# block 1

`src/rtl/segment_packer.sv`:
```
// Packs 16-bit pipe words (MSB first) into 128-bit clock segments and holds one for the segment FIFO.
// Optional zero-period rejection is enabled by defining SEGMENT_CHECK_EN.
module segment_packer #(
    parameter int SEG_COUNT_W = 16
) (
    input  logic                   ti_clk,
    input  logic                   reset,
    input  logic                   pipe_write,
    input  logic [15:0]            pipe_data,
    input  logic                   flush,
    input  logic                   status_clr,
    input  logic                   fifo_full,
    output logic [127:0]           seg_data,
    output logic                   seg_write,
    output logic                   busy,
    output logic [2:0]             word_idx,
    output logic [SEG_COUNT_W-1:0] seg_count,
    output logic                   overflow,
    output logic                   err_zero_period
);

    logic [127:0]           shift_q, shift_d;
    logic [127:0]           hold_q, hold_d;
    logic [2:0]             idx_q, idx_d;
    logic                   busy_q, busy_d;
    logic [SEG_COUNT_W-1:0] count_q, count_d;
    logic                   overflow_q, overflow_d;
    logic                   err_q, err_d;

    logic [127:0] assembled;
    logic         accept;
    logic         complete;
    logic         bad_seg;
    logic         load;
    logic         write_now;

    assign accept    = pipe_write & ~flush;
    assign complete  = accept & (idx_q == 3'd7);
    assign assembled = {shift_q[111:0], pipe_data};
    assign write_now = busy_q & ~fifo_full & ~flush;

`ifdef SEGMENT_CHECK_EN
    logic [48:0] period_sum;
    assign period_sum = {1'b0, assembled[127:80]} + {1'b0, assembled[79:32]};
    assign bad_seg    = (assembled[31:0] != 32'd0) && (period_sum == 49'd0);
`else
    assign bad_seg    = 1'b0;
`endif

    // A completion while a segment is still held only lands if the held one leaves this cycle.
    assign load = complete & ~bad_seg & (~busy_q | write_now);

    always_comb begin
        shift_d    = shift_q;
        hold_d     = hold_q;
        idx_d      = idx_q;
        busy_d     = busy_q;
        count_d    = count_q;
        overflow_d = overflow_q;
        err_d      = err_q;

        if (flush) begin
            shift_d = '0;
            hold_d  = '0;
            idx_d   = 3'd0;
            busy_d  = 1'b0;
        end else begin
            if (accept) begin
                shift_d = assembled;
                idx_d   = idx_q + 3'd1;
            end
            if (load) begin
                hold_d = assembled;
                busy_d = 1'b1;
            end else if (write_now) begin
                busy_d = 1'b0;
            end
        end

        if (status_clr) begin
            overflow_d = 1'b0;
            err_d      = 1'b0;
            count_d    = '0;
        end
        // Set events are applied after the clear so they win in the same cycle.
        if (write_now && (count_d != '1))
            count_d = count_d + 1'b1;
        if (complete && !bad_seg && busy_q && !write_now)
            overflow_d = 1'b1;
        if (complete && bad_seg)
            err_d = 1'b1;
    end

    always_ff @(posedge ti_clk) begin
        if (reset) begin
            shift_q    <= '0;
            hold_q     <= '0;
            idx_q      <= 3'd0;
            busy_q     <= 1'b0;
            count_q    <= '0;
            overflow_q <= 1'b0;
            err_q      <= 1'b0;
        end else begin
            shift_q    <= shift_d;
            hold_q     <= hold_d;
            idx_q      <= idx_d;
            busy_q     <= busy_d;
            count_q    <= count_d;
            overflow_q <= overflow_d;
            err_q      <= err_d;
        end
    end

    assign seg_data        = hold_q;
    assign seg_write       = write_now;
    assign busy            = busy_q;
    assign word_idx        = idx_q;
    assign seg_count       = count_q;
    assign overflow        = overflow_q;
`ifdef SEGMENT_CHECK_EN
    assign err_zero_period = err_q;
`else
    assign err_zero_period = 1'b0;
`endif

endmodule

```
`config.mk`:
```
export PLATFORM = sky130hd
export DESIGN_NAME = segment_packer
export DESIGN_NICKNAME = d
export VERILOG_FILES = /design/src/rtl/segment_packer.sv
export SDC_FILE = /design/constraint.sdc
export NUM_CORES = 1
export LEC_CHECK = 0
export ABC_AREA = 1
export CORE_ASPECT_RATIO = 1.75
export CORE_MARGIN = 5
export CORE_UTILIZATION = 45
export DETAILED_ROUTE_END_ITERATION = 8
export GPL_TIMING_DRIVEN = 0
export HOLD_SLACK_MARGIN = 0.06
export PLACE_DENSITY_LB_ADDON = 0.15
export SLEW_MARGIN = 20
export SYNTH_ARGS = -nofsm -noshare
export SYNTH_HDL_FRONTEND = slang
export SYNTH_SLANG_ARGS = --single-unit
```
`constraint.sdc`:
```
create_clock -name ti_clk -period 2.2 [get_ports ti_clk]
set_input_delay 0.66 -clock ti_clk [delete_from_list [all_inputs] [get_ports ti_clk]]
set_output_delay 0.66 -clock ti_clk [all_outputs]
set_load 0.005 [all_outputs]
```
Figure 1. Cell placement (block 1).
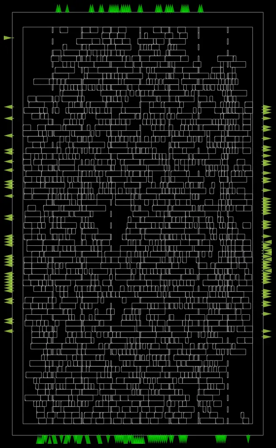
core area: 0.0204 mm^2
FILL cells: 1906
Well Taps: 248

==> reports/metrics.csv <==
metric,value,unit
status,"finished, final reports clean",
Worst slew margin,0.664,
HPWL after DPL,21500,um
Seq Cell Count,261,
GR Util met1,0.247,
maximum fanout along the worst path,10,
Hold Crit Class,reg -> reg,
"CTS clk-pin slew, worst paths",0.07,ns
CP arrival,2.61,ns
Late-Pin Clk Latency,0.51,ns
Root Buffer,clkbuf_16,
crit path capture,seg_data[75],
CP required,2.64,ns
Max rail drop VDD,0.629,mV
hold path depth,2,
Mapped Nets,1161,
number of enable flip-flop cells,0,
WL per Instance,17.9,um
drt drc,0,
YS chip area,0.00930,mm^2
Top cells by area,"dfxtp_1 (56%), o21ai_0 (13%), a21oi_1 (11%), nor2_1 (6.0%), inv_1 (4.4%)",
Figure 2. Cells by drive strength (block 1).
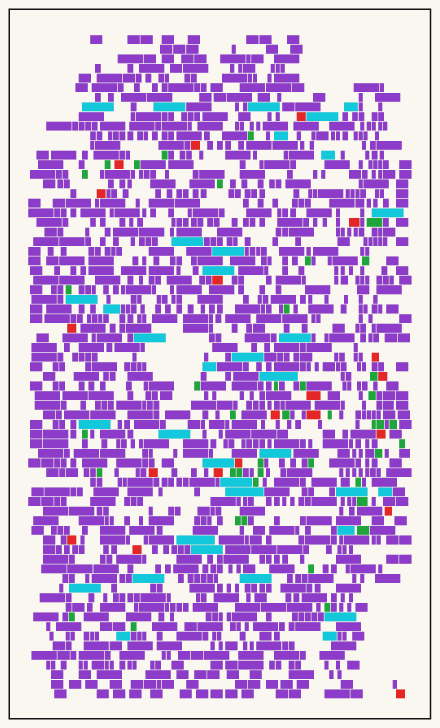
purple -> _0 and _1 cells  # cells 1256, share 93%, most used dfxtp_1
cyan -> _6 and larger  # cells 35, share 2.6%, most used clkbuf_16
green -> _2 cells  # cells 41, share 3.0%, most used buf_2
red -> _3 and _4 cells  # cells 20, share 1.5%, most used buf_4
Signal buffers: 255
Area Growth Syn to Fin: 30.4%

-- cell families after synthesis --
family	after synthesis	synth area share
fa+ha+maj	2	0.00269
buf+inv	195	0.0902
simple gates	224	0.0988
xor+xnor	1	0.000942
other cells	1	0.000403
compound gates	453	0.245
flops	261	0.562
-- sequential cells by signal, indices dropped and copies added, names as in the netlist --
register / flops
seg_data: 128
seg_count: 16
overflow: 1
word_idx: 3
shift_q: 112
busy: 1
-- report_power, final --
group,leakage (nW),internal (W),switching [W],total (W)
logic,1.97,0.000134,0.000294,0.000428
registers,2.12,0.00481,0.0000489,0.00486
clock network,0.376,0.00236,0.00180,0.00415
-- critical path: stages --
cell and delay (ns):
clkdlybuf4s50_1 0.55, nor2_4 0.35, buf_2 0.33, buf_1 0.38
o21ai_0 0.19, a21oi_1 0.14
-- metrics by stage --
step                utilization  hold WS (ns)  cells  worst slack [ns]  total power [W]
floorplan                     -         0.441   1137             0.521          0.00519
global route              0.595         0.502   1600           -0.0624          0.00975
detailed placement        0.555         0.470   1556            -0.655          0.00539
finish                    0.595         0.482   1600            0.0315          0.00944
CTS                       0.595         0.479   1600            0.0301          0.00948
global placement          0.555         0.462   1556            -0.665          0.00538

# block 2

<file path="src/rtl/decoder_scan_ctrl.sv">
// decoder_scan_ctrl
//   Generates the select input of a downstream 3-to-8 decoder. On start it
//   walks sel_out from first_sel to last_sel (up or down, modulo 2^SEL_W),
//   holding each address for dwell+1 cycles, then finishes or wraps.
//
// Ports
//   clk, rst_n       : clock, asynchronous active-low reset
//   start            : begin scan (sampled in IDLE only)
//   stop             : abort scan (sampled in RUN only)
//   mode[0]          : 0 = count up, 1 = count down
//   mode[1]          : 0 = single pass, 1 = continuous
//   dwell            : hold time minus one, per address
//   first_sel        : first address of the range
//   last_sel         : last address of the range
//   sel_out          : registered select to the decoder
//   sel_valid        : sel_out belongs to an active scan
//   busy             : scan in progress
//   done             : one-cycle pulse on single-pass completion
//   wrap_pulse       : one-cycle pulse when a continuous scan reloads first_sel
module decoder_scan_ctrl #(
  parameter int SEL_W   = 3,
  parameter int DWELL_W = 8
) (
  input  logic               clk,
  input  logic               rst_n,
  input  logic               start,
  input  logic               stop,
  input  logic [1:0]         mode,
  input  logic [DWELL_W-1:0] dwell,
  input  logic [SEL_W-1:0]   first_sel,
  input  logic [SEL_W-1:0]   last_sel,
  output logic [SEL_W-1:0]   sel_out,
  output logic               sel_valid,
  output logic               busy,
  output logic               done,
  output logic               wrap_pulse
);

  typedef enum logic {
    IDLE = 1'b0,
    RUN  = 1'b1
  } state_t;

  state_t             state;
  logic [DWELL_W-1:0] cnt;
  logic [DWELL_W-1:0] dwell_q;
  logic [1:0]         mode_q;
  logic [SEL_W-1:0]   first_q;
  logic [SEL_W-1:0]   last_q;

  always_ff @(posedge clk or negedge rst_n) begin
    if (!rst_n) begin
      state      <= IDLE;
      cnt        <= '0;
      dwell_q    <= '0;
      mode_q     <= '0;
      first_q    <= '0;
      last_q     <= '0;
      sel_out    <= '0;
      sel_valid  <= 1'b0;
      busy       <= 1'b0;
      done       <= 1'b0;
      wrap_pulse <= 1'b0;
    end else begin
      // Pulses last exactly one cycle unless re-asserted below.
      done       <= 1'b0;
      wrap_pulse <= 1'b0;
      unique case (state)
        IDLE: begin
          if (start) begin
            mode_q    <= mode;
            dwell_q   <= dwell;
            first_q   <= first_sel;
            last_q    <= last_sel;
            sel_out   <= first_sel;
            sel_valid <= 1'b1;
            busy      <= 1'b1;
            cnt       <= '0;
            state     <= RUN;
          end
        end
        RUN: begin
          if (stop) begin
            state     <= IDLE;
            sel_valid <= 1'b0;
            busy      <= 1'b0;
          end else if (cnt != dwell_q) begin
            cnt <= cnt + DWELL_W'(1);
          end else begin
            cnt <= '0;
            if (sel_out != last_q) begin
              // Natural SEL_W-bit overflow gives the modulo wrap both ways.
              if (mode_q[0]) sel_out <= sel_out - SEL_W'(1);
              else           sel_out <= sel_out + SEL_W'(1);
            end else if (mode_q[1]) begin
              sel_out    <= first_q;
              wrap_pulse <= 1'b1;
            end else begin
              state     <= IDLE;
              sel_valid <= 1'b0;
              busy      <= 1'b0;
              done      <= 1'b1;
            end
          end
        end
        default: state <= IDLE;
      endcase
    end
  end

endmodule

</file>
<file path="config.mk">
export PLATFORM = sky130hd
export DESIGN_NAME = decoder_scan_ctrl
export DESIGN_NICKNAME = d
export VERILOG_FILES = /design/src/rtl/decoder_scan_ctrl.sv
export SDC_FILE = /design/constraint.sdc
export NUM_CORES = 1
export LEC_CHECK = 0
export CAP_MARGIN = 20
export CELL_PAD_IN_SITES_DETAIL_PLACEMENT = 0
export CELL_PAD_IN_SITES_GLOBAL_PLACEMENT = 1
export CORE_MARGIN = 3
export CORE_UTILIZATION = 42
export CTS_BUF_LIST = sky130_fd_sc_hd__clkbuf_4 sky130_fd_sc_hd__clkbuf_8 sky130_fd_sc_hd__clkbuf_16
export DETAILED_ROUTE_END_ITERATION = 10
export GPL_TIMING_DRIVEN = 0
export PLACE_DENSITY = 0.81
export SLEW_MARGIN = 15
export SYNTH_ARGS = -nofsm -noshare
export SYNTH_HDL_FRONTEND = slang
export SYNTH_SLANG_ARGS = --single-unit
</file>
<file path="constraint.sdc">
create_clock -name clk -period 4.9 [get_ports clk]
set_clock_uncertainty 0.2 [all_clocks]
set_input_delay 0.49 -clock clk [delete_from_list [all_inputs] [get_ports clk]]
set_output_delay 0.49 -clock clk [all_outputs]
set_load 0.02 [all_outputs]
</file>
Figure 3. I/O nets highlighted (block 2).
Scale bar: 20 um.
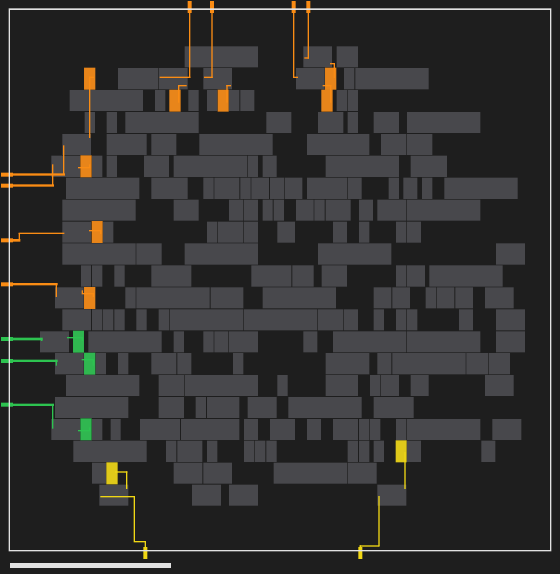
yellow -> `mode`  # bits 2, direction input, edge bottom, end cells 2, buffers 2, wire 28.2 um
orange -> `dwell`  # bits 8, direction input, edge 4 left, 4 top, end cells 8, buffers 8, wire 90.6 um
green -> `last_sel`  # bits 3, direction input, edge left, end cells 3, buffers 3, wire 23.1 um
I/O pins: 27
PortBufs: 26

Figure 4. Cell placement (block 2).
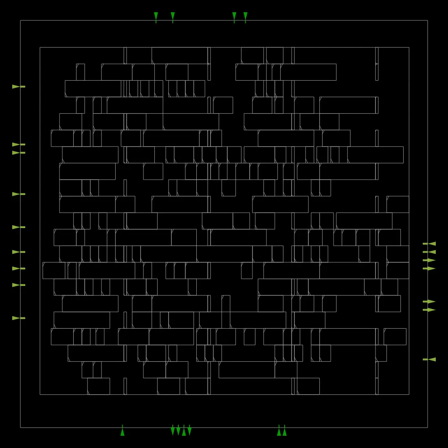
Layout Cells excl Fill: 249
Seq Cell Count: 31

==> reports/metrics.csv <==
metric,value,unit
asr flop ratio synth,1.00,
"reg-to-reg slack, setup",2.71,ns
core area,0.00347,mm^2
"CTS clk-pin slew, worst paths",0.07,ns
Reg2Reg Depth,5,
# hold bufs at CTS,0,
Worst slew margin,0.543,
CP peak stage delay,0.43,ns
Synth warnings,0,
Pwr top,registers,
Max rail drop VDD,0.202,mV
worst path buffer plus inverter count,0,
Crit. path cell count,5,
Mapped Cells,169,
status,"finished, final reports clean",
Antenna Diode Count,0,
Num CTS Buffers,5,
==> per-stage QoR <==
| stage | instance area (um^2) | setup slack (ns) | std cells |
|---|---|---|---|
| 2_1_floorplan | 1560 | 2.82 | 169 |
| 4_1_cts | 1980 | 2.69 | 249 |
| 3_3_place_gp | 1880 | 2.50 | 241 |
| 3_5_place_dp | 1880 | 2.47 | 241 |
| 5_1_grt | 1980 | 2.56 | 249 |
| 6_report | 1980 | 2.71 | 249 |
==> cells in the mapped netlist, drive strengths merged, types with 4 or more instances <==
cell    number  area (um^2)
o32ai        4         35.0
inv          7         26.3
o21ai        6         30.0
xor2         9         78.8
nor2         4         15.0
xnor2        4         35.0
nand2       56          213
dfrtp       31          776
nor4         5         52.6
clkbuf       5         18.8
nand3        4         20.0
a21oi        9         45.0
==> flip-flops by register name (all words and copies together) (netlist names) <==
signal and count:
cnt 8, dwell_q 8, first_q 3, last_q 3
sel_out 3, mode_q 2, busy 1, done 1
state 1, wrap_pulse 1
==> area by class of cell <==
cell class / count / area (um^2)
multi-input combinational: 123 / 726
sequential: 31 / 776
fill: 334 / 1490
timing repair buffer: 26 / 255
inverter: 7 / 26.3
buffer: 8 / 35.0
tap: 46 / 57.6
clock buffer: 8 / 104

# block 3

Figure 5. I/O nets highlighted (block 3).
Scale bar: 20 um.
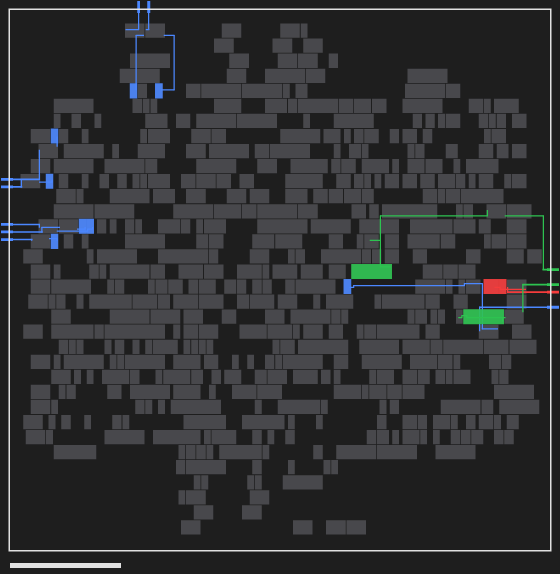
Figure 6. Placement by cell class (block 3).
Fill, decap, tap and diode cells in gray.
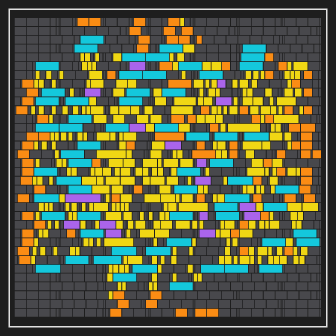
**config.mk**
```make
export PLATFORM = sky130hd
export DESIGN_NAME = counter_cfg_sequencer
export DESIGN_NICKNAME = d
export VERILOG_FILES = /design/src/rtl/counter_cfg_sequencer.sv
export SDC_FILE = /design/constraint.sdc
export NUM_CORES = 1
export LEC_CHECK = 0
export CORE_UTILIZATION = 35
export DETAILED_ROUTE_END_ITERATION = 7
export PLACE_DENSITY = 0.61
export SYNTH_ARGS = -nofsm -noshare
export SYNTH_HDL_FRONTEND = slang
export SYNTH_SLANG_ARGS = --single-unit
```
**constraint.sdc**
```tcl
create_clock -name clk_in -period 2.6 [get_ports clk_in]
set_input_delay 0.52 -clock clk_in [delete_from_list [all_inputs] [get_ports clk_in]]
set_output_delay 0.52 -clock clk_in [all_outputs]
set_load 0.05 [all_outputs]
```
**src/rtl/counter_cfg_sequencer.sv**
```systemverilog
`default_nettype none
// ============================================================================
// Module      : counter_cfg_sequencer
// Description : Bus master placed in front of the up/down counter. Accepts one
//               configuration (PLR/ULR/LLR/CCR) over a valid/ready handshake,
//               range-checks it and writes the four registers through the
//               counter's ncs/nwr/A0/A1/Din bus. It then pulses start, waits
//               for ec/err and reports a single completion status.
//               Optional feature macro: READBACK_VERIFY_EN (reads all four
//               registers back after the writes and compares them).
// Ports       : clk_in, reset_in           clock, synchronous active-high reset
//               cfg_valid_in/cfg_ready_out config handshake (ready only in IDLE)
//               plr_in/ulr_in/llr_in/ccr_in configuration values
//               dout_out/din_in            bus write / read data
//               ncs_out/nwr_out/nrd_out    active-low bus strobes
//               a0_out/a1_out              register select {a0,a1}
//               start_out                  one-cycle start pulse to counter
//               ec_in/err_in               counter end-of-count / error flags
//               busy_out/done_out/status_out  progress and completion status
// Revision    : 1.0  initial release
// ============================================================================
module counter_cfg_sequencer #(
    parameter int DATA_W     = 8,
    parameter int SETUP_CYC  = 1,
    parameter int STROBE_CYC = 2,
    parameter int HOLD_CYC   = 1,
    parameter int TIMEOUT    = 1024
) (
    input  logic              clk_in,
    input  logic              reset_in,
    input  logic              cfg_valid_in,
    output logic              cfg_ready_out,
    input  logic [DATA_W-1:0] plr_in,
    input  logic [DATA_W-1:0] ulr_in,
    input  logic [DATA_W-1:0] llr_in,
    input  logic [DATA_W-1:0] ccr_in,
    output logic [DATA_W-1:0] dout_out,
    input  logic [DATA_W-1:0] din_in,
    output logic              ncs_out,
    output logic              nwr_out,
    output logic              nrd_out,
    output logic              a0_out,
    output logic              a1_out,
    output logic              start_out,
    input  logic              ec_in,
    input  logic              err_in,
    output logic              busy_out,
    output logic              done_out,
    output logic [1:0]        status_out
);

    // Phase counter only has to reach the longest of the three bus phases.
    localparam int PH_MAX = (SETUP_CYC > STROBE_CYC)
                          ? ((SETUP_CYC > HOLD_CYC) ? SETUP_CYC : HOLD_CYC)
                          : ((STROBE_CYC > HOLD_CYC) ? STROBE_CYC : HOLD_CYC);
    localparam int CNT_W  = (PH_MAX < 2) ? 1 : $clog2(PH_MAX);
    localparam int TMR_W  = $clog2(TIMEOUT + 1);

    localparam logic [CNT_W-1:0] SETUP_LAST  = CNT_W'(SETUP_CYC - 1);
    localparam logic [CNT_W-1:0] STROBE_LAST = CNT_W'(STROBE_CYC - 1);
    localparam logic [CNT_W-1:0] HOLD_LAST   = CNT_W'(HOLD_CYC - 1);
    localparam logic [TMR_W-1:0] TMR_LAST    = TMR_W'(TIMEOUT - 1);

    localparam logic [1:0] ST_OK      = 2'b00;
    localparam logic [1:0] ST_CFG_ERR = 2'b01;
    localparam logic [1:0] ST_RUN_ERR = 2'b10;
    localparam logic [1:0] ST_TIMEOUT = 2'b11;

    typedef enum logic [3:0] {
        S_IDLE   = 4'd0,
        S_CHECK  = 4'd1,
        S_SETUP  = 4'd2,
        S_STROBE = 4'd3,
        S_HOLD   = 4'd4,
        S_GAP    = 4'd5,
        S_START  = 4'd6,
        S_WAIT   = 4'd7,
        S_DONE   = 4'd8
    } state_t;

    state_t            state_q,  state_d;
    logic [CNT_W-1:0]  cnt_q,    cnt_d;
    logic [TMR_W-1:0]  timer_q,  timer_d;
    logic [1:0]        idx_q,    idx_d;     // register being accessed, 0=PLR..3=CCR
    logic [1:0]        addr_q,   addr_d;
    logic [DATA_W-1:0] dout_q,   dout_d;
    logic [1:0]        status_q, status_d;
    logic [DATA_W-1:0] plr_q, plr_d, ulr_q, ulr_d, llr_q, llr_d, ccr_q, ccr_d;
`ifdef READBACK_VERIFY_EN
    logic              rd_q,     rd_d;      // 0 = write pass, 1 = read-back pass
    logic              mism_q,   mism_d;
`else
    logic              w_unused_din;
    assign w_unused_din = ^din_in;
`endif

    always_ff @(posedge clk_in) begin
        if (reset_in) begin
            state_q  <= S_IDLE;
            cnt_q    <= '0;
            timer_q  <= '0;
            idx_q    <= '0;
            addr_q   <= '0;
            dout_q   <= '0;
            status_q <= ST_OK;
            plr_q    <= '0;
            ulr_q    <= '0;
            llr_q    <= '0;
            ccr_q    <= '0;
`ifdef READBACK_VERIFY_EN
            rd_q     <= 1'b0;
            mism_q   <= 1'b0;
`endif
        end else begin
            state_q  <= state_d;
            cnt_q    <= cnt_d;
            timer_q  <= timer_d;
            idx_q    <= idx_d;
            addr_q   <= addr_d;
            dout_q   <= dout_d;
            status_q <= status_d;
            plr_q    <= plr_d;
            ulr_q    <= ulr_d;
            llr_q    <= llr_d;
            ccr_q    <= ccr_d;
`ifdef READBACK_VERIFY_EN
            rd_q     <= rd_d;
            mism_q   <= mism_d;
`endif
        end
    end

    always_comb begin
        state_d  = state_q;
        cnt_d    = cnt_q;
        timer_d  = timer_q;
        idx_d    = idx_q;
        addr_d   = addr_q;
        dout_d   = dout_q;
        status_d = status_q;
        plr_d    = plr_q;
        ulr_d    = ulr_q;
        llr_d    = llr_q;
        ccr_d    = ccr_q;
`ifdef READBACK_VERIFY_EN
        rd_d     = rd_q;
        mism_d   = mism_q;
`endif

        case (state_q)
            S_IDLE: begin
                if (cfg_valid_in) begin
                    plr_d   = plr_in;
                    ulr_d   = ulr_in;
                    llr_d   = llr_in;
                    ccr_d   = ccr_in;
                    state_d = S_CHECK;
                end
            end
            S_CHECK: begin
                if ((llr_q > plr_q) || (plr_q > ulr_q) || (ccr_q == '0)) begin
                    status_d = ST_CFG_ERR;
                    state_d  = S_DONE;
                end else begin
                    cnt_d   = '0;
                    idx_d   = 2'd0;
`ifdef READBACK_VERIFY_EN
                    rd_d    = 1'b0;
                    mism_d  = 1'b0;
`endif
                    state_d = S_SETUP;
                end
            end
            S_SETUP: begin
                if (cnt_q == SETUP_LAST) begin
                    cnt_d   = '0;
                    state_d = S_STROBE;
                end else begin
                    cnt_d = cnt_q + 1'b1;
                end
            end
            S_STROBE: begin
                if (cnt_q == STROBE_LAST) begin
`ifdef READBACK_VERIFY_EN
                    // dout still carries the value written to this register,
                    // so it doubles as the expected read-back value.
                    if (rd_q && (din_in != dout_q)) begin
                        mism_d = 1'b1;
                    end
`endif
                    cnt_d   = '0;
                    state_d = S_HOLD;
                end else begin
                    cnt_d = cnt_q + 1'b1;
                end
            end
            S_HOLD: begin
                if (cnt_q == HOLD_LAST) begin
                    cnt_d   = '0;
                    state_d = S_GAP;
                end else begin
                    cnt_d = cnt_q + 1'b1;
                end
            end
            S_GAP: begin
                cnt_d = '0;
                if (idx_q != 2'd3) begin
                    idx_d   = idx_q + 2'd1;
                    state_d = S_SETUP;
                end
`ifdef READBACK_VERIFY_EN
                else if (!rd_q) begin
                    rd_d    = 1'b1;
                    idx_d   = 2'd0;
                    state_d = S_SETUP;
                end else if (mism_q) begin
                    status_d = ST_CFG_ERR;
                    state_d  = S_DONE;
                end
`endif
                else begin
                    state_d = S_START;
                end
            end
            S_START: begin
                timer_d = '0;
                state_d = S_WAIT;
            end
            S_WAIT: begin
                // err has priority over ec when both arrive together.
                if (err_in) begin
                    status_d = ST_RUN_ERR;
                    state_d  = S_DONE;
                end else if (ec_in) begin
                    status_d = ST_OK;
                    state_d  = S_DONE;
                end else if (timer_q == TMR_LAST) begin
                    status_d = ST_TIMEOUT;
                    state_d  = S_DONE;
                end else begin
                    timer_d = timer_q + 1'b1;
                end
            end
            S_DONE: begin
                state_d = S_IDLE;
            end
            default: begin
                state_d = S_IDLE;
            end
        endcase

        // Address and data move only on entry to SETUP, so they are stable
        // for the whole SETUP/STROBE/HOLD window of every access.
        if ((state_d == S_SETUP) && (state_q != S_SETUP)) begin
            addr_d = idx_d;
            case (idx_d)
                2'd0:    dout_d = plr_q;
                2'd1:    dout_d = ulr_q;
                2'd2:    dout_d = llr_q;
                default: dout_d = ccr_q;
            endcase
        end
    end

    // Bus and status outputs are decoded from registered state only.
    always_comb begin
        cfg_ready_out = (state_q == S_IDLE);
        busy_out      = (state_q != S_IDLE);
        ncs_out       = !((state_q == S_SETUP) || (state_q == S_STROBE) ||
                          (state_q == S_HOLD));
`ifdef READBACK_VERIFY_EN
        nwr_out       = !((state_q == S_STROBE) && !rd_q);
        nrd_out       = !((state_q == S_STROBE) &&  rd_q);
`else
        nwr_out       = !(state_q == S_STROBE);
        nrd_out       = 1'b1;
`endif
        start_out     = (state_q == S_START);
        done_out      = (state_q == S_DONE);
        status_out    = status_q;
        dout_out      = dout_q;
        a0_out        = addr_q[1];
        a1_out        = addr_q[0];
    end

endmodule
`default_nettype wire

```
==> reports/metrics.csv <==
metric,value,unit
status,"complete, but fails checks",
failing checks,setup timing,
setup ws final,-0.0689,ns
CP arrival,2.90,ns
Mapped Cells,393,
Total Power,0.00318,W
Post-Syn Area per Cell,8.13,um^2
cell count in the Yosys report,393,
CTS tree,built,
final setup fails,8,
FILL cells,831,
Die Area,0.00952,mm^2
clk_buf instances,12,
Mapped Nets,455,
Late-Pin Clk Latency,0.34,ns
Dominant comb cell,simple AND/OR/NAND/NOR gates,
worst path buffer plus inverter count,3,
Reg2Reg Depth,12,
YS chip area,0.00320,mm^2
Simple-Gate Area Share,0.241,
combinational share of cell area,0.426,
Psw,0.00112,W
gr busiest metal,met2,
Yosys reg bits,62,
Notes on Figure 5 above:
green -> `status_out`  # bits 2, direction output, edge right, end cells 2, buffers 2, wire 69.5 um
red -> `ec_in`  # bits 1, direction input, edge right, end cells 2, buffers 1, wire 13.8 um
blue -> `ccr_in`  # bits 8, direction input, edge 5 left, 2 top, 1 right, end cells 8, buffers 8, wire 133 um
I/O pins: 64
PortBufs: 54

Notes on Figure 6 above:
orange -> remaining buffers and delay cells  # cells 92, share of their area 20%
yellow -> combinational and other logic  # cells 307, share of their area 46%
cyan -> sequential cells  # cells 62, share of their area 29%
purple -> clock drivers and dummy loads  # cells 16, share of their area 5.1%
Cell Rows: 34
core area: 0.00876 mm^2
flop share of the area: 0.282
Core Util, Final: 0.508
Finished Cell Area: 0.00445 mm^2

[stage by stage]
stage	cells	setup TNS [ns]	instance area, um^2
floorplan	393	0	3260
finish	585	-0.361	4450
detailed placement	561	-2.29	4040
global placement	561	-1.98	4040
CTS	580	-0.0183	4320
global route	585	-0.745	4450
[routing by layer]
metal | wire length, um | vias to the layer above
li1 | - | 1521
met1 | 3810 | 1319
met2 | 3790 | 58
met3 | 292 | 13
met4 | 117 | 0
met5 | 0 | -
[repair_timing]
| action | CTS | global route |
|---|---|---|
| gates resized | 4 | 26 |
| pin swaps | 2 | 19 |
| buffers inserted | 3 | 3 |
| gates cloned | 0 | 2 |
| setup endpoints to repair | 9 | 10 |
[sequential cells by signal, summed over array words and instances, names as in the netlist]
name / count
timer_q: 11
ccr_q: 8
dout_out: 8
llr_q: 8
plr_q: 8
ulr_q: 8
state_q: 4
addr_q: 2
idx_q: 2
status_out: 2
cnt_q: 1
[power groups by stage]
stage	logic (W)	clock network (W)	registers [W]
2_1_floorplan	0.000692	0	0.00117
3_3_place_gp	0.00102	0	0.00116
3_5_place_dp	0.00104	0	0.00116
4_1_cts	0.00107	0.000924	0.00114
5_1_grt	0.00123	0.000964	0.00116
6_report	0.00112	0.000906	0.00115

# block 4

--- src/rtl/dmem_arbiter.sv ---
// dmem_arbiter: two-master round-robin arbiter in front of the single-ported
// data memory/IO block. Each transfer is IDLE -> ACCESS -> RESP, so a master
// gets one transfer per three cycles at best. Under contention the master
// that was not served last wins.
module dmem_arbiter #(
  parameter int unsigned AW = 32,
  parameter int unsigned DW = 32,
  parameter int unsigned CW = 16
) (
  input  logic          clock,
  input  logic          reset,

  input  logic          m0_req,
  input  logic          m0_we,
  input  logic [AW-1:0] m0_addr,
  input  logic [DW-1:0] m0_wdata,
  output logic          m0_ack,
  output logic [DW-1:0] m0_rdata,

  input  logic          m1_req,
  input  logic          m1_we,
  input  logic [AW-1:0] m1_addr,
  input  logic [DW-1:0] m1_wdata,
  output logic          m1_ack,
  output logic [DW-1:0] m1_rdata,

  output logic          mem_we,
  output logic [AW-1:0] mem_addr,
  output logic [DW-1:0] mem_wdata,
  input  logic [DW-1:0] mem_rdata,

  output logic [1:0]    owner,
  output logic [CW-1:0] m0_xfers,
  output logic [CW-1:0] m1_xfers
);

  typedef enum logic [1:0] {
    ST_IDLE   = 2'd0,
    ST_ACCESS = 2'd1,
    ST_RESP   = 2'd2
  } state_t;

  state_t        state_q,     state_d;
  logic          grant_q,     grant_d;      // 0 = m0, 1 = m1
  logic          last_q,      last_d;       // master served most recently
  logic          mem_we_q,    mem_we_d;
  logic [AW-1:0] mem_addr_q,  mem_addr_d;
  logic [DW-1:0] mem_wdata_q, mem_wdata_d;
  logic [DW-1:0] rdata0_q,    rdata0_d;
  logic [DW-1:0] rdata1_q,    rdata1_d;
  logic [CW-1:0] xfers0_q,    xfers0_d;
  logic [CW-1:0] xfers1_q,    xfers1_d;

  logic          pick;
  logic          in_resp;

  // Winner selection: a lone requester wins outright; on a tie the master
  // that was not served last wins.
  always_comb begin
    pick = 1'b0;
    if (m0_req && m1_req) begin
      pick = ~last_q;
    end else begin
      pick = ~m0_req;
    end
  end

  // Next-state logic. The request fields are captured straight into the
  // memory-side registers on the grant edge, which both latches them against
  // later input changes and presents them to memory during ACCESS.
  always_comb begin
    state_d     = state_q;
    grant_d     = grant_q;
    last_d      = last_q;
    mem_we_d    = 1'b0;
    mem_addr_d  = mem_addr_q;
    mem_wdata_d = mem_wdata_q;
    rdata0_d    = rdata0_q;
    rdata1_d    = rdata1_q;
    xfers0_d    = xfers0_q;
    xfers1_d    = xfers1_q;

    case (state_q)
      ST_IDLE: begin
        if (m0_req || m1_req) begin
          state_d = ST_ACCESS;
          grant_d = pick;
          if (pick) begin
            mem_we_d    = m1_we;
            mem_addr_d  = m1_addr;
            mem_wdata_d = m1_wdata;
          end else begin
            mem_we_d    = m0_we;
            mem_addr_d  = m0_addr;
            mem_wdata_d = m0_wdata;
          end
        end
      end

      ST_ACCESS: begin
        state_d = ST_RESP;
      end

      ST_RESP: begin
        state_d = ST_IDLE;
        last_d  = grant_q;
        if (grant_q) begin
          rdata1_d = mem_rdata;
          if (xfers1_q != '1) begin
            xfers1_d = xfers1_q + CW'(1);
          end
        end else begin
          rdata0_d = mem_rdata;
          if (xfers0_q != '1) begin
            xfers0_d = xfers0_q + CW'(1);
          end
        end
      end

      default: begin
        state_d = ST_IDLE;
      end
    endcase
  end

  // State and datapath registers with asynchronous reset.
  always_ff @(posedge clock or posedge reset) begin
    if (reset) begin
      state_q     <= ST_IDLE;
      grant_q     <= 1'b0;
      last_q      <= 1'b1;
      mem_we_q    <= 1'b0;
      mem_addr_q  <= '0;
      mem_wdata_q <= '0;
      rdata0_q    <= '0;
      rdata1_q    <= '0;
      xfers0_q    <= '0;
      xfers1_q    <= '0;
    end else begin
      state_q     <= state_d;
      grant_q     <= grant_d;
      last_q      <= last_d;
      mem_we_q    <= mem_we_d;
      mem_addr_q  <= mem_addr_d;
      mem_wdata_q <= mem_wdata_d;
      rdata0_q    <= rdata0_d;
      rdata1_q    <= rdata1_d;
      xfers0_q    <= xfers0_d;
      xfers1_q    <= xfers1_d;
    end
  end

  // Output decode. During RESP the owner sees memory data directly so rdata
  // is valid alongside ack; afterwards the captured copy is held.
  always_comb begin
    in_resp  = (state_q == ST_RESP);
    m0_ack   = in_resp && !grant_q;
    m1_ack   = in_resp &&  grant_q;
    m0_rdata = m0_ack ? mem_rdata : rdata0_q;
    m1_rdata = m1_ack ? mem_rdata : rdata1_q;
    if ((state_q == ST_ACCESS) || (state_q == ST_RESP)) begin
      owner = grant_q ? 2'b10 : 2'b01;
    end else begin
      owner = 2'b00;
    end
  end

  assign mem_we    = mem_we_q;
  assign mem_addr  = mem_addr_q;
  assign mem_wdata = mem_wdata_q;
  assign m0_xfers  = xfers0_q;
  assign m1_xfers  = xfers1_q;

  a_ack_exclusive: assert property (@(posedge clock) disable iff (reset)
    !(m0_ack && m1_ack));
  a_owner_onehot0: assert property (@(posedge clock) disable iff (reset)
    $onehot0(owner));

endmodule

--- config.mk ---
export PLATFORM = sky130hd
export DESIGN_NAME = dmem_arbiter
export DESIGN_NICKNAME = d
export VERILOG_FILES = /design/src/rtl/dmem_arbiter.sv
export SDC_FILE = /design/constraint.sdc
export NUM_CORES = 1
export LEC_CHECK = 0
export CAP_MARGIN = 20
export CORE_AREA = 2 2 129 131
export DETAILED_ROUTE_END_ITERATION = 10
export DIE_AREA = 0 0 131 133
export GPL_TIMING_DRIVEN = 1
export PLACE_DENSITY = 0.9
export RECOVER_POWER = 25
export SKIP_CTS_REPAIR_TIMING = 1
export SYNTH_ARGS = -nofsm -noshare
export SYNTH_HDL_FRONTEND = slang
export SYNTH_SLANG_ARGS = --single-unit
--- constraint.sdc ---
create_clock -name clock -period 15.9 [get_ports clock]
set_input_delay 3.18 -clock clock [delete_from_list [all_inputs] [get_ports clock]]
set_output_delay 3.18 -clock clock [all_outputs]
set_load 0.005 [all_outputs]
Figure 7. Cells by drive strength (block 4).
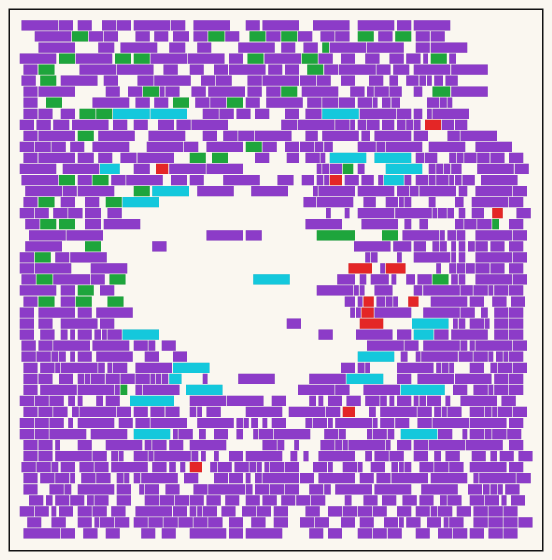
purple -> _0 and _1 cells  # cells 840, share 91%, most used clkdlybuf4s50_1
cyan -> _6 and larger  # cells 23, share 2.5%, most used clkbuf_16
green -> _2 cells  # cells 49, share 5.3%, most used mux2_2
red -> _3 and _4 cells  # cells 12, share 1.3%, most used clkinv_4
Signal buffers: 335
Area Growth Syn to Fin: 56.6%
Finished Cell Area: 0.0112 mm^2
setup ws final: 8.13 ns

==> reports/metrics.csv <==
metric,value,unit
Worst slew margin,-1.60,
Final Max Slew Viols,173,
Root Buffer,clkbuf_16,
"reg-to-reg slack, setup",12.14,ns
CP Launch Point,mem_rdata[25],
status,"complete, but fails checks",
first-pass GRT wire length,30900,um
CTS sink cnt,165,
clk_buf instances,21,
nets,1083,
Die W,131,um
tool warnings,30,
failing checks,"capacitance limit, slew limit",
Max-Cap Viols,4,
Psw,0.000584,W
final hold vios,0,
Max-area cell share,0.575,
"Seq share, synth",0.579,
Mapped Cells,588,
## sequential cells by signal (all words and copies together), names as in the netlist
register and flops:
rdata0_q 32, mem_wdata 32, mem_we 1, mem_addr 32, state_q 2, rdata1_q 32, m1_xfers 16, last_q 1
grant_q 1, m0_xfers 16
## cells by family after synthesis
family | count (synthesis) | synth area share
compound gates | 82 | 0.0584
xor+xnor | 26 | 0.0319
fa+ha+maj | 5 | 0.00876
buf+inv | 40 | 0.0258
flops | 165 | 0.579
mux | 133 | 0.198
simple gates | 137 | 0.0983
## layer usage
metal | vias to the layer above | global-route usage | share of wire | wire (um)
li1 | 2707 | - | - | -
met1 | 2756 | 0.269 | 0.37 | 7460
met2 | 218 | 0.381 | 0.51 | 10300
met3 | 54 | 0.0720 | 0.079 | 1580
met4 | 0 | 0.113 | 0.038 | 756
met5 | - | 0 | 0 | 0
## power by group through the flow
stage	Clock, W	Combinational (W)	Sequential, W
finish	0.000412	0.000836	0.000687
global route	0.000436	0.000903	0.000706
CTS	0.000419	0.000858	0.000688
detailed placement	0	0.000850	0.000693
global placement	0	0.000830	0.000681
floorplan	0	0.000332	0.000682

# block 5

### src/rtl/pipe_stage_reg.sv
// pipe_stage_reg: inter-stage pipeline register with valid/ready flow control,
// stall, synchronous flush, NOP bubble insertion and an optional 2-entry skid.
//   clock/reset_n         : rising-edge clock, asynchronous active-low reset
//   flush                 : squash every held entry and any input offered this cycle
//   in_valid/in_ready     : upstream handshake, in_ctrl/in_data carried with it
//   out_valid/out_ready   : downstream handshake, out_ctrl/out_data presented
//   count                 : number of entries currently held
module pipe_stage_reg #(
    parameter int CTRL_W = 12,
    parameter int DATA_W = 128,
    parameter int SKID   = 0
) (
    input  logic              clock,
    input  logic              reset_n,
    input  logic              flush,
    input  logic              in_valid,
    output logic              in_ready,
    input  logic [CTRL_W-1:0] in_ctrl,
    input  logic [DATA_W-1:0] in_data,
    output logic              out_valid,
    input  logic              out_ready,
    output logic [CTRL_W-1:0] out_ctrl,
    output logic [DATA_W-1:0] out_data,
    output logic [1:0]        count
);
    typedef enum logic [1:0] {EMPTY = 2'd0, ONE = 2'd1, TWO = 2'd2} state_t;

    logic              r_valid;
    logic [CTRL_W-1:0] r_ctrl;
    logic [DATA_W-1:0] r_data;
    logic              w_in_xfer;
    logic              w_out_xfer;

    assign w_out_xfer = r_valid && out_ready;
    assign out_valid  = r_valid;
    // an empty stage presents a NOP; data is left stale on purpose
    assign out_ctrl   = r_valid ? r_ctrl : '0;
    assign out_data   = r_data;

    generate
        if (SKID == 0) begin : g_single
            assign in_ready  = !r_valid || out_ready;
            assign w_in_xfer = in_valid && in_ready;
            assign count     = {1'b0, r_valid};
            always_ff @(posedge clock or negedge reset_n) begin
                if (!reset_n) begin
                    r_valid <= 1'b0;
                    r_ctrl  <= '0;
                    r_data  <= '0;
                end else if (flush) begin
                    r_valid <= 1'b0;
                end else if (w_in_xfer) begin
                    r_valid <= 1'b1;
                    r_ctrl  <= in_ctrl;
                    r_data  <= in_data;
                end else if (w_out_xfer) begin
                    r_valid <= 1'b0;
                end
            end
        end else begin : g_skid
            state_t            r_state;
            logic              r_in_ready;
            logic [CTRL_W-1:0] r_skid_ctrl;
            logic [DATA_W-1:0] r_skid_data;

            // in_ready comes from a flop so out_ready never reaches it combinationally
            assign in_ready  = r_in_ready;
            assign w_in_xfer = in_valid && r_in_ready;
            assign count     = r_state;
            always_ff @(posedge clock or negedge reset_n) begin
                if (!reset_n) begin
                    r_state     <= EMPTY;
                    r_valid     <= 1'b0;
                    r_in_ready  <= 1'b1;
                    r_ctrl      <= '0;
                    r_data      <= '0;
                    r_skid_ctrl <= '0;
                    r_skid_data <= '0;
                end else if (flush) begin
                    r_state    <= EMPTY;
                    r_valid    <= 1'b0;
                    r_in_ready <= 1'b1;
                end else begin
                    case (r_state)
                        EMPTY: if (w_in_xfer) begin
                            r_ctrl  <= in_ctrl;
                            r_data  <= in_data;
                            r_valid <= 1'b1;
                            r_state <= ONE;
                        end
                        ONE: if (w_in_xfer && w_out_xfer) begin
                            r_ctrl <= in_ctrl;
                            r_data <= in_data;
                        end else if (w_in_xfer) begin
                            // main is stalled: park the newcomer behind it
                            r_skid_ctrl <= in_ctrl;
                            r_skid_data <= in_data;
                            r_state     <= TWO;
                            r_in_ready  <= 1'b0;
                        end else if (w_out_xfer) begin
                            r_valid <= 1'b0;
                            r_state <= EMPTY;
                        end
                        TWO: if (w_out_xfer) begin
                            r_ctrl     <= r_skid_ctrl;
                            r_data     <= r_skid_data;
                            r_state    <= ONE;
                            r_in_ready <= 1'b1;
                        end
                        default: begin
                            r_state    <= EMPTY;
                            r_valid    <= 1'b0;
                            r_in_ready <= 1'b1;
                        end
                    endcase
                end
            end
        end
    endgenerate
endmodule

### config.mk
export PLATFORM = sky130hd
export DESIGN_NAME = pipe_stage_reg
export DESIGN_NICKNAME = d
export VERILOG_FILES = /design/src/rtl/pipe_stage_reg.sv
export SDC_FILE = /design/constraint.sdc
export NUM_CORES = 1
export LEC_CHECK = 0
export ABC_AREA = 1
export CAP_MARGIN = 20
export CORE_ASPECT_RATIO = 2
export CORE_MARGIN = 2
export CORE_UTILIZATION = 35
export CTS_CLUSTER_DIAMETER = 200
export DETAILED_ROUTE_END_ITERATION = 10
export PLACE_DENSITY = 0.8
export SYNTH_ARGS = -nofsm -noshare
export SYNTH_HDL_FRONTEND = slang
export SYNTH_SLANG_ARGS = --single-unit
### constraint.sdc
create_clock -name clock -period 1.25 [get_ports clock]
set_clock_uncertainty 0.15 [all_clocks]
set_input_delay 0.125 -clock clock [delete_from_list [all_inputs] [get_ports clock]]
set_output_delay 0.125 -clock clock [all_outputs]
set_load 0.03 [all_outputs]
Figure 8. Cell placement (block 5).
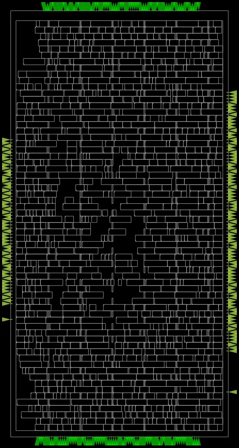
Well Taps: 201
Core Util, Final: 0.819
core area: 0.0158 mm^2
Seq Cell Count: 141
FILL cells: 800

==> reports/metrics.csv <==
metric,value,unit
Synth warnings,0,
Clk. pwr,0.00500,W
CTS tree,built,
met3 usage,0.0574,
Clk pwr share,0.289,
CTS-repair resized insts,278,
die height,184,um
adder share,0,
Total Routing Usage GR,0.282,
status,"complete, but fails checks",
grt total ovfl,0,
cell total after placement,1113,
final setup fails,197,
setup ws final,-0.301,ns
Mapped Area,0.00566,mm^2
Comb area,0.00309,mm^2
vias per cell,5.39,
Reg area,0.00353,mm^2
Post-Route WL,30800,um
failing checks,setup timing,
crit start category,register,
## layout make-up
cell class | count | area share
sequential | 141 | 0.274
tap | 201 | 0.0195
clock inverter | 7 | 0.00678
inverter | 14 | 0.00407
multi-input combinational | 438 | 0.239
clock buffer | 25 | 0.0368
timing repair buffer | 457 | 0.420
antenna | 1 | 0.000194
## per-layer routing
layer	share of wire	wire length, um
met1	0.32	9750
met2	0.53	16400
met3	0.071	2190
met4	0.081	2490
met5	0	0
## metrics by stage
step                cell area [um^2]  TNS [ns]
finish                         12900    -32.70
global route                   12900    -42.02
CTS                            11200    -33.17
detailed placement              8770    -42.34
global placement                8770    -40.42
floorplan                       5700     -7.05
## state kept, by name, summed over array words and instances, names as in the netlist
signal,flops
out_valid,1
out_data,128
r_ctrl,12
## synthesized netlist by cell type (all sizes together)
master	count
nand2	294
clkbuf	8
nor2	1
nand3	140
dfrtp	141
buf	40
a21oi	1
conb	1
inv	14
## critical path, stage by stage, from the launching register on
cell     delay (ns)
dfrtp_2        0.44
nand2_4        0.11
buf_12         0.14
buf_12         0.13
buf_6          0.10
buf_12         0.14
nand3_1        0.14
nand2_2        0.12

# block 6

===== src/rtl/rc5_enc_16bit_core.sv =====
// One-round RC5-style encryptor for 16-bit blocks: 8-bit half-words, fixed key table.
// A start/done handshake runs a four-state FSM: IDLE, ROUND_A, ROUND_B, DONE.
module rc5_enc_16bit_core (
    input  logic        clock,
    input  logic        reset,
    input  logic        enc_start,
    input  logic [15:0] p,
    output logic [15:0] c,
    output logic        enc_done
);

    localparam logic [7:0] S0 = 8'h20;
    localparam logic [7:0] S1 = 8'h10;
    localparam logic [7:0] S2 = 8'hFF;
    localparam logic [7:0] S3 = 8'hFF;

    typedef enum logic [1:0] {
        IDLE,
        ROUND_A,
        ROUND_B,
        DONE
    } state_t;

    state_t      state;
    state_t      state_next;
    logic [7:0]  a_reg;
    logic [7:0]  a_next;
    logic [7:0]  b_reg;
    logic [7:0]  b_next;
    logic [15:0] c_reg;
    logic [15:0] c_next;
    logic        done_reg;
    logic        done_next;

    logic [7:0]  round_a;
    logic [7:0]  round_b;

    // Rotate amount is taken from the low three bits only.
    function automatic logic [7:0] rotl8(input logic [7:0] x, input logic [2:0] n);
        logic [15:0] wide;
        wide = {x, x} << n;
        return wide[15:8];
    endfunction

    // The B half of the round uses the already-updated A held in a_reg.
    always_comb begin
        round_a = rotl8(a_reg ^ b_reg, b_reg[2:0]) + S2;
        round_b = rotl8(b_reg ^ a_reg, a_reg[2:0]) + S3;
    end

    always_ff @(posedge clock or negedge reset) begin
        if (!reset) begin
            state    <= IDLE;
            a_reg    <= '0;
            b_reg    <= '0;
            c_reg    <= '0;
            done_reg <= 1'b0;
        end else begin
            state    <= state_next;
            a_reg    <= a_next;
            b_reg    <= b_next;
            c_reg    <= c_next;
            done_reg <= done_next;
        end
    end

    always_comb begin
        state_next = state;
        a_next     = a_reg;
        b_next     = b_reg;
        c_next     = c_reg;
        done_next  = done_reg;

        case (state)
            IDLE: begin
                done_next = 1'b0;
                if (enc_start) begin
                    a_next     = p[15:8] + S0;
                    b_next     = p[7:0] + S1;
                    state_next = ROUND_A;
                end
            end
            ROUND_A: begin
                a_next     = round_a;
                state_next = ROUND_B;
            end
            ROUND_B: begin
                b_next     = round_b;
                c_next     = {a_reg, round_b};
                done_next  = 1'b1;
                state_next = DONE;
            end
            DONE: begin
                if (!enc_start) begin
                    done_next  = 1'b0;
                    state_next = IDLE;
                end
            end
            default: begin
                state_next = IDLE;
                done_next  = 1'b0;
            end
        endcase
    end

    assign c        = c_reg;
    assign enc_done = done_reg;

endmodule


===== config.mk =====
export PLATFORM = sky130hd
export DESIGN_NAME = rc5_enc_16bit_core
export DESIGN_NICKNAME = d
export VERILOG_FILES = /design/src/rtl/rc5_enc_16bit_core.sv
export SDC_FILE = /design/constraint.sdc
export NUM_CORES = 1
export LEC_CHECK = 0
export CAP_MARGIN = 20
export CORE_MARGIN = 2
export CORE_UTILIZATION = 60
export DETAILED_ROUTE_END_ITERATION = 6
export GPL_ROUTABILITY_DRIVEN = 1
export HOLD_SLACK_MARGIN = 0.03
export PLACE_DENSITY = 0.86
export SLEW_MARGIN = 5
export SYNTH_ARGS = -nofsm -noshare
export SYNTH_HDL_FRONTEND = slang
export SYNTH_SLANG_ARGS = --single-unit

===== constraint.sdc =====
create_clock -name clock -period 4.3 [get_ports clock]
set_input_delay 0.645 -clock clock [delete_from_list [all_inputs] [get_ports clock]]
set_output_delay 0.645 -clock clock [all_outputs]
set_load 0.005 [all_outputs]

Figure 9. Placement by cell class (block 6).
Fill, decap, tap and diode cells in gray.
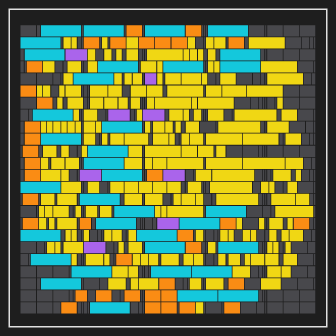
orange -> remaining buffers and delay cells  # cells 37, share of their area 12%
cyan -> sequential cells  # cells 35, share of their area 28%
purple -> clock drivers and dummy loads  # cells 8, share of their area 3.3%
yellow -> combinational and other logic  # cells 206, share of their area 57%
Core Util, Final: 0.730
flop share of the area: 0.275
core area: 0.00435 mm^2
Finished Cell Area: 0.00318 mm^2

==> reports/metrics.csv <==
metric,value,unit
Min-Delay Endpoint,c[0],
"count leader, synth",dfrtp_1,
crit path kind,reg -> reg,
RSZ-0062 raised after global routing,no,
worst slew pin tran,0.838,ns
Total Routing Usage GR,0.277,
crit path cell chain,nor2_1 -> a21o_1 -> mux4_2 -> ha_1 -> nand2_1 -> o22ai_1 -> or3_1 -> o21ai_0 -> o21ai_0,
Top cells by area,"dfrtp_1 (32%), mux4_2 (12%), mux4_1 (5.8%), mux2i_1 (5.2%), xor2_1 (4.2%)",
max reg flops,16,
cell count in the Yosys report,257,
CTS-repair resized insts,0,
Hold Crit Class,reg -> reg,
Reg area,876,um^2
die height,71.3,um
Cell Rows,24,
top cell type by total area after synthesis,dfrtp_1,
CP peak stage delay,0.89,ns
fp_density,0.625,
crit start category,register,
status,"finished, final reports clean",
most frequent cells in the layout,"dfrtp_1 (35), clkdlybuf4s50_1 (35), nor2_1 (21), nand2_1 (21), a21oi_1 (18)",
"Setup Fix Bufs, Post-CTS",0,
Antenna Diode Count,0,
Mapped Nets,284,
[per-layer routing]
metal  track usage  part of all wire
met1         0.383              0.42
met5             0                 0
met2         0.434              0.49
met4         0.115             0.029
met3        0.0506             0.058
[stage by stage]
step           std cells  hold WS, ns
2_1_floorplan        257        0.349
3_3_place_gp         330        0.461
3_5_place_dp         330        0.467
4_1_cts              338        0.482
5_1_grt              338        0.503
6_report             338        0.479
[area by class of cell]
type	count	share of cell area
multi-input combinational	196	0.544
sequential	35	0.275
timing repair buffer	37	0.115
clock buffer	7	0.0303
tap	52	0.0205
inverter	10	0.0126
clock inverter	1	0.00236
[kinds of logic after synthesis]
family / Yosys count / share of synthesized area
AND-OR/OR-AND: 55 / 0.125
XOR/XNOR: 25 / 0.0805
adder cells (fa/ha/maj): 8 / 0.0368
buffers and inverters: 26 / 0.0419
flip-flops: 35 / 0.322
multiplexers: 48 / 0.288
AND/OR/NAND/NOR: 60 / 0.105

# block 7

===== src/rtl/alu181_slice_seq_if.sv =====
// Bus between the operand/control source, the nibble sequencer and the 4-bit ALU slice.
// The slave modport is the sequencer's view; the master modport is the surrounding environment.
interface alu181_slice_seq_if #(
  parameter int NIBBLES = 4
);
  localparam int W = 4 * NIBBLES;

  logic         start;
  logic [W-1:0] op_a;
  logic [W-1:0] op_b;
  logic [3:0]   sel;
  logic         mode;
  logic         carry_in;
  logic [W-1:0] result;
  logic         carry_out;
  logic         a_eq_b;
  logic         busy;
  logic         done;
  logic [3:0]   alu_a;
  logic [3:0]   alu_b;
  logic [3:0]   alu_s;
  logic         alu_m;
  logic         alu_cin;
  logic [3:0]   alu_f;
  logic         alu_cout;
  logic         alu_eqv;

  modport slave (
    input  start, op_a, op_b, sel, mode, carry_in, alu_f, alu_cout, alu_eqv,
    output result, carry_out, a_eq_b, busy, done, alu_a, alu_b, alu_s, alu_m, alu_cin
  );

  modport master (
    output start, op_a, op_b, sel, mode, carry_in, alu_f, alu_cout, alu_eqv,
    input  result, carry_out, a_eq_b, busy, done, alu_a, alu_b, alu_s, alu_m, alu_cin
  );
endinterface


===== src/rtl/alu181_slice_seq.sv =====
// Runs a 4*NIBBLES-bit operation through one 4-bit '181-style slice, LS nibble first,
// rippling the carry through a register and assembling the result one nibble per clock.
module alu181_slice_seq #(
  parameter int NIBBLES = 4
) (
  input  logic              clk,
  input  logic              rst_n,
  alu181_slice_seq_if.slave bus
);
  localparam int W  = 4 * NIBBLES;
  localparam int IW = (NIBBLES > 1) ? $clog2(NIBBLES) : 1;
  localparam logic [IW-1:0] LAST = IW'(NIBBLES - 1);

  typedef enum logic [1:0] {IDLE = 2'd0, RUN = 2'd1, DONE = 2'd2} state_t;

  state_t        r_state;
  logic [W-1:0]  r_sh_a;
  logic [W-1:0]  r_sh_b;
  logic [IW-1:0] r_idx;
  logic [3:0]    r_nib [NIBBLES];
  logic [3:0]    r_alu_s;
  logic          r_alu_m;
  logic          r_alu_cin;
  logic          r_carry_out;
  logic          r_a_eq_b;
  logic          r_eq_acc;
  logic          r_busy;
  logic          r_done;
  logic [W-1:0]  w_result;
  logic          w_accept;
  logic          w_run;

  assign w_accept = (r_state == IDLE) && bus.start;
  assign w_run    = (r_state == RUN);

  always_ff @(posedge clk or negedge rst_n) begin
    if (!rst_n) begin
      r_state     <= IDLE;
      r_sh_a      <= '0;
      r_sh_b      <= '0;
      r_idx       <= '0;
      r_alu_s     <= '0;
      r_alu_m     <= 1'b0;
      r_alu_cin   <= 1'b0;
      r_carry_out <= 1'b0;
      r_a_eq_b    <= 1'b0;
      r_eq_acc    <= 1'b0;
      r_busy      <= 1'b0;
      r_done      <= 1'b0;
    end else begin
      case (r_state)
        IDLE: begin
          if (bus.start) begin
            r_sh_a    <= bus.op_a;
            r_sh_b    <= bus.op_b;
            r_alu_s   <= bus.sel;
            r_alu_m   <= bus.mode;
            r_alu_cin <= bus.carry_in;
            r_idx     <= '0;
            r_eq_acc  <= 1'b1;
            r_busy    <= 1'b1;
            r_state   <= RUN;
          end
        end
        RUN: begin
          r_alu_cin <= bus.alu_cout;
          r_eq_acc  <= r_eq_acc & bus.alu_eqv;
          r_sh_a    <= {4'h0, r_sh_a[W-1:4]};
          r_sh_b    <= {4'h0, r_sh_b[W-1:4]};
          r_idx     <= r_idx + IW'(1);
          if (r_idx == LAST) begin
            r_carry_out <= bus.alu_cout;
            r_a_eq_b    <= r_eq_acc & bus.alu_eqv;
            r_state     <= DONE;
          end
        end
        DONE: begin
          // First DONE cycle arms the pulse, second drops it and releases busy.
          if (!r_done) begin
            r_done <= 1'b1;
          end else begin
            r_done  <= 1'b0;
            r_busy  <= 1'b0;
            r_state <= IDLE;
          end
        end
        default: r_state <= IDLE;
      endcase
    end
  end

  generate
    for (genvar gi = 0; gi < NIBBLES; gi++) begin : g_nib
      always_ff @(posedge clk or negedge rst_n) begin
        if (!rst_n) begin
          r_nib[gi] <= 4'h0;
        end else if (w_accept) begin
          r_nib[gi] <= 4'h0;
        end else if (w_run && (r_idx == IW'(gi))) begin
          r_nib[gi] <= bus.alu_f;
        end
      end
      assign w_result[4*gi +: 4] = r_nib[gi];
    end
  endgenerate

  assign bus.alu_a     = r_sh_a[3:0];
  assign bus.alu_b     = r_sh_b[3:0];
  assign bus.alu_s     = r_alu_s;
  assign bus.alu_m     = r_alu_m;
  assign bus.alu_cin   = r_alu_cin;
  assign bus.result    = w_result;
  assign bus.carry_out = r_carry_out;
  assign bus.a_eq_b    = r_a_eq_b;
  assign bus.busy      = r_busy;
  assign bus.done      = r_done;
endmodule

===== src/flat_wrapper.sv =====
// flat-port wrapper written by rule: the top's interface ports become plain ports
module alu181_slice_seq_flat 
#(
  parameter int NIBBLES = 4
)
  (clk, rst_n, bus_start, bus_op_a, bus_op_b, bus_sel, bus_mode, bus_carry_in, bus_alu_f, bus_alu_cout, bus_alu_eqv, bus_result, bus_carry_out, bus_a_eq_b, bus_busy, bus_done, bus_alu_a, bus_alu_b, bus_alu_s, bus_alu_m, bus_alu_cin);
  alu181_slice_seq_if #(.NIBBLES(NIBBLES)) bus_i ();
  input  logic clk;
  input  logic rst_n;
  input wire logic [$bits(bus_i.start)-1:0] bus_start;
  input wire logic [$bits(bus_i.op_a)-1:0] bus_op_a;
  input wire logic [$bits(bus_i.op_b)-1:0] bus_op_b;
  input wire logic [$bits(bus_i.sel)-1:0] bus_sel;
  input wire logic [$bits(bus_i.mode)-1:0] bus_mode;
  input wire logic [$bits(bus_i.carry_in)-1:0] bus_carry_in;
  input wire logic [$bits(bus_i.alu_f)-1:0] bus_alu_f;
  input wire logic [$bits(bus_i.alu_cout)-1:0] bus_alu_cout;
  input wire logic [$bits(bus_i.alu_eqv)-1:0] bus_alu_eqv;
  output wire logic [$bits(bus_i.result)-1:0] bus_result;
  output wire logic [$bits(bus_i.carry_out)-1:0] bus_carry_out;
  output wire logic [$bits(bus_i.a_eq_b)-1:0] bus_a_eq_b;
  output wire logic [$bits(bus_i.busy)-1:0] bus_busy;
  output wire logic [$bits(bus_i.done)-1:0] bus_done;
  output wire logic [$bits(bus_i.alu_a)-1:0] bus_alu_a;
  output wire logic [$bits(bus_i.alu_b)-1:0] bus_alu_b;
  output wire logic [$bits(bus_i.alu_s)-1:0] bus_alu_s;
  output wire logic [$bits(bus_i.alu_m)-1:0] bus_alu_m;
  output wire logic [$bits(bus_i.alu_cin)-1:0] bus_alu_cin;
  assign bus_i.start = bus_start;
  assign bus_i.op_a = bus_op_a;
  assign bus_i.op_b = bus_op_b;
  assign bus_i.sel = bus_sel;
  assign bus_i.mode = bus_mode;
  assign bus_i.carry_in = bus_carry_in;
  assign bus_i.alu_f = bus_alu_f;
  assign bus_i.alu_cout = bus_alu_cout;
  assign bus_i.alu_eqv = bus_alu_eqv;
  assign bus_result = bus_i.result;
  assign bus_carry_out = bus_i.carry_out;
  assign bus_a_eq_b = bus_i.a_eq_b;
  assign bus_busy = bus_i.busy;
  assign bus_done = bus_i.done;
  assign bus_alu_a = bus_i.alu_a;
  assign bus_alu_b = bus_i.alu_b;
  assign bus_alu_s = bus_i.alu_s;
  assign bus_alu_m = bus_i.alu_m;
  assign bus_alu_cin = bus_i.alu_cin;
  alu181_slice_seq #(.NIBBLES(NIBBLES)) u_core (.clk(clk), .rst_n(rst_n), .bus(bus_i));
endmodule

===== config.mk =====
export PLATFORM = sky130hd
export DESIGN_NAME = alu181_slice_seq_flat
export DESIGN_NICKNAME = d
export VERILOG_FILES = /design/src/rtl/alu181_slice_seq_if.sv /design/src/rtl/alu181_slice_seq.sv /design/src/flat_wrapper.sv
export SDC_FILE = /design/constraint.sdc
export NUM_CORES = 1
export LEC_CHECK = 0
export ABC_CLOCK_PERIOD_IN_PS = 1400
export CAP_MARGIN = 20
export CORE_ASPECT_RATIO = 1.75
export CORE_MARGIN = 5
export CORE_UTILIZATION = 35
export DETAILED_ROUTE_END_ITERATION = 10
export GPL_TIMING_DRIVEN = 0
export SYNTH_ARGS = -nofsm -noshare
export SYNTH_HDL_FRONTEND = slang
export SYNTH_SLANG_ARGS = --single-unit

===== constraint.sdc =====
create_clock -name clk -period 1.4 [get_ports clk]
set_input_delay 0.21 -clock clk [delete_from_list [all_inputs] [get_ports clk]]
set_output_delay 0.21 -clock clk [all_outputs]
set_load 0.05 [all_outputs]

Figure 10. I/O nets highlighted (block 7).
Scale bar: 20 um.
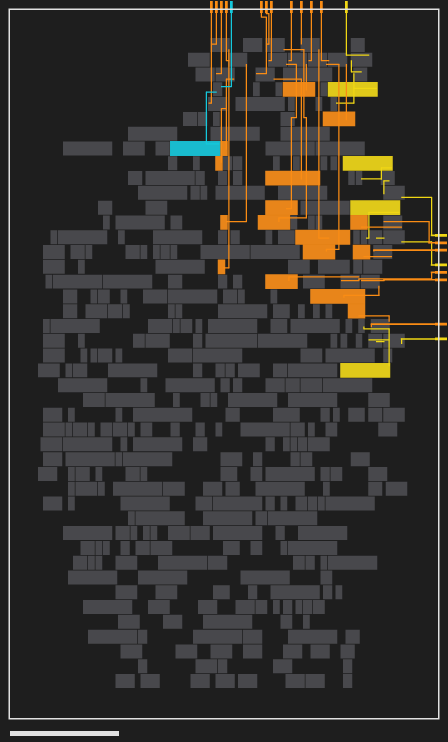
orange -> `bus_op_a`  # bits 16, direction input, edge 11 top, 5 right, end cells 16, buffers 16, wire 507 um
yellow -> `bus_alu_a`  # bits 4, direction output, edge 3 right, 1 top, end cells 4, buffers 8, wire 99.6 um
cyan -> `bus_carry_out`  # bits 1, direction output, edge top, end cells 1, buffers 1, wire 29.3 um
I/O pins: 81
PortBufs: 80

==> reports/metrics.csv <==
metric,value,unit
failing checks,hold timing,
nets,424,
final hold slack,-0.0357,ns
"Seq share, synth",0.546,
Mapped Nets,332,
status,"complete, but fails checks",
Worst slew margin,0.458,
final hold vios,29,
Post-Synth XOR/XNOR Area,0,
asr flop ratio synth,1.00,
maximum fanout along the worst path,10,
core area,0.00820,mm^2
Synth warnings,0,
CTS sink cnt,63,
final RePlAce weighted congestion,0.795,
"Core Util, Final",0.508,
Area after DPL,0.00380,mm^2
Area Growth Syn to Fin,44.2,%
endpoint type of the worst setup path,register,
Top cells by area,"dfrtp_1 (55%), nand2_1 (6.1%), o32ai_2 (5.6%), nor2_1 (5.2%), o211ai_1 (4.2%)",
[where the power goes]
| part | internal (W) | switching (W) | leakage, nW |
|---|---|---|---|
| Combinational | 0.00217 | 0.00354 | 0.850 |
| Sequential | 0.00265 | 0.000500 | 0.775 |
| Clock | 0.00137 | 0.000822 | 0.134 |
| Total | 0.00620 | 0.00486 | 1.76 |
[worst max path at each step]
stage / start / endpoint / slack [ns] / cells past startpoint
3_5_place_dp: bus_start / u_core.bus.alu_s[3] / -0.40 / 4
2_1_floorplan: u_core.r_state[0] / u_core.bus.alu_m / 0.15 / 3
5_1_grt: u_core.r_state[1] / u_core.r_sh_a[6] / -0.03 / 5
4_1_cts: u_core.r_sh_b[3] / bus_alu_b[3] / 0.007 / 2
6_report: u_core.r_state[1] / u_core.r_sh_a[6] / 0.03 / 5
3_3_place_gp: rst_n / u_core.bus.alu_s[0] / -2.03 / 1
[worst max-delay path: stages (launching register included)]
cell and delay, ns:
dfrtp_1 0.37, buf_6 0.14, or2_4 0.27, buf_6 0.17
o32ai_2 0.23, nor2_1 0.07
[what timing repair did]
action | CTS | global route
setup buffers | 1 | 0
gates resized | 99 | 22
pin swaps | 1 | 1
endpoints found under the setup margin | 40 | 30

# block 8

Figure 11. Routed metal, one color a layer (block 8).
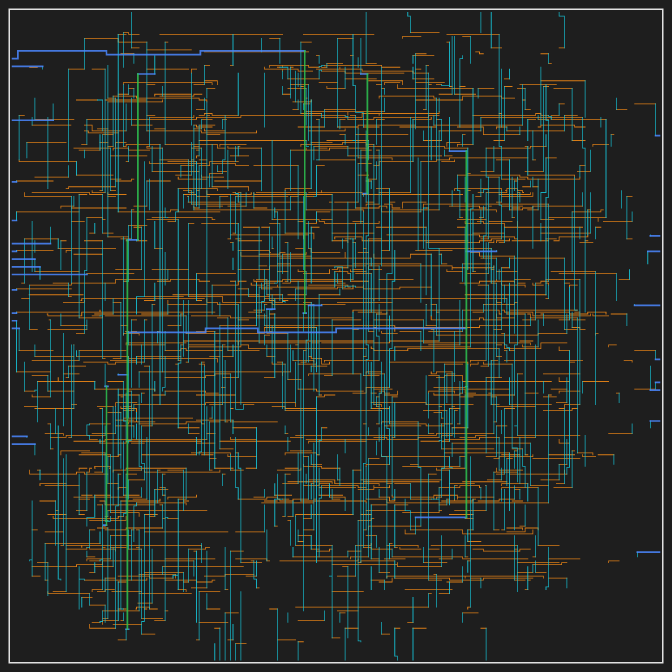
$ cat config.mk
export PLATFORM = sky130hd
export DESIGN_NAME = stopwatch_ctrl
export DESIGN_NICKNAME = d
export VERILOG_FILES = /design/src/rtl/stopwatch_ctrl.sv
export SDC_FILE = /design/constraint.sdc
export NUM_CORES = 1
export LEC_CHECK = 0
export CAP_MARGIN = 20
export CELL_PAD_IN_SITES_DETAIL_PLACEMENT = 1
export CELL_PAD_IN_SITES_GLOBAL_PLACEMENT = 2
export CORE_UTILIZATION = 37
export CTS_CLUSTER_SIZE = 30
export DETAILED_ROUTE_END_ITERATION = 10
export GPL_TIMING_DRIVEN = 0
export PLACE_DENSITY = 0.8
export SLEW_MARGIN = 25
export SYNTH_ARGS = -nofsm -noshare
export SYNTH_HDL_FRONTEND = slang
export SYNTH_SLANG_ARGS = --single-unit
$ cat constraint.sdc
create_clock -name CLK_1K -period 3.7 [get_ports CLK_1K]
set_input_delay 0.925 -clock CLK_1K [delete_from_list [all_inputs] [get_ports CLK_1K]]
set_output_delay 0.925 -clock CLK_1K [all_outputs]
set_load 0.01 [all_outputs]
$ cat src/rtl/stopwatch_ctrl.sv
// rtl/stopwatch_ctrl.sv - centisecond stopwatch controller with lap, pause blink and overflow hold
module stopwatch_ctrl (
    input  logic        CLK_1K,
    input  logic        FPGA_RST,
    input  logic        Start_Stop,
    input  logic        Lap,
    input  logic        Clear,
    output logic [23:0] Number,
    output logic [5:0]  Hide,
    output logic [5:0]  Dot,
    output logic        Running,
    output logic        Overflow
);

    typedef enum logic [2:0] {IDLE, RUN, PAUSE, LAP, FULL} state_t;

    localparam logic [23:0] COUNT_MAX = 24'h595999;
    localparam logic [5:0]  DOT_NORMAL = 6'b101011;

    state_t      state, state_n;
    logic        ss_q, lap_q, clr_q;
    logic        ss_e, lap_e, clr_e;
    logic [3:0]  presc, presc_n;
    logic [23:0] count, count_n;
    logic [23:0] lap_reg, lap_n;
    logic [8:0]  blink, blink_n;
    logic        ovf;
    logic [23:0] disp;
    logic [5:0]  hide_n;

    // Per-digit BCD increment; digits 3 and 5 are tens of seconds/minutes and wrap at 5.
    function automatic logic [23:0] bcd_inc(input logic [23:0] v);
        logic [23:0] r;
        logic        carry;
        logic [3:0]  d;
        logic [3:0]  lim;
        r     = v;
        carry = 1'b1;
        for (int k = 0; k < 6; k++) begin
            d   = v[4*k +: 4];
            lim = (k == 3 || k == 5) ? 4'd5 : 4'd9;
            if (carry) begin
                if (d == lim) begin
                    r[4*k +: 4] = 4'd0;
                end else begin
                    r[4*k +: 4] = d + 4'd1;
                    carry       = 1'b0;
                end
            end
        end
        return r;
    endfunction

    always_comb begin
        ss_e    = Start_Stop & ~ss_q;
        lap_e   = Lap & ~lap_q;
        clr_e   = Clear & ~clr_q;
        state_n = state;
        presc_n = presc;
        count_n = count;
        lap_n   = lap_reg;
        blink_n = 9'd0;
        ovf     = 1'b0;

        if (state == RUN || state == LAP) begin
            if (presc == 4'd9) begin
                presc_n = 4'd0;
                if (count == COUNT_MAX)
                    ovf = 1'b1;
                else
                    count_n = bcd_inc(count);
            end else begin
                presc_n = presc + 4'd1;
            end
        end

        if (state == PAUSE)
            blink_n = (blink == 9'd499) ? 9'd0 : blink + 9'd1;

        // Only the highest-priority edge that is legal in this state takes effect.
        if (clr_e && (state == IDLE || state == PAUSE || state == FULL)) begin
            state_n = IDLE;
            count_n = 24'd0;
            presc_n = 4'd0;
            lap_n   = 24'd0;
        end else if (ss_e && state != FULL) begin
            case (state)
                IDLE: begin
                    state_n = RUN;
                    presc_n = 4'd0;
                end
                RUN:     state_n = PAUSE;
                PAUSE:   state_n = RUN;
                LAP:     state_n = PAUSE;
                default: state_n = state;
            endcase
        end else if (lap_e) begin
            if (state == RUN) begin
                state_n = LAP;
                lap_n   = count;
            end else if (state == LAP) begin
                state_n = RUN;
            end
        end

        if (ovf)
            state_n = FULL;

        if (state_n == PAUSE && state != PAUSE)
            blink_n = 9'd0;

        disp   = (state_n == LAP) ? lap_n : count_n;
        hide_n = {disp[23:20] == 4'd0, disp[23:16] == 8'd0, 4'b0000};
        if (state_n == PAUSE && blink_n >= 9'd250)
            hide_n = 6'b111111;
    end

    always_ff @(posedge CLK_1K or posedge FPGA_RST) begin
        if (FPGA_RST) begin
            state    <= IDLE;
            ss_q     <= 1'b1;
            lap_q    <= 1'b1;
            clr_q    <= 1'b1;
            presc    <= 4'd0;
            count    <= 24'd0;
            lap_reg  <= 24'd0;
            blink    <= 9'd0;
            Number   <= 24'h000000;
            Hide     <= 6'b110000;
            Dot      <= DOT_NORMAL;
            Running  <= 1'b0;
            Overflow <= 1'b0;
        end else begin
            state    <= state_n;
            ss_q     <= Start_Stop;
            lap_q    <= Lap;
            clr_q    <= Clear;
            presc    <= presc_n;
            count    <= count_n;
            lap_reg  <= lap_n;
            blink    <= blink_n;
            Number   <= disp;
            Hide     <= hide_n;
            Dot      <= (state_n == FULL) ? 6'b000000 : DOT_NORMAL;
            Running  <= (state_n == RUN || state_n == LAP);
            Overflow <= (state_n == FULL);
        end
    end

endmodule

==> reports/metrics.csv <==
metric,value,unit
crit start category,primary input,
register share of total power,0.436,
Late-Pin Clk Latency,0.36,ns
gr busiest metal,met2,
post-route ant nets,0,
CP Launch Point,Clear,
Mapped Cells,464,
RSZ-0062 raised after global routing,no,
Sw Share,0.271,
Dominant comb cell,simple AND/OR/NAND/NOR gates,
power share of the combinational group,0.168,
Pint,0.00200,W
worst path buffer plus inverter count,3,
Psw,0.000744,W
status,"finished, final reports clean",
fp_density,0.387,
Total Power,0.00275,W
Clk pwr share,0.396,
Min-Delay Endpoint,blink[0],
setup ws final,0.450,ns
core area,0.0122,mm^2
cell total after placement,674,
Simple-Gate Area Share,0.206,
I/O pins,43,
Post-Place Setup Slack,0.0912,ns
Yosys reg bits,97,
Die W,115,um
About Figure 11:
orange -> metal 1  # wire length 5600 um
green -> metal 4  # wire length 254 um
cyan -> metal 2  # wire length 5390 um
blue -> metal 3  # wire length 216 um
Total Routing Usage GR: 0.197
Post-Route WL: 11500 um
detailed-route via count: 3549
WL per Instance: 16.6 um

==> area by class of cell <==
cell class              instances  area [um^2]
plain buffers                  29          189
clock buffers                  11          243
clock inverters                 5          103
fillers                      1394         6500
inverters                      18         72.6
multi-input cells             321         2040
flip-flops and latches         97         2430
well taps                     168          210
repair buffers                 41          428
==> routing by layer <==
metal  share of wire  vias to the layer above
met3           0.019                       16
met4           0.022                        0
li1                -                     1697
met5               0                        -
met2            0.47                       42
met1            0.49                     1794
==> worst register-to-register path, stage by stage (launching register included) <==
cell and delay (ns):
dfrtp_1 0.47, inv_1 0.11, ha_1 0.20, buf_6 0.13, and4b_1 0.21, buf_6 0.13, nand3_4 0.15, o2111ai_2 0.23
nor3_4 0.35, buf_4 0.26, buf_2 0.35, mux2_2 0.40
==> synth_stat cells, types with 6 or more instances <==
cell     instances  area share
dfrtp_1         91        0.48
nand2_1         68       0.054
a21oi_1         39       0.041
nor2_1          38       0.030
inv_1           18       0.014
mux2_2          18       0.043
ha_1            17       0.045
nand3_1         14       0.015
nor3_1          12       0.013
buf_4           10       0.016
o21ai_0          9      0.0095
buf_2            7      0.0074
mux2i_1          7       0.015
nand4_1          7      0.0093
dfstp_2          6       0.033
o31ai_1          6      0.0095

# block 9

Figure 12. Routed metal, one color a layer (block 9).
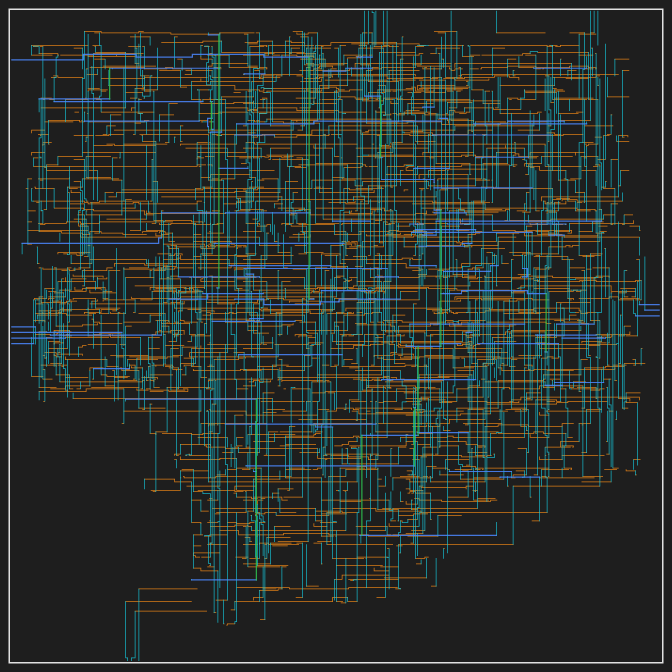
Figure 13. I/O nets highlighted (block 9).
Scale bar: 50 um.
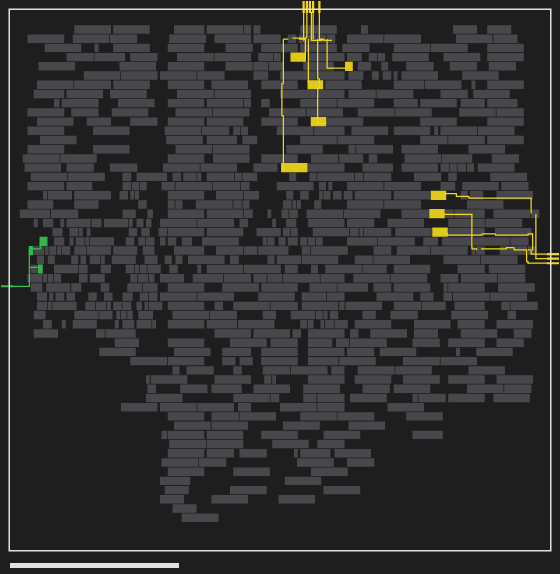
File: src/rtl/async_fifo_core.sv
// async_fifo_core: single-clock show-ahead FIFO. It is the common-clock
// counterpart and the cycle-accurate flag/data reference for the dual-clock FIFO.
// Optional macro ASYNC_FIFO_CORE_ERR_EN adds sticky overflow/underflow outputs.
// DEPTH must be a power of two and at least 2.
module async_fifo_core #(
    parameter int DATA_WIDTH = 8,
    parameter int DEPTH      = 32
) (
    input  logic                  clk,
    input  logic                  rst,
    input  logic                  winc,
    input  logic [DATA_WIDTH-1:0] wdata,
    output logic                  wfull,
    input  logic                  rinc,
    output logic [DATA_WIDTH-1:0] rdata,
    output logic                  rempty
`ifdef ASYNC_FIFO_CORE_ERR_EN
    ,
    output logic                  overflow,
    output logic                  underflow
`endif
);

    localparam int ADDR_WIDTH = $clog2(DEPTH);

    // Pointers carry one extra wrap bit so that full and empty are distinguishable.
    logic [ADDR_WIDTH:0]   wptr_q, wptr_d;
    logic [ADDR_WIDTH:0]   rptr_q, rptr_d;
    logic [DATA_WIDTH-1:0] mem_q [DEPTH];
    logic                  wr_en, rd_en;

    // Flags are decoded from the registered pointers only.
    assign rempty = (wptr_q == rptr_q);
    assign wfull  = (wptr_q[ADDR_WIDTH-1:0] == rptr_q[ADDR_WIDTH-1:0]) &&
                    (wptr_q[ADDR_WIDTH] != rptr_q[ADDR_WIDTH]);

    // The head entry is visible without a read request; an empty FIFO shows zero.
    assign rdata = rempty ? '0 : mem_q[rptr_q[ADDR_WIDTH-1:0]];

    // A request is accepted only if its flag is clear; reset blocks both.
    assign wr_en = winc && !wfull  && !rst;
    assign rd_en = rinc && !rempty && !rst;

    // Next-state pointers: advance by one per accepted operation.
    always_comb begin
        wptr_d = wptr_q;
        rptr_d = rptr_q;
        if (wr_en) wptr_d = wptr_q + 1'b1;
        if (rd_en) rptr_d = rptr_q + 1'b1;
    end

    // Pointer registers with synchronous reset.
    always_ff @(posedge clk) begin
        if (rst) begin
            wptr_q <= '0;
            rptr_q <= '0;
        end else begin
            wptr_q <= wptr_d;
            rptr_q <= rptr_d;
        end
    end

    // Storage array is not reset; only entries between the pointers are meaningful.
    always_ff @(posedge clk) begin
        if (wr_en) mem_q[wptr_q[ADDR_WIDTH-1:0]] <= wdata;
    end

`ifdef ASYNC_FIFO_CORE_ERR_EN
    logic overflow_q, overflow_d;
    logic underflow_q, underflow_d;

    // Sticky error flags: set by a rejected request, cleared only by reset.
    always_comb begin
        overflow_d  = overflow_q  || (winc && wfull);
        underflow_d = underflow_q || (rinc && rempty);
    end

    // Error flag registers.
    always_ff @(posedge clk) begin
        if (rst) begin
            overflow_q  <= 1'b0;
            underflow_q <= 1'b0;
        end else begin
            overflow_q  <= overflow_d;
            underflow_q <= underflow_d;
        end
    end

    assign overflow  = overflow_q;
    assign underflow = underflow_q;
`endif

endmodule

File: config.mk
export PLATFORM = sky130hd
export DESIGN_NAME = async_fifo_core
export DESIGN_NICKNAME = d
export VERILOG_FILES = /design/src/rtl/async_fifo_core.sv
export SDC_FILE = /design/constraint.sdc
export NUM_CORES = 1
export LEC_CHECK = 0
export CAP_MARGIN = 10
export CORE_MARGIN = 2
export CORE_UTILIZATION = 45
export CTS_CLUSTER_DIAMETER = 80
export DETAILED_ROUTE_END_ITERATION = 8
export DONT_BUFFER_PORTS = 1
export GPL_ROUTABILITY_DRIVEN = 0
export PLACE_DENSITY = 0.64
export SLEW_MARGIN = 10
export SYNTH_ARGS = -nofsm -noshare
export SYNTH_HDL_FRONTEND = slang
export SYNTH_SLANG_ARGS = --single-unit
File: constraint.sdc
create_clock -name clk -period 2.2 [get_ports clk]
set_input_delay 0.33 -clock clk [delete_from_list [all_inputs] [get_ports clk]]
set_output_delay 0.33 -clock clk [all_outputs]
set_load 0.01 [all_outputs]
==> reports/metrics.csv <==
metric,value,unit
Top Metal Used,met4,
Fin Setup TNS,-4.29,ns
Die W,159,um
Leading cell kind,registers,
final setup fails,8,
clock network area share,0.0671,
drt drc,0,
synth cell count leaders,"edfxtp_1 (256), mux4_2 (64), nor2_1 (50)",
failing checks,setup timing,
combinational share of cell area,0.224,
flop share of the area,0.613,
nets,647,
setup ws final,-0.554,ns
status,"complete, but fails checks",
Die Area,0.0254,mm^2
## Picture notes: Figure 12
green -> metal 4  # wire length 303 um
blue -> metal 3  # wire length 1410 um
cyan -> metal 2  # wire length 10700 um
orange -> metal 1  # wire length 9920 um
WL per Instance: 23.1 um
detailed-route via count: 5398
Total Routing Usage GR: 0.178

## Picture notes: Figure 13
yellow -> `rdata`  # bits 8, direction output, edge 5 top, 3 right, end cells 8, buffers 8, wire 289 um
green -> `rinc`  # bits 1, direction input, edge left, end cells 3, buffers 0, wire 24.7 um
I/O pins: 22
PortBufs: 0

==> path summary, 6_finish.rpt <==
kind	endpoint	slack, ns	startpoint	cells after the start
setup / recovery	rdata[3]	-0.55	register	7
hold / removal	wptr_q[3]	0.04	rst	2
setup reg to reg	mem_q[4][5]	0.17	wptr_q[4]	7
hold reg to reg	wptr_q[5]	0.58	wptr_q[5]	3
==> what timing repair did <==
| action | in CTS | in global routing |
|---|---|---|
| gates resized | 40 | 37 |
| buffers inserted | 3 | 3 |
| hold buffers | 9 | 0 |
| endpoints found under the setup margin | 160 | 158 |
| pin swaps | 2 | 8 |
| hold endpoints to repair | 269 | 0 |
| cloned | 1 | 0 |
==> layout by cell type, fill, tap and decap left out, types with 6 or more instances in the layout <==
cell       count
a211oi_2      10
buf_12        14
buf_4         60
buf_6          6
clkbuf_1       8
clkbuf_16     27
clkinv_2       6
dfxtp_1       14
edfxtp_1     256
mux2_2        10
mux2_4         7
mux4_2        64
nor2_1        26
nor2_2        22
nor2b_1       17
nor4_2         7
o22ai_4        6
xnor2_1        9
==> state kept, by name, summed over array words and instances (netlist names), named ones only <==
name / count
mem_q: 256
rptr_q: 6
wptr_q: 6

# block 10

Figure 14. Placement by cell class (block 10).
Fill, decap, tap and diode cells in gray.
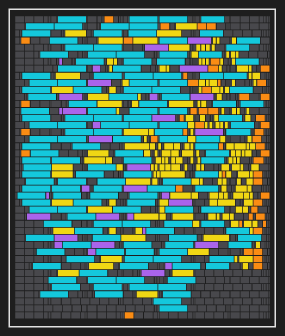
Figure 15. Routed metal, one color a layer (block 10).
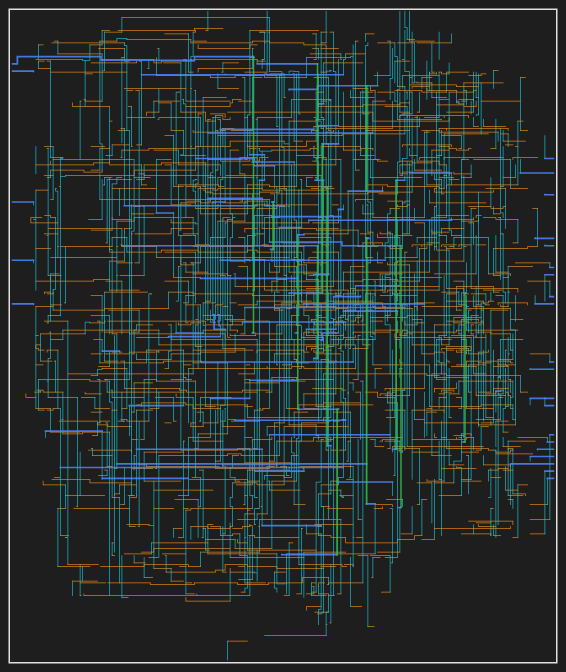
File: config.mk
export PLATFORM = sky130hd
export DESIGN_NAME = sync_fifo_prog
export DESIGN_NICKNAME = d
export VERILOG_FILES = /design/src/rtl/sync_fifo_prog_pkg.sv /design/src/rtl/fifo_mem.sv /design/src/rtl/sync_fifo_prog.sv
export SDC_FILE = /design/constraint.sdc
export NUM_CORES = 1
export LEC_CHECK = 0
export ABC_CLOCK_PERIOD_IN_PS = 2600
export CAP_MARGIN = 15
export CORE_ASPECT_RATIO = 1.2
export CORE_MARGIN = 1.5
export CORE_UTILIZATION = 54
export DETAILED_ROUTE_END_ITERATION = 6
export GPL_TIMING_DRIVEN = 0
export PLACE_DENSITY = 0.76
export SLEW_MARGIN = 25
export SYNTH_ARGS = -nofsm -noshare
export SYNTH_HDL_FRONTEND = slang
export SYNTH_HIERARCHICAL = 1
export SYNTH_SLANG_ARGS = --single-unit
export TNS_END_PERCENT = 20
File: constraint.sdc
create_clock -name clk -period 2.6 [get_ports clk]
set_clock_uncertainty 0.1 [all_clocks]
set_input_delay 0.52 -clock clk [delete_from_list [all_inputs] [get_ports clk]]
set_output_delay 0.52 -clock clk [all_outputs]
set_load 0.02 [all_outputs]
File: src/rtl/sync_fifo_prog_pkg.sv
// Shared FIFO helpers: pointer/count width derivation and read-mode encoding.
package sync_fifo_prog_pkg;

  localparam int unsigned MODE_STD  = 0;
  localparam int unsigned MODE_FWFT = 1;

  function automatic int unsigned clog2(input int unsigned value);
    int unsigned r;
    r = 0;
    while ((64'd1 << r) < 64'(value)) r++;
    return r;
  endfunction

  // Occupancy needs one extra bit so that DEPTH itself is representable.
  function automatic int unsigned cnt_width(input int unsigned depth);
    return clog2(depth) + 1;
  endfunction

endpackage

File: src/rtl/fifo_mem.sv
// Simple dual-port storage: synchronous write, asynchronous read, no reset.
module fifo_mem #(
  parameter int unsigned DATA_WIDTH = 8,
  parameter int unsigned DEPTH      = 16,
  parameter int unsigned ADDR_WIDTH = 4
) (
  input  logic                  clk,
  input  logic                  we,
  input  logic [ADDR_WIDTH-1:0] waddr,
  input  logic [DATA_WIDTH-1:0] wdata,
  input  logic [ADDR_WIDTH-1:0] raddr,
  output logic [DATA_WIDTH-1:0] rdata
);

  logic [DATA_WIDTH-1:0] mem [DEPTH];

  always_ff @(posedge clk) begin
    if (we) mem[waddr] <= wdata;
  end

  assign rdata = mem[raddr];

endmodule

File: src/rtl/sync_fifo_prog.sv
// Single-clock FIFO with programmable thresholds, occupancy count, sticky
// error flags, synchronous flush and optional first-word-fall-through reads.
module sync_fifo_prog
  import sync_fifo_prog_pkg::*;
#(
  parameter int unsigned DATA_WIDTH    = 8,
  parameter int unsigned DEPTH         = 16,
  parameter int unsigned AFULL_THRESH  = DEPTH - 2,
  parameter int unsigned AEMPTY_THRESH = 2,
  parameter int unsigned FWFT          = MODE_STD
) (
  input  logic                        clk,
  input  logic                        rst,
  input  logic                        flush,
  input  logic                        w_en,
  input  logic [DATA_WIDTH-1:0]       data_in,
  input  logic                        r_en,
  output logic [DATA_WIDTH-1:0]       data_out,
  output logic                        full,
  output logic                        empty,
  output logic                        almost_full,
  output logic                        almost_empty,
  output logic [cnt_width(DEPTH)-1:0] count,
  output logic                        overflow,
  output logic                        underflow
);

  localparam int unsigned PTR_WIDTH = clog2(DEPTH);
  localparam int unsigned CNT_WIDTH = PTR_WIDTH + 1;

  if (DEPTH < 4 || (DEPTH & (DEPTH - 1)) != 0) begin : g_bad_depth
    $error("sync_fifo_prog: DEPTH must be a power of two >= 4");
  end

  logic [PTR_WIDTH-1:0]  wptr;
  logic [PTR_WIDTH-1:0]  rptr;
  logic                  wr_acc;
  logic                  rd_acc;
  logic [CNT_WIDTH-1:0]  count_nxt;
  logic [DATA_WIDTH-1:0] rd_data;

  // Acceptance gates on the registered flags only; flush overrides both.
  always_comb begin
    wr_acc    = w_en && !full;
    rd_acc    = r_en && !empty;
    count_nxt = count;
    if (flush) begin
      count_nxt = '0;
    end else if (wr_acc && !rd_acc) begin
      count_nxt = count + CNT_WIDTH'(1);
    end else if (rd_acc && !wr_acc) begin
      count_nxt = count - CNT_WIDTH'(1);
    end
  end

  // Flags are registered from the next count so they move with the operation.
  always_ff @(posedge clk or posedge rst) begin
    if (rst) begin
      wptr         <= '0;
      rptr         <= '0;
      count        <= '0;
      full         <= 1'b0;
      empty        <= 1'b1;
      almost_full  <= 1'b0;
      almost_empty <= 1'b1;
      overflow     <= 1'b0;
      underflow    <= 1'b0;
    end else begin
      count        <= count_nxt;
      full         <= (count_nxt == CNT_WIDTH'(DEPTH));
      empty        <= (count_nxt == '0);
      almost_full  <= (count_nxt >= CNT_WIDTH'(AFULL_THRESH));
      almost_empty <= (count_nxt <= CNT_WIDTH'(AEMPTY_THRESH));
      if (flush) begin
        wptr      <= '0;
        rptr      <= '0;
        overflow  <= 1'b0;
        underflow <= 1'b0;
      end else begin
        if (wr_acc) wptr <= wptr + PTR_WIDTH'(1);
        if (rd_acc) rptr <= rptr + PTR_WIDTH'(1);
        overflow  <= overflow  | (w_en && full);
        underflow <= underflow | (r_en && empty);
      end
    end
  end

  fifo_mem #(
    .DATA_WIDTH (DATA_WIDTH),
    .DEPTH      (DEPTH),
    .ADDR_WIDTH (PTR_WIDTH)
  ) u_mem (
    .clk   (clk),
    .we    (wr_acc && !flush),
    .waddr (wptr),
    .wdata (data_in),
    .raddr (rptr),
    .rdata (rd_data)
  );

  if (FWFT == MODE_FWFT) begin : g_fwft
    // Head word is presented directly; masked so stale memory never leaks out.
    assign data_out = empty ? '0 : rd_data;
  end else begin : g_std
    always_ff @(posedge clk or posedge rst) begin
      if (rst) begin
        data_out <= '0;
      end else if (flush) begin
        data_out <= '0;
      end else if (rd_acc) begin
        data_out <= rd_data;
      end
    end
  end

endmodule

==> reports/metrics.csv <==
metric,value,unit
failing checks,setup timing,
Fin Setup TNS,-4.30,ns
combinational share of cell area,0.230,
CP required,2.54,ns
Worst slew margin,0.325,
grt total ovfl,0,
status,"complete, but fails checks",
FILL cells,816,
nets,429,
Mapped Cells,361,
DRT iter0 DRCs,238,
Post-Place Setup Slack,-0.565,ns
final setup fails,40,
Post-Syn Area per Cell,17.6,um^2
main flop type,edfxtp_1,
Multi-In Gates,183,
Mapped Nets,378,
FMAX,360,MHz
met3 wire length,924,um
Clk. pwr,0.00236,W
post-route ant nets,0,
crit path cell chain,clkdlybuf4s50_1 -> nand2b_1 -> buf_2 -> nor2_1 -> or3b_2 -> nor2_1,
setup ws final,-0.177,ns
Notes on Figure 14 above:
cyan -> sequential cells  # cells 155, share of their area 62%
purple -> clock drivers and dummy loads  # cells 32, share of their area 7.9%
orange -> remaining buffers and delay cells  # cells 51, share of their area 6.3%
yellow -> combinational and other logic  # cells 187, share of their area 24%
flop share of the area: 0.604
Cell Rows: 43
core area: 0.0115 mm^2

Notes on Figure 15 above:
green -> metal 4  # wire length 436 um
orange -> metal 1  # wire length 4880 um
cyan -> metal 2  # wire length 6690 um
blue -> metal 3  # wire length 925 um
WL per Instance: 22.2 um
Post-Route WL: 12900 um
detailed-route via count: 3509
Total Routing Usage GR: 0.227

## state kept, by name, indices dropped and copies added (netlist names)
signal        cells
almost_empty      1
almost_full       1
count             5
data_out          8
empty             1
full              1
overflow          1
rptr              4
u_mem/mem       128
underflow         1
wptr              4
## timing repair
action / in CTS / in global routing
gates resized: 0 / 5
endpoints found under the setup margin: 32 / 72
buffers inserted: 0 / 0
## final timing paths
check / start / to / slack (ns) / depth (start not counted)
worst max-delay path: w_en / u_mem/mem[1][2] / -0.18 / 6
worst min-delay path: rst / data_out[7] / 0.38 / 2
worst max register to register: full / u_mem/mem[1][2] / -0.05 / 5
worst min register to register: overflow / overflow / 0.41 / 2
max in group asynchronous: rst / almost_empty / 1.64 / 2
min in group clk: overflow / overflow / 0.41 / 2
## placed cells by master (no fill, tap or decap), drive strengths merged, types with 4 or more instances in the layout
cell type and count:
mux4 32, inv 6, a22oi 16, ha 4, nand3 4, xor2 4, nor2 30, nor2b 5
clkinv 8, clkbuf 22, xnor2 4, edfxtp 128, nand2b 4, buf 14, nor3 10, clkdlybuf4s50 30
dfrtp 25, a21oi 12, nand2 31

# block 11

<file path="src/rtl/imm_decode_queue.sv">
// Immediate decoder feeding a DEPTH-entry FIFO with valid/ready handshakes on both sides.
// Optional macro IMM_CSR_ZIMM_EN adds out_zimm and the zero-extended CSR zimm immediate.
module imm_decode_queue #(
    parameter int XLEN  = 64,
    parameter int DEPTH = 2
) (
    input  logic                   clk,
    input  logic                   rst,
    input  logic                   in_valid,
    output logic                   in_ready,
    input  logic [31:0]            in_instr,
    output logic                   out_valid,
    input  logic                   out_ready,
    output logic [31:0]            out_instr,
    output logic [XLEN-1:0]        out_imm,
    output logic [2:0]             out_type,
    output logic                   out_illegal,
`ifdef IMM_CSR_ZIMM_EN
    output logic [4:0]             out_zimm,
`endif
    output logic [$clog2(DEPTH):0] count
);
    localparam int PW = $clog2(DEPTH);
    localparam int CW = PW + 1;

    localparam logic [2:0] T_R   = 3'd0;
    localparam logic [2:0] T_I   = 3'd1;
    localparam logic [2:0] T_S   = 3'd2;
    localparam logic [2:0] T_B   = 3'd3;
    localparam logic [2:0] T_U   = 3'd4;
    localparam logic [2:0] T_J   = 3'd5;
    localparam logic [2:0] T_ILL = 3'd7;

    function automatic logic [XLEN-1:0] sext32(input logic [31:0] v);
        logic signed [XLEN-1:0] s;
        s = XLEN'($signed(v));
        return s;
    endfunction

    logic [6:0]      opcode;
    logic [2:0]      dec_type;
    logic            dec_ill;
    logic [31:0]     imm32;
    logic [XLEN-1:0] dec_imm;
`ifdef IMM_CSR_ZIMM_EN
    logic [4:0]      dec_zimm;
`endif

    always_comb begin
        opcode   = in_instr[6:0];
        dec_type = T_ILL;
        dec_ill  = 1'b0;
        imm32    = '0;
        case (opcode)
            7'b0000011, 7'b0010011, 7'b1100111, 7'b0001111, 7'b1110011: begin
                dec_type = T_I;
                imm32    = {{20{in_instr[31]}}, in_instr[31:20]};
            end
            7'b0011011: begin
                if (XLEN == 64) begin
                    dec_type = T_I;
                    imm32    = {{20{in_instr[31]}}, in_instr[31:20]};
                end else begin
                    dec_ill = 1'b1;
                end
            end
            7'b0100011: begin
                dec_type = T_S;
                imm32    = {{20{in_instr[31]}}, in_instr[31:25], in_instr[11:7]};
            end
            7'b1100011: begin
                dec_type = T_B;
                imm32    = {{19{in_instr[31]}}, in_instr[31], in_instr[7],
                            in_instr[30:25], in_instr[11:8], 1'b0};
            end
            7'b0110111, 7'b0010111: begin
                dec_type = T_U;
                imm32    = {in_instr[31:12], 12'b0};
            end
            7'b1101111: begin
                dec_type = T_J;
                imm32    = {{11{in_instr[31]}}, in_instr[31], in_instr[19:12],
                            in_instr[20], in_instr[30:21], 1'b0};
            end
            7'b0110011: dec_type = T_R;
            7'b0111011: begin
                if (XLEN == 64) dec_type = T_R;
                else            dec_ill  = 1'b1;
            end
            default: dec_ill = 1'b1;
        endcase
        dec_imm = sext32(imm32);
`ifdef IMM_CSR_ZIMM_EN
        dec_zimm = '0;
        // CSR*I forms carry an unsigned 5-bit immediate in the rs1 field
        if (opcode == 7'b1110011 && in_instr[14]) begin
            dec_zimm = in_instr[19:15];
            dec_imm  = XLEN'(in_instr[19:15]);
        end
`endif
    end

    logic [PW-1:0]   wptr_q, wptr_d, rptr_q, rptr_d;
    logic [CW-1:0]   count_q, count_d;
    logic [31:0]     instr_mem_q [DEPTH];
    logic [31:0]     instr_mem_d [DEPTH];
    logic [XLEN-1:0] imm_mem_q   [DEPTH];
    logic [XLEN-1:0] imm_mem_d   [DEPTH];
    logic [2:0]      type_mem_q  [DEPTH];
    logic [2:0]      type_mem_d  [DEPTH];
    logic            ill_mem_q   [DEPTH];
    logic            ill_mem_d   [DEPTH];
`ifdef IMM_CSR_ZIMM_EN
    logic [4:0]      zimm_mem_q  [DEPTH];
    logic [4:0]      zimm_mem_d  [DEPTH];
`endif
    logic            push, pop;

    assign in_ready  = (count_q < CW'(DEPTH));
    assign out_valid = (count_q != '0);
    assign push      = in_valid && in_ready;
    assign pop       = out_valid && out_ready;
    assign count     = count_q;

    always_comb begin
        wptr_d      = wptr_q;
        rptr_d      = rptr_q;
        count_d     = count_q;
        instr_mem_d = instr_mem_q;
        imm_mem_d   = imm_mem_q;
        type_mem_d  = type_mem_q;
        ill_mem_d   = ill_mem_q;
`ifdef IMM_CSR_ZIMM_EN
        zimm_mem_d  = zimm_mem_q;
`endif
        if (push) begin
            instr_mem_d[wptr_q] = in_instr;
            imm_mem_d[wptr_q]   = dec_imm;
            type_mem_d[wptr_q]  = dec_type;
            ill_mem_d[wptr_q]   = dec_ill;
`ifdef IMM_CSR_ZIMM_EN
            zimm_mem_d[wptr_q]  = dec_zimm;
`endif
            wptr_d = wptr_q + PW'(1);
        end
        if (pop) rptr_d = rptr_q + PW'(1);
        if (push && !pop)      count_d = count_q + CW'(1);
        else if (pop && !push) count_d = count_q - CW'(1);
    end

    always_ff @(posedge clk or posedge rst) begin
        if (rst) begin
            wptr_q      <= '0;
            rptr_q      <= '0;
            count_q     <= '0;
            instr_mem_q <= '{default: '0};
            imm_mem_q   <= '{default: '0};
            type_mem_q  <= '{default: '0};
            ill_mem_q   <= '{default: '0};
`ifdef IMM_CSR_ZIMM_EN
            zimm_mem_q  <= '{default: '0};
`endif
        end else begin
            wptr_q      <= wptr_d;
            rptr_q      <= rptr_d;
            count_q     <= count_d;
            instr_mem_q <= instr_mem_d;
            imm_mem_q   <= imm_mem_d;
            type_mem_q  <= type_mem_d;
            ill_mem_q   <= ill_mem_d;
`ifdef IMM_CSR_ZIMM_EN
            zimm_mem_q  <= zimm_mem_d;
`endif
        end
    end

    // Head fields read as zero whenever the queue is empty
    assign out_instr   = out_valid ? instr_mem_q[rptr_q] : '0;
    assign out_imm     = out_valid ? imm_mem_q[rptr_q]   : '0;
    assign out_type    = out_valid ? type_mem_q[rptr_q]  : '0;
    assign out_illegal = out_valid ? ill_mem_q[rptr_q]   : 1'b0;
`ifdef IMM_CSR_ZIMM_EN
    assign out_zimm    = out_valid ? zimm_mem_q[rptr_q]  : '0;
`endif
endmodule

</file>
<file path="config.mk">
export PLATFORM = sky130hd
export DESIGN_NAME = imm_decode_queue
export DESIGN_NICKNAME = d
export VERILOG_FILES = /design/src/rtl/imm_decode_queue.sv
export SDC_FILE = /design/constraint.sdc
export NUM_CORES = 1
export LEC_CHECK = 0
export CAP_MARGIN = 10
export CELL_PAD_IN_SITES_DETAIL_PLACEMENT = 1
export CELL_PAD_IN_SITES_GLOBAL_PLACEMENT = 1
export CORE_MARGIN = 2
export CORE_UTILIZATION = 43
export CTS_CLUSTER_SIZE = 8
export DETAILED_ROUTE_END_ITERATION = 16
export PLACE_DENSITY_LB_ADDON = 0.1
export SLEW_MARGIN = 30
export SYNTH_ARGS = -nofsm -noshare
export SYNTH_HDL_FRONTEND = slang
export SYNTH_SLANG_ARGS = --single-unit
export TNS_END_PERCENT = 1
</file>
<file path="constraint.sdc">
create_clock -name clk -period 9.21 [get_ports clk]
set_input_delay 1.3815 -clock clk [delete_from_list [all_inputs] [get_ports clk]]
set_output_delay 1.3815 -clock clk [all_outputs]
set_load 0.03 [all_outputs]
</file>
==> reports/metrics.csv <==
metric,value,unit
pin count of the biggest net entering global routing,82,
cell total after placement,1051,
main flop type,dfrtp_1,
vias in the first global route,6602,
Root Buffer,clkbuf_16,
status,"finished, final reports clean",
CP peak stage delay,0.78,ns
Post-Synth AOI/OAI Area,0.110,
CP required,7.83,ns
Comb area,0.00312,mm^2
Worst slew margin,0.340,
Dominant comb cell,simple AND/OR/NAND/NOR gates,
asr flop ratio synth,1.00,
synth cell count leaders,"nand2_1 (246), dfrtp_1 (140), nor2_1 (83), mux2i_1 (68), buf_4 (33)",
"Seq share, synth",0.491,
clock tree buffer depth,2,
Synth warnings,0,
worst slew pin tran,0.988,ns
Leak,4.19,nW
crit path kind,reg -> out,
CTS-repair resized insts,0,
fp_density,0.435,
Clk. pwr,0.000783,W
CP arrival,3.07,ns
==> worst min-delay path, delay by kind of cell, from the launching register on <==
kind	cells	cell delay, ns
DFF	1	0.34
and+or+nand+nor	2	0.10
==> layout make-up <==
class                           instances  area share
Sequential cell                       140       0.388
Clock buffer                           20      0.0505
Clock inverter                         12      0.0241
Multi-Input combinational cell        542       0.345
Tap cell                              220      0.0304
Inverter                                3     0.00180
Timing Repair Buffer                  146       0.160
==> cells by family after synthesis <==
| family | count (synthesis) |
|---|---|
| simple gates | 376 |
| flops | 140 |
| buf+inv | 94 |
| compound gates | 92 |
| mux | 68 |
| xor+xnor | 5 |
| fa+ha+maj | 1 |
==> path summary, 6_finish.rpt <==
check                           startpoint               to  slack, ns  depth (start not counted)
setup / recovery                    rptr_q      out_imm[10]       4.76                          4
hold / removal             instr_mem_q[15]  instr_mem_q[15]       0.48                          2
setup reg to reg                  count[1]    imm_mem_q[14]       6.71                          5
hold reg to reg            instr_mem_q[15]  instr_mem_q[15]       0.48                          2
max in group asynchronous              rst           rptr_q       6.31                          3
min in group asynchronous              rst  instr_mem_q[14]       1.45                          2
Figure 16. Placement by cell class (block 11).
Fill, decap, tap and diode cells in gray.
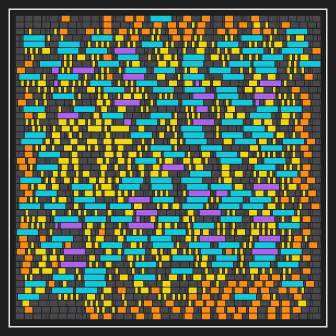
orange -> remaining buffers and delay cells  # cells 146, share of their area 16%
yellow -> combinational and other logic  # cells 545, share of their area 36%
cyan -> sequential cells  # cells 140, share of their area 40%
purple -> clock drivers and dummy loads  # cells 32, share of their area 7.7%
Core Util, Final: 0.551
Finished Cell Area: 0.00904 mm^2
flop share of the area: 0.388
core area: 0.0164 mm^2
Cell Rows: 47

Figure 17. Routed metal, one color a layer (block 11).
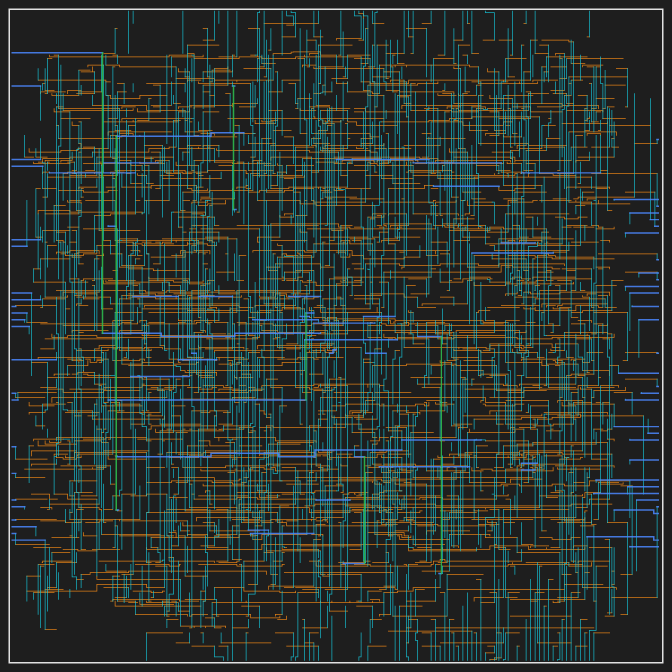
green -> metal 4  # wire length 246 um
cyan -> metal 2  # wire length 11300 um
orange -> metal 1  # wire length 9330 um
blue -> metal 3  # wire length 725 um
Post-Route WL: 21600 um
WL per Instance: 20.0 um
Total Routing Usage GR: 0.254
detailed-route via count: 6018

Figure 18. Cells by drive strength (block 11).
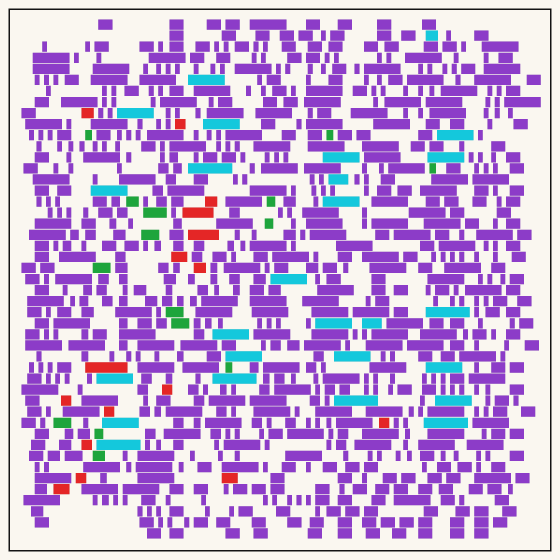
purple -> _0 and _1 cells  # cells 806, share 93%, most used nand2_1
green -> _2 cells  # cells 15, share 1.7%, most used clkinv_2
cyan -> _6 and larger  # cells 26, share 3.0%, most used clkbuf_16
red -> _3 and _4 cells  # cells 16, share 1.9%, most used buf_4
setup ws final: 4.76 ns
Area Growth Syn to Fin: 26.7%
Signal buffers: 146


# block 12

Figure 19. Routed metal, one color a layer (block 12).
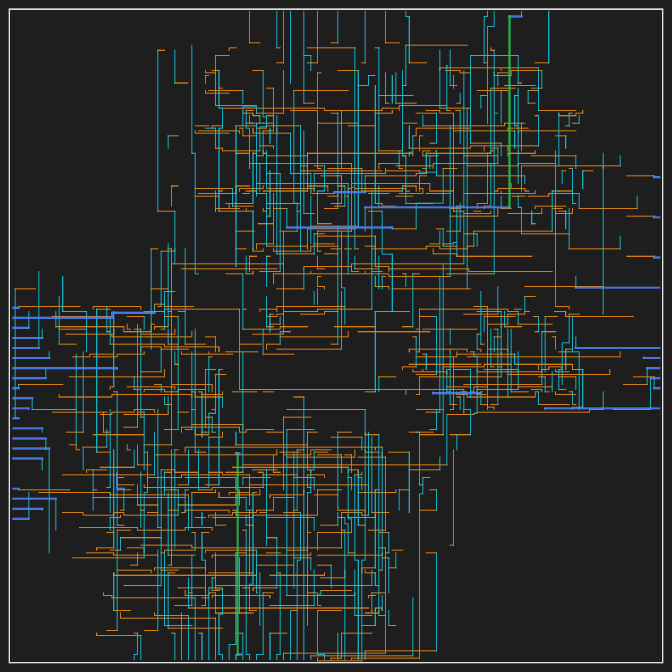
Figure 20. Cells by drive strength (block 12).
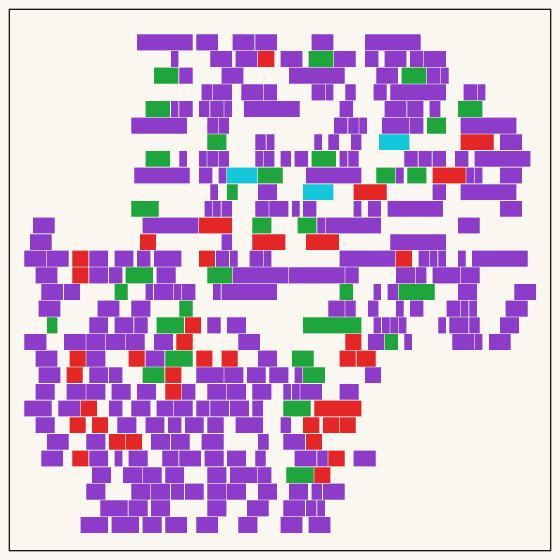
### src/rtl/hazard_ctrl.sv
// -----------------------------------------------------------------------------
// hazard_ctrl
//   Hazard detection and pipeline control for the 5-stage MIPS core.
//   Produces the stall/flush controls for the IF/ID and ID/EX pipeline
//   registers, the EX/ID forwarding selects, a multi-cycle mult/div sequencer
//   that holds decode for MD_LATENCY cycles, and a saturating stall counter.
//
// Ports
//   clk, reset            : pipeline clock, asynchronous active-high reset
//   rsd, rtd, rse, rte    : source register fields in decode / execute
//   writerege/m/w         : destination registers in execute/memory/writeback
//   regwritee/m/w         : stage writes a register
//   memtorege/m           : stage instruction is a load
//   branchd, pcsrcd       : decode branch, branch taken
//   mdstartd              : decode instruction is a multi-cycle mult/div
//   stall_clr             : synchronous clear of stall_count
//   stallf, stalld        : hold PC / IF/ID register
//   flushd, flushe        : clear IF/ID / ID/EX register
//   forwardad, forwardbd  : decode operand taken from memory-stage ALU result
//   forwardae, forwardbe  : EX select, 00 regfile, 01 writeback, 10 memory
//   mdbusy, mddone        : sequencer busy / one-cycle release pulse
//   stall_count           : saturating count of cycles with stalld=1
// -----------------------------------------------------------------------------
module hazard_ctrl #(
  parameter int MD_LATENCY = 4,
  parameter int CNT_W      = 16
) (
  input  logic             clk,
  input  logic             reset,
  input  logic [4:0]       rsd,
  input  logic [4:0]       rtd,
  input  logic [4:0]       rse,
  input  logic [4:0]       rte,
  input  logic [4:0]       writerege,
  input  logic [4:0]       writeregm,
  input  logic [4:0]       writeregw,
  input  logic             regwritee,
  input  logic             regwritem,
  input  logic             regwritew,
  input  logic             memtorege,
  input  logic             memtoregm,
  input  logic             branchd,
  input  logic             pcsrcd,
  input  logic             mdstartd,
  input  logic             stall_clr,
  output logic             stallf,
  output logic             stalld,
  output logic             flushd,
  output logic             flushe,
  output logic             forwardad,
  output logic             forwardbd,
  output logic [1:0]       forwardae,
  output logic [1:0]       forwardbe,
  output logic             mdbusy,
  output logic             mddone,
  output logic [CNT_W-1:0] stall_count
);

  localparam int CW = $clog2(MD_LATENCY);
  localparam logic [CW-1:0]    MD_LOAD = CW'(MD_LATENCY - 2);
  localparam logic [CNT_W-1:0] CNT_MAX = {CNT_W{1'b1}};

  typedef enum logic [2:0] {
    IDLE = 3'b001,
    BUSY = 3'b010,
    DONE = 3'b100
  } md_state_t;

  md_state_t        state_reg, state_next;
  logic [CW-1:0]    md_cnt_reg, md_cnt_next;
  logic [CNT_W-1:0] stall_count_reg, stall_count_next;

  logic lwstall, branchstall, mdstall, stall_any;
  logic md_busy_raw, md_done_raw;

  // Per-operand forwarding: index 0 is the rs path, index 1 the rt path.
  logic [4:0] src_e [2];
  logic [4:0] src_d [2];
  logic [1:0] fwd_e [2];
  logic       fwd_d [2];

  assign src_e[0] = rse;
  assign src_e[1] = rte;
  assign src_d[0] = rsd;
  assign src_d[1] = rtd;

  genvar gi;
  generate
    for (gi = 0; gi < 2; gi++) begin : g_fwd
      // Memory stage is younger than writeback, so it wins.
      always_comb begin
        fwd_e[gi] = 2'b00;
        if (src_e[gi] != 5'd0 && regwritem && src_e[gi] == writeregm)
          fwd_e[gi] = 2'b10;
        else if (src_e[gi] != 5'd0 && regwritew && src_e[gi] == writeregw)
          fwd_e[gi] = 2'b01;
      end
      assign fwd_d[gi] = (src_d[gi] != 5'd0) && regwritem && (src_d[gi] == writeregm);
    end
  endgenerate

  assign lwstall = memtorege && (rte == rsd || rte == rtd);

  // A branch resolves in decode, so it must wait for an ALU result still in
  // execute or for a load result still in memory.
  assign branchstall = branchd &&
      ((regwritee && (writerege == rsd || writerege == rtd)) ||
       (memtoregm && (writeregm == rsd || writeregm == rtd)));

  // Sequencer state register.
  always_ff @(posedge clk or posedge reset) begin
    if (reset) begin
      state_reg  <= IDLE;
      md_cnt_reg <= '0;
    end else begin
      state_reg  <= state_next;
      md_cnt_reg <= md_cnt_next;
    end
  end

  // The IDLE cycle in which mdstartd is seen already counts as a stall cycle,
  // so BUSY lasts MD_LATENCY-1 cycles and the op leaves decode in DONE.
  always_comb begin
    state_next  = state_reg;
    md_cnt_next = md_cnt_reg;
    mdstall     = 1'b0;
    md_busy_raw = 1'b0;
    md_done_raw = 1'b0;
    case (state_reg)
      IDLE: begin
        mdstall = mdstartd;
        // Start only once the operands are hazard-free.
        if (mdstartd && !lwstall && !branchstall) begin
          state_next  = BUSY;
          md_cnt_next = MD_LOAD;
        end
      end
      BUSY: begin
        mdstall     = 1'b1;
        md_busy_raw = 1'b1;
        if (md_cnt_reg == '0)
          state_next = DONE;
        else
          md_cnt_next = md_cnt_reg - CW'(1);
      end
      DONE: begin
        md_done_raw = 1'b1;
        state_next  = IDLE;
      end
      default: begin
        state_next  = IDLE;
        md_cnt_next = '0;
      end
    endcase
  end

  assign stall_any = lwstall | branchstall | mdstall;

  // Reset forces a safe pipeline: nothing held, both registers bubbled.
  assign stallf    = !reset && stall_any;
  assign stalld    = !reset && stall_any;
  assign flushe    = reset || stall_any;
  assign flushd    = reset || (pcsrcd && !stall_any);
  assign forwardae = reset ? 2'b00 : fwd_e[0];
  assign forwardbe = reset ? 2'b00 : fwd_e[1];
  assign forwardad = !reset && fwd_d[0];
  assign forwardbd = !reset && fwd_d[1];
  assign mdbusy    = !reset && md_busy_raw;
  assign mddone    = !reset && md_done_raw;

  always_comb begin
    stall_count_next = stall_count_reg;
    if (stall_clr)
      stall_count_next = '0;
    else if (stall_any && stall_count_reg != CNT_MAX)
      stall_count_next = stall_count_reg + CNT_W'(1);
  end

  always_ff @(posedge clk or posedge reset) begin
    if (reset)
      stall_count_reg <= '0;
    else
      stall_count_reg <= stall_count_next;
  end

  assign stall_count = stall_count_reg;

endmodule
### config.mk
export PLATFORM = sky130hd
export DESIGN_NAME = hazard_ctrl
export DESIGN_NICKNAME = d
export VERILOG_FILES = /design/src/rtl/hazard_ctrl.sv
export SDC_FILE = /design/constraint.sdc
export NUM_CORES = 1
export LEC_CHECK = 0
export CORE_MARGIN = 2
export CORE_UTILIZATION = 30
export CTS_BUF_LIST = sky130_fd_sc_hd__clkbuf_8
export CTS_CLUSTER_DIAMETER = 120
export DETAILED_ROUTE_END_ITERATION = 6
export PLACE_DENSITY = 0.6
export SLEW_MARGIN = 40
export SYNTH_ARGS = -nofsm -noshare
export SYNTH_HDL_FRONTEND = slang
export SYNTH_SLANG_ARGS = --single-unit
### constraint.sdc
create_clock -name clk -period 3 [get_ports clk]
set_clock_uncertainty 0.2 [all_clocks]
set_input_delay 0.45 -clock clk [delete_from_list [all_inputs] [get_ports clk]]
set_output_delay 0.45 -clock clk [all_outputs]
set_load 0.01 [all_outputs]
==> reports/metrics.csv <==
metric,value,unit
Top cells by area,"dfrtp_1 (24%), xnor2_1 (19%), mux2_2 (4.8%), nor2b_1 (4.7%), nand4_1 (4.4%)",
RSZ-0062 raised after global routing,no,
pin count of the biggest net entering global routing,33,
GR Util met1,0.219,
post-synth cell types,37,
CP Launch Point,rte[3],
Simple-Gate Area Share,0.294,
Mapped Nets,306,
final RePlAce weighted congestion,0.820,
Synth warnings,0,
CP arrival,2.23,ns
status,"finished, final reports clean",
R2R Path Start,stall_count[1],
Die W,88.3,um
Post-Synth AOI/OAI Area,0.0934,
Post-Synth XOR/XNOR Area,0.210,
crit path cell chain,clkdlybuf4s50_1 -> or4_1 -> nor2_2 -> nor4_2 -> buf_4 -> and2_1 -> dlygate4sd2_1,
asr flop ratio synth,1.00,
DRT iter0 DRCs,42,
Hold Startpoint,md_cnt_reg[1],
## Picture notes: Figure 19
orange -> metal 1  # wire length 2790 um
green -> metal 4  # wire length 53.0 um
cyan -> metal 2  # wire length 2860 um
blue -> metal 3  # wire length 184 um
Post-Route WL: 5890 um
WL per Instance: 13.3 um

## Picture notes: Figure 20
green -> _2 cells  # cells 32, share 9.2%, most used mux2_2
red -> _3 and _4 cells  # cells 37, share 11%, most used buf_4
purple -> _0 and _1 cells  # cells 276, share 79%, most used clkdlybuf4s50_1
cyan -> _6 and larger  # cells 3, share 0.86%, most used clkbuf_8
Area Growth Syn to Fin: 51.3%
Finished Cell Area: 0.00322 mm^2
setup ws final: 0.118 ns

==> metrics by stage <==
stage,power [W],std cells
final,0.00110,444
after global routing,0.00120,444
after CTS,0.00110,444
after detailed placement,0.000919,439
after global placement,0.000911,439
after floorplan,0.000694,258
==> area by class of cell <==
| cell class | instances | share of cell area |
|---|---|---|
| Multi-Input combinational cell | 215 | 0.484 |
| Clock inverter | 1 | 0.00155 |
| Clock buffer | 3 | 0.0128 |
| Timing Repair Buffer | 102 | 0.294 |
| Tap cell | 96 | 0.0373 |
| Inverter | 6 | 0.00699 |
| Sequential cell | 21 | 0.163 |
==> worst max-delay path: cells and delay by family <==
kind	cells	cell delay (ns)
buffers and inverters	3	0.91
and+or+nand+nor	4	0.87
==> what timing repair did <==
item	CTS	global route
gates resized	22	20
setup buffers	1	0
pin swaps	1	5
endpoints found under the setup margin	9	8
==> power breakdown <==
group | internal [W] | switching (W) | leakage (nW)
Combinational | 0.000269 | 0.000265 | 1.02
Clock | 0.0000926 | 0.0000958 | 0.0255
Sequential | 0.000323 | 0.0000550 | 0.286


==> notes/layouts.md <==
Pictures saved along the way, in no particular order.

Cells by drive strength.
panel A
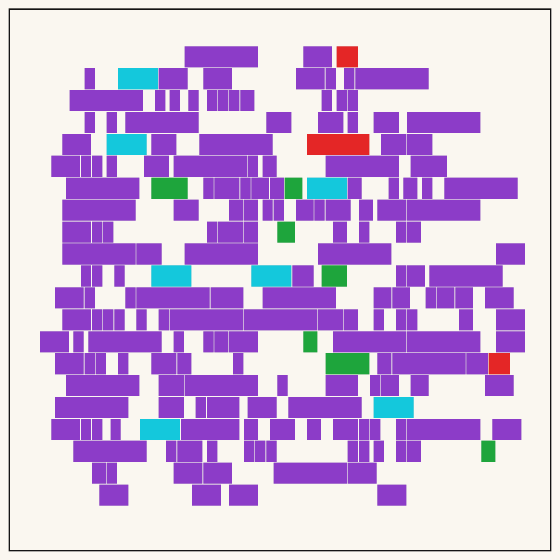
panel B
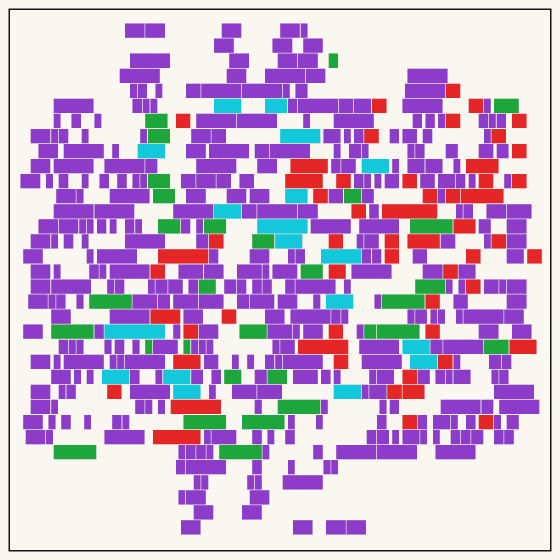
panel C
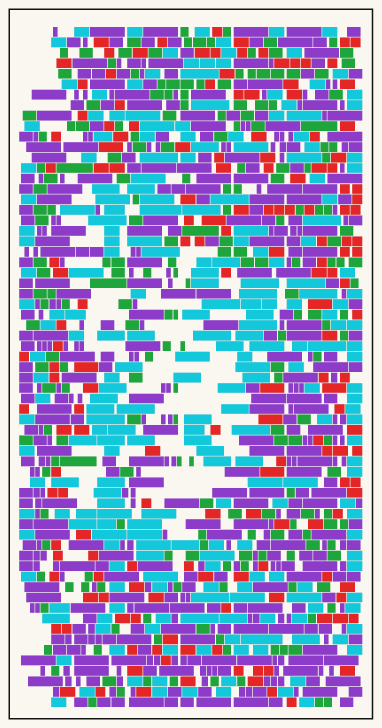
panel D
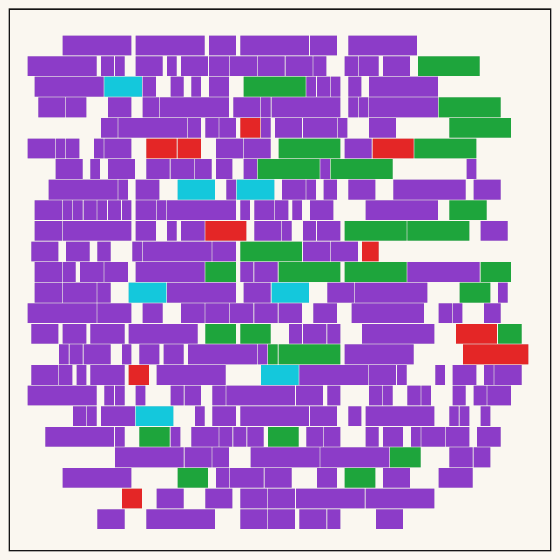
panel E
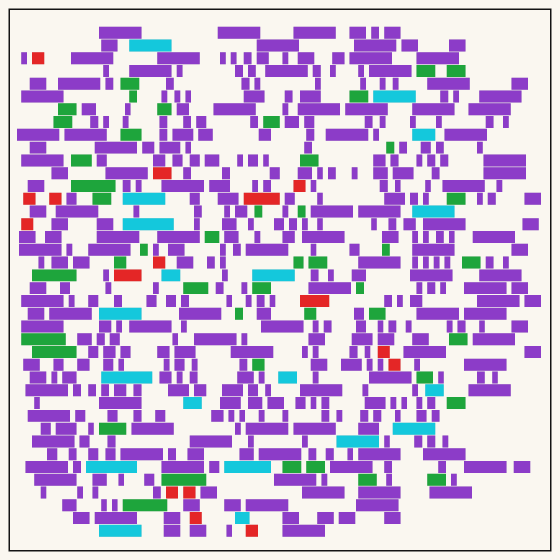
panel F
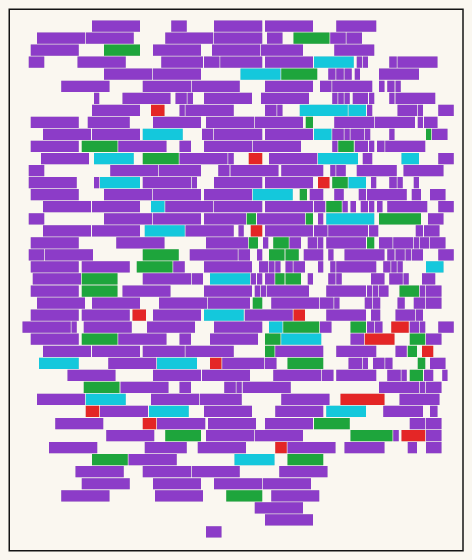
- block 8 = panel E
- block 10 = panel F
- block 5 = panel C
- block 2 = panel A
- block 6 = panel D
- block 3 = panel B
The one with the fewest cells is panel A.
The one with the most cells is panel C.

Key to panel F:
purple -> _0 and _1 cells  # cells 340, share 80%, most used edfxtp_1
cyan -> _6 and larger  # cells 26, share 6.1%, most used clkbuf_16
green -> _2 cells  # cells 44, share 10%, most used mux4_2
red -> _3 and _4 cells  # cells 15, share 3.5%, most used clkinv_4


==> notes/layouts.md <==
Pictures saved along the way, in no particular order.

Placement by cell class.
Fill, decap, tap and diode cells in gray.
picture 1
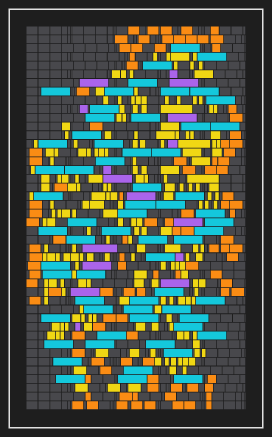
picture 2
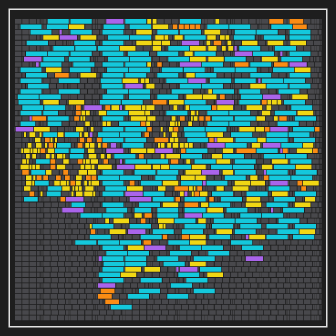
picture 3
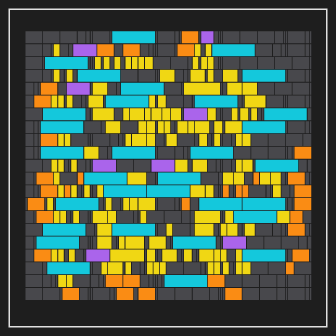
picture 4
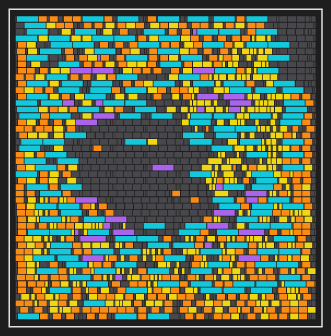
picture 5
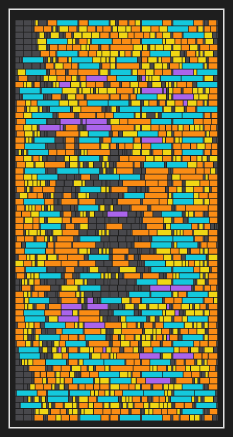
picture 6
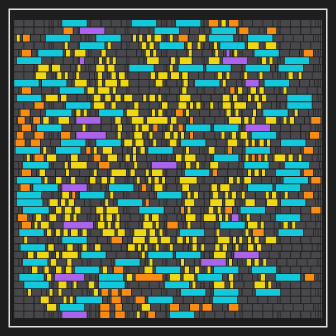
| picture | from |
|---|---|
| picture 2 | block 9 |
| picture 3 | block 2 |
| picture 6 | block 8 |
| picture 1 | block 7 |
| picture 4 | block 4 |
| picture 5 | block 5 |
Of these, most sequential cells: picture 2
Of these, fewest sequential cells: picture 3

Key to picture 6:
cyan -> sequential cells  # cells 97, share of their area 44%
purple -> clock drivers and dummy loads  # cells 16, share of their area 6.3%
orange -> remaining buffers and delay cells  # cells 70, share of their area 11%
yellow -> combinational and other logic  # cells 339, share of their area 38%

No activity file was given, so power comes from the tool's default toggle rates.
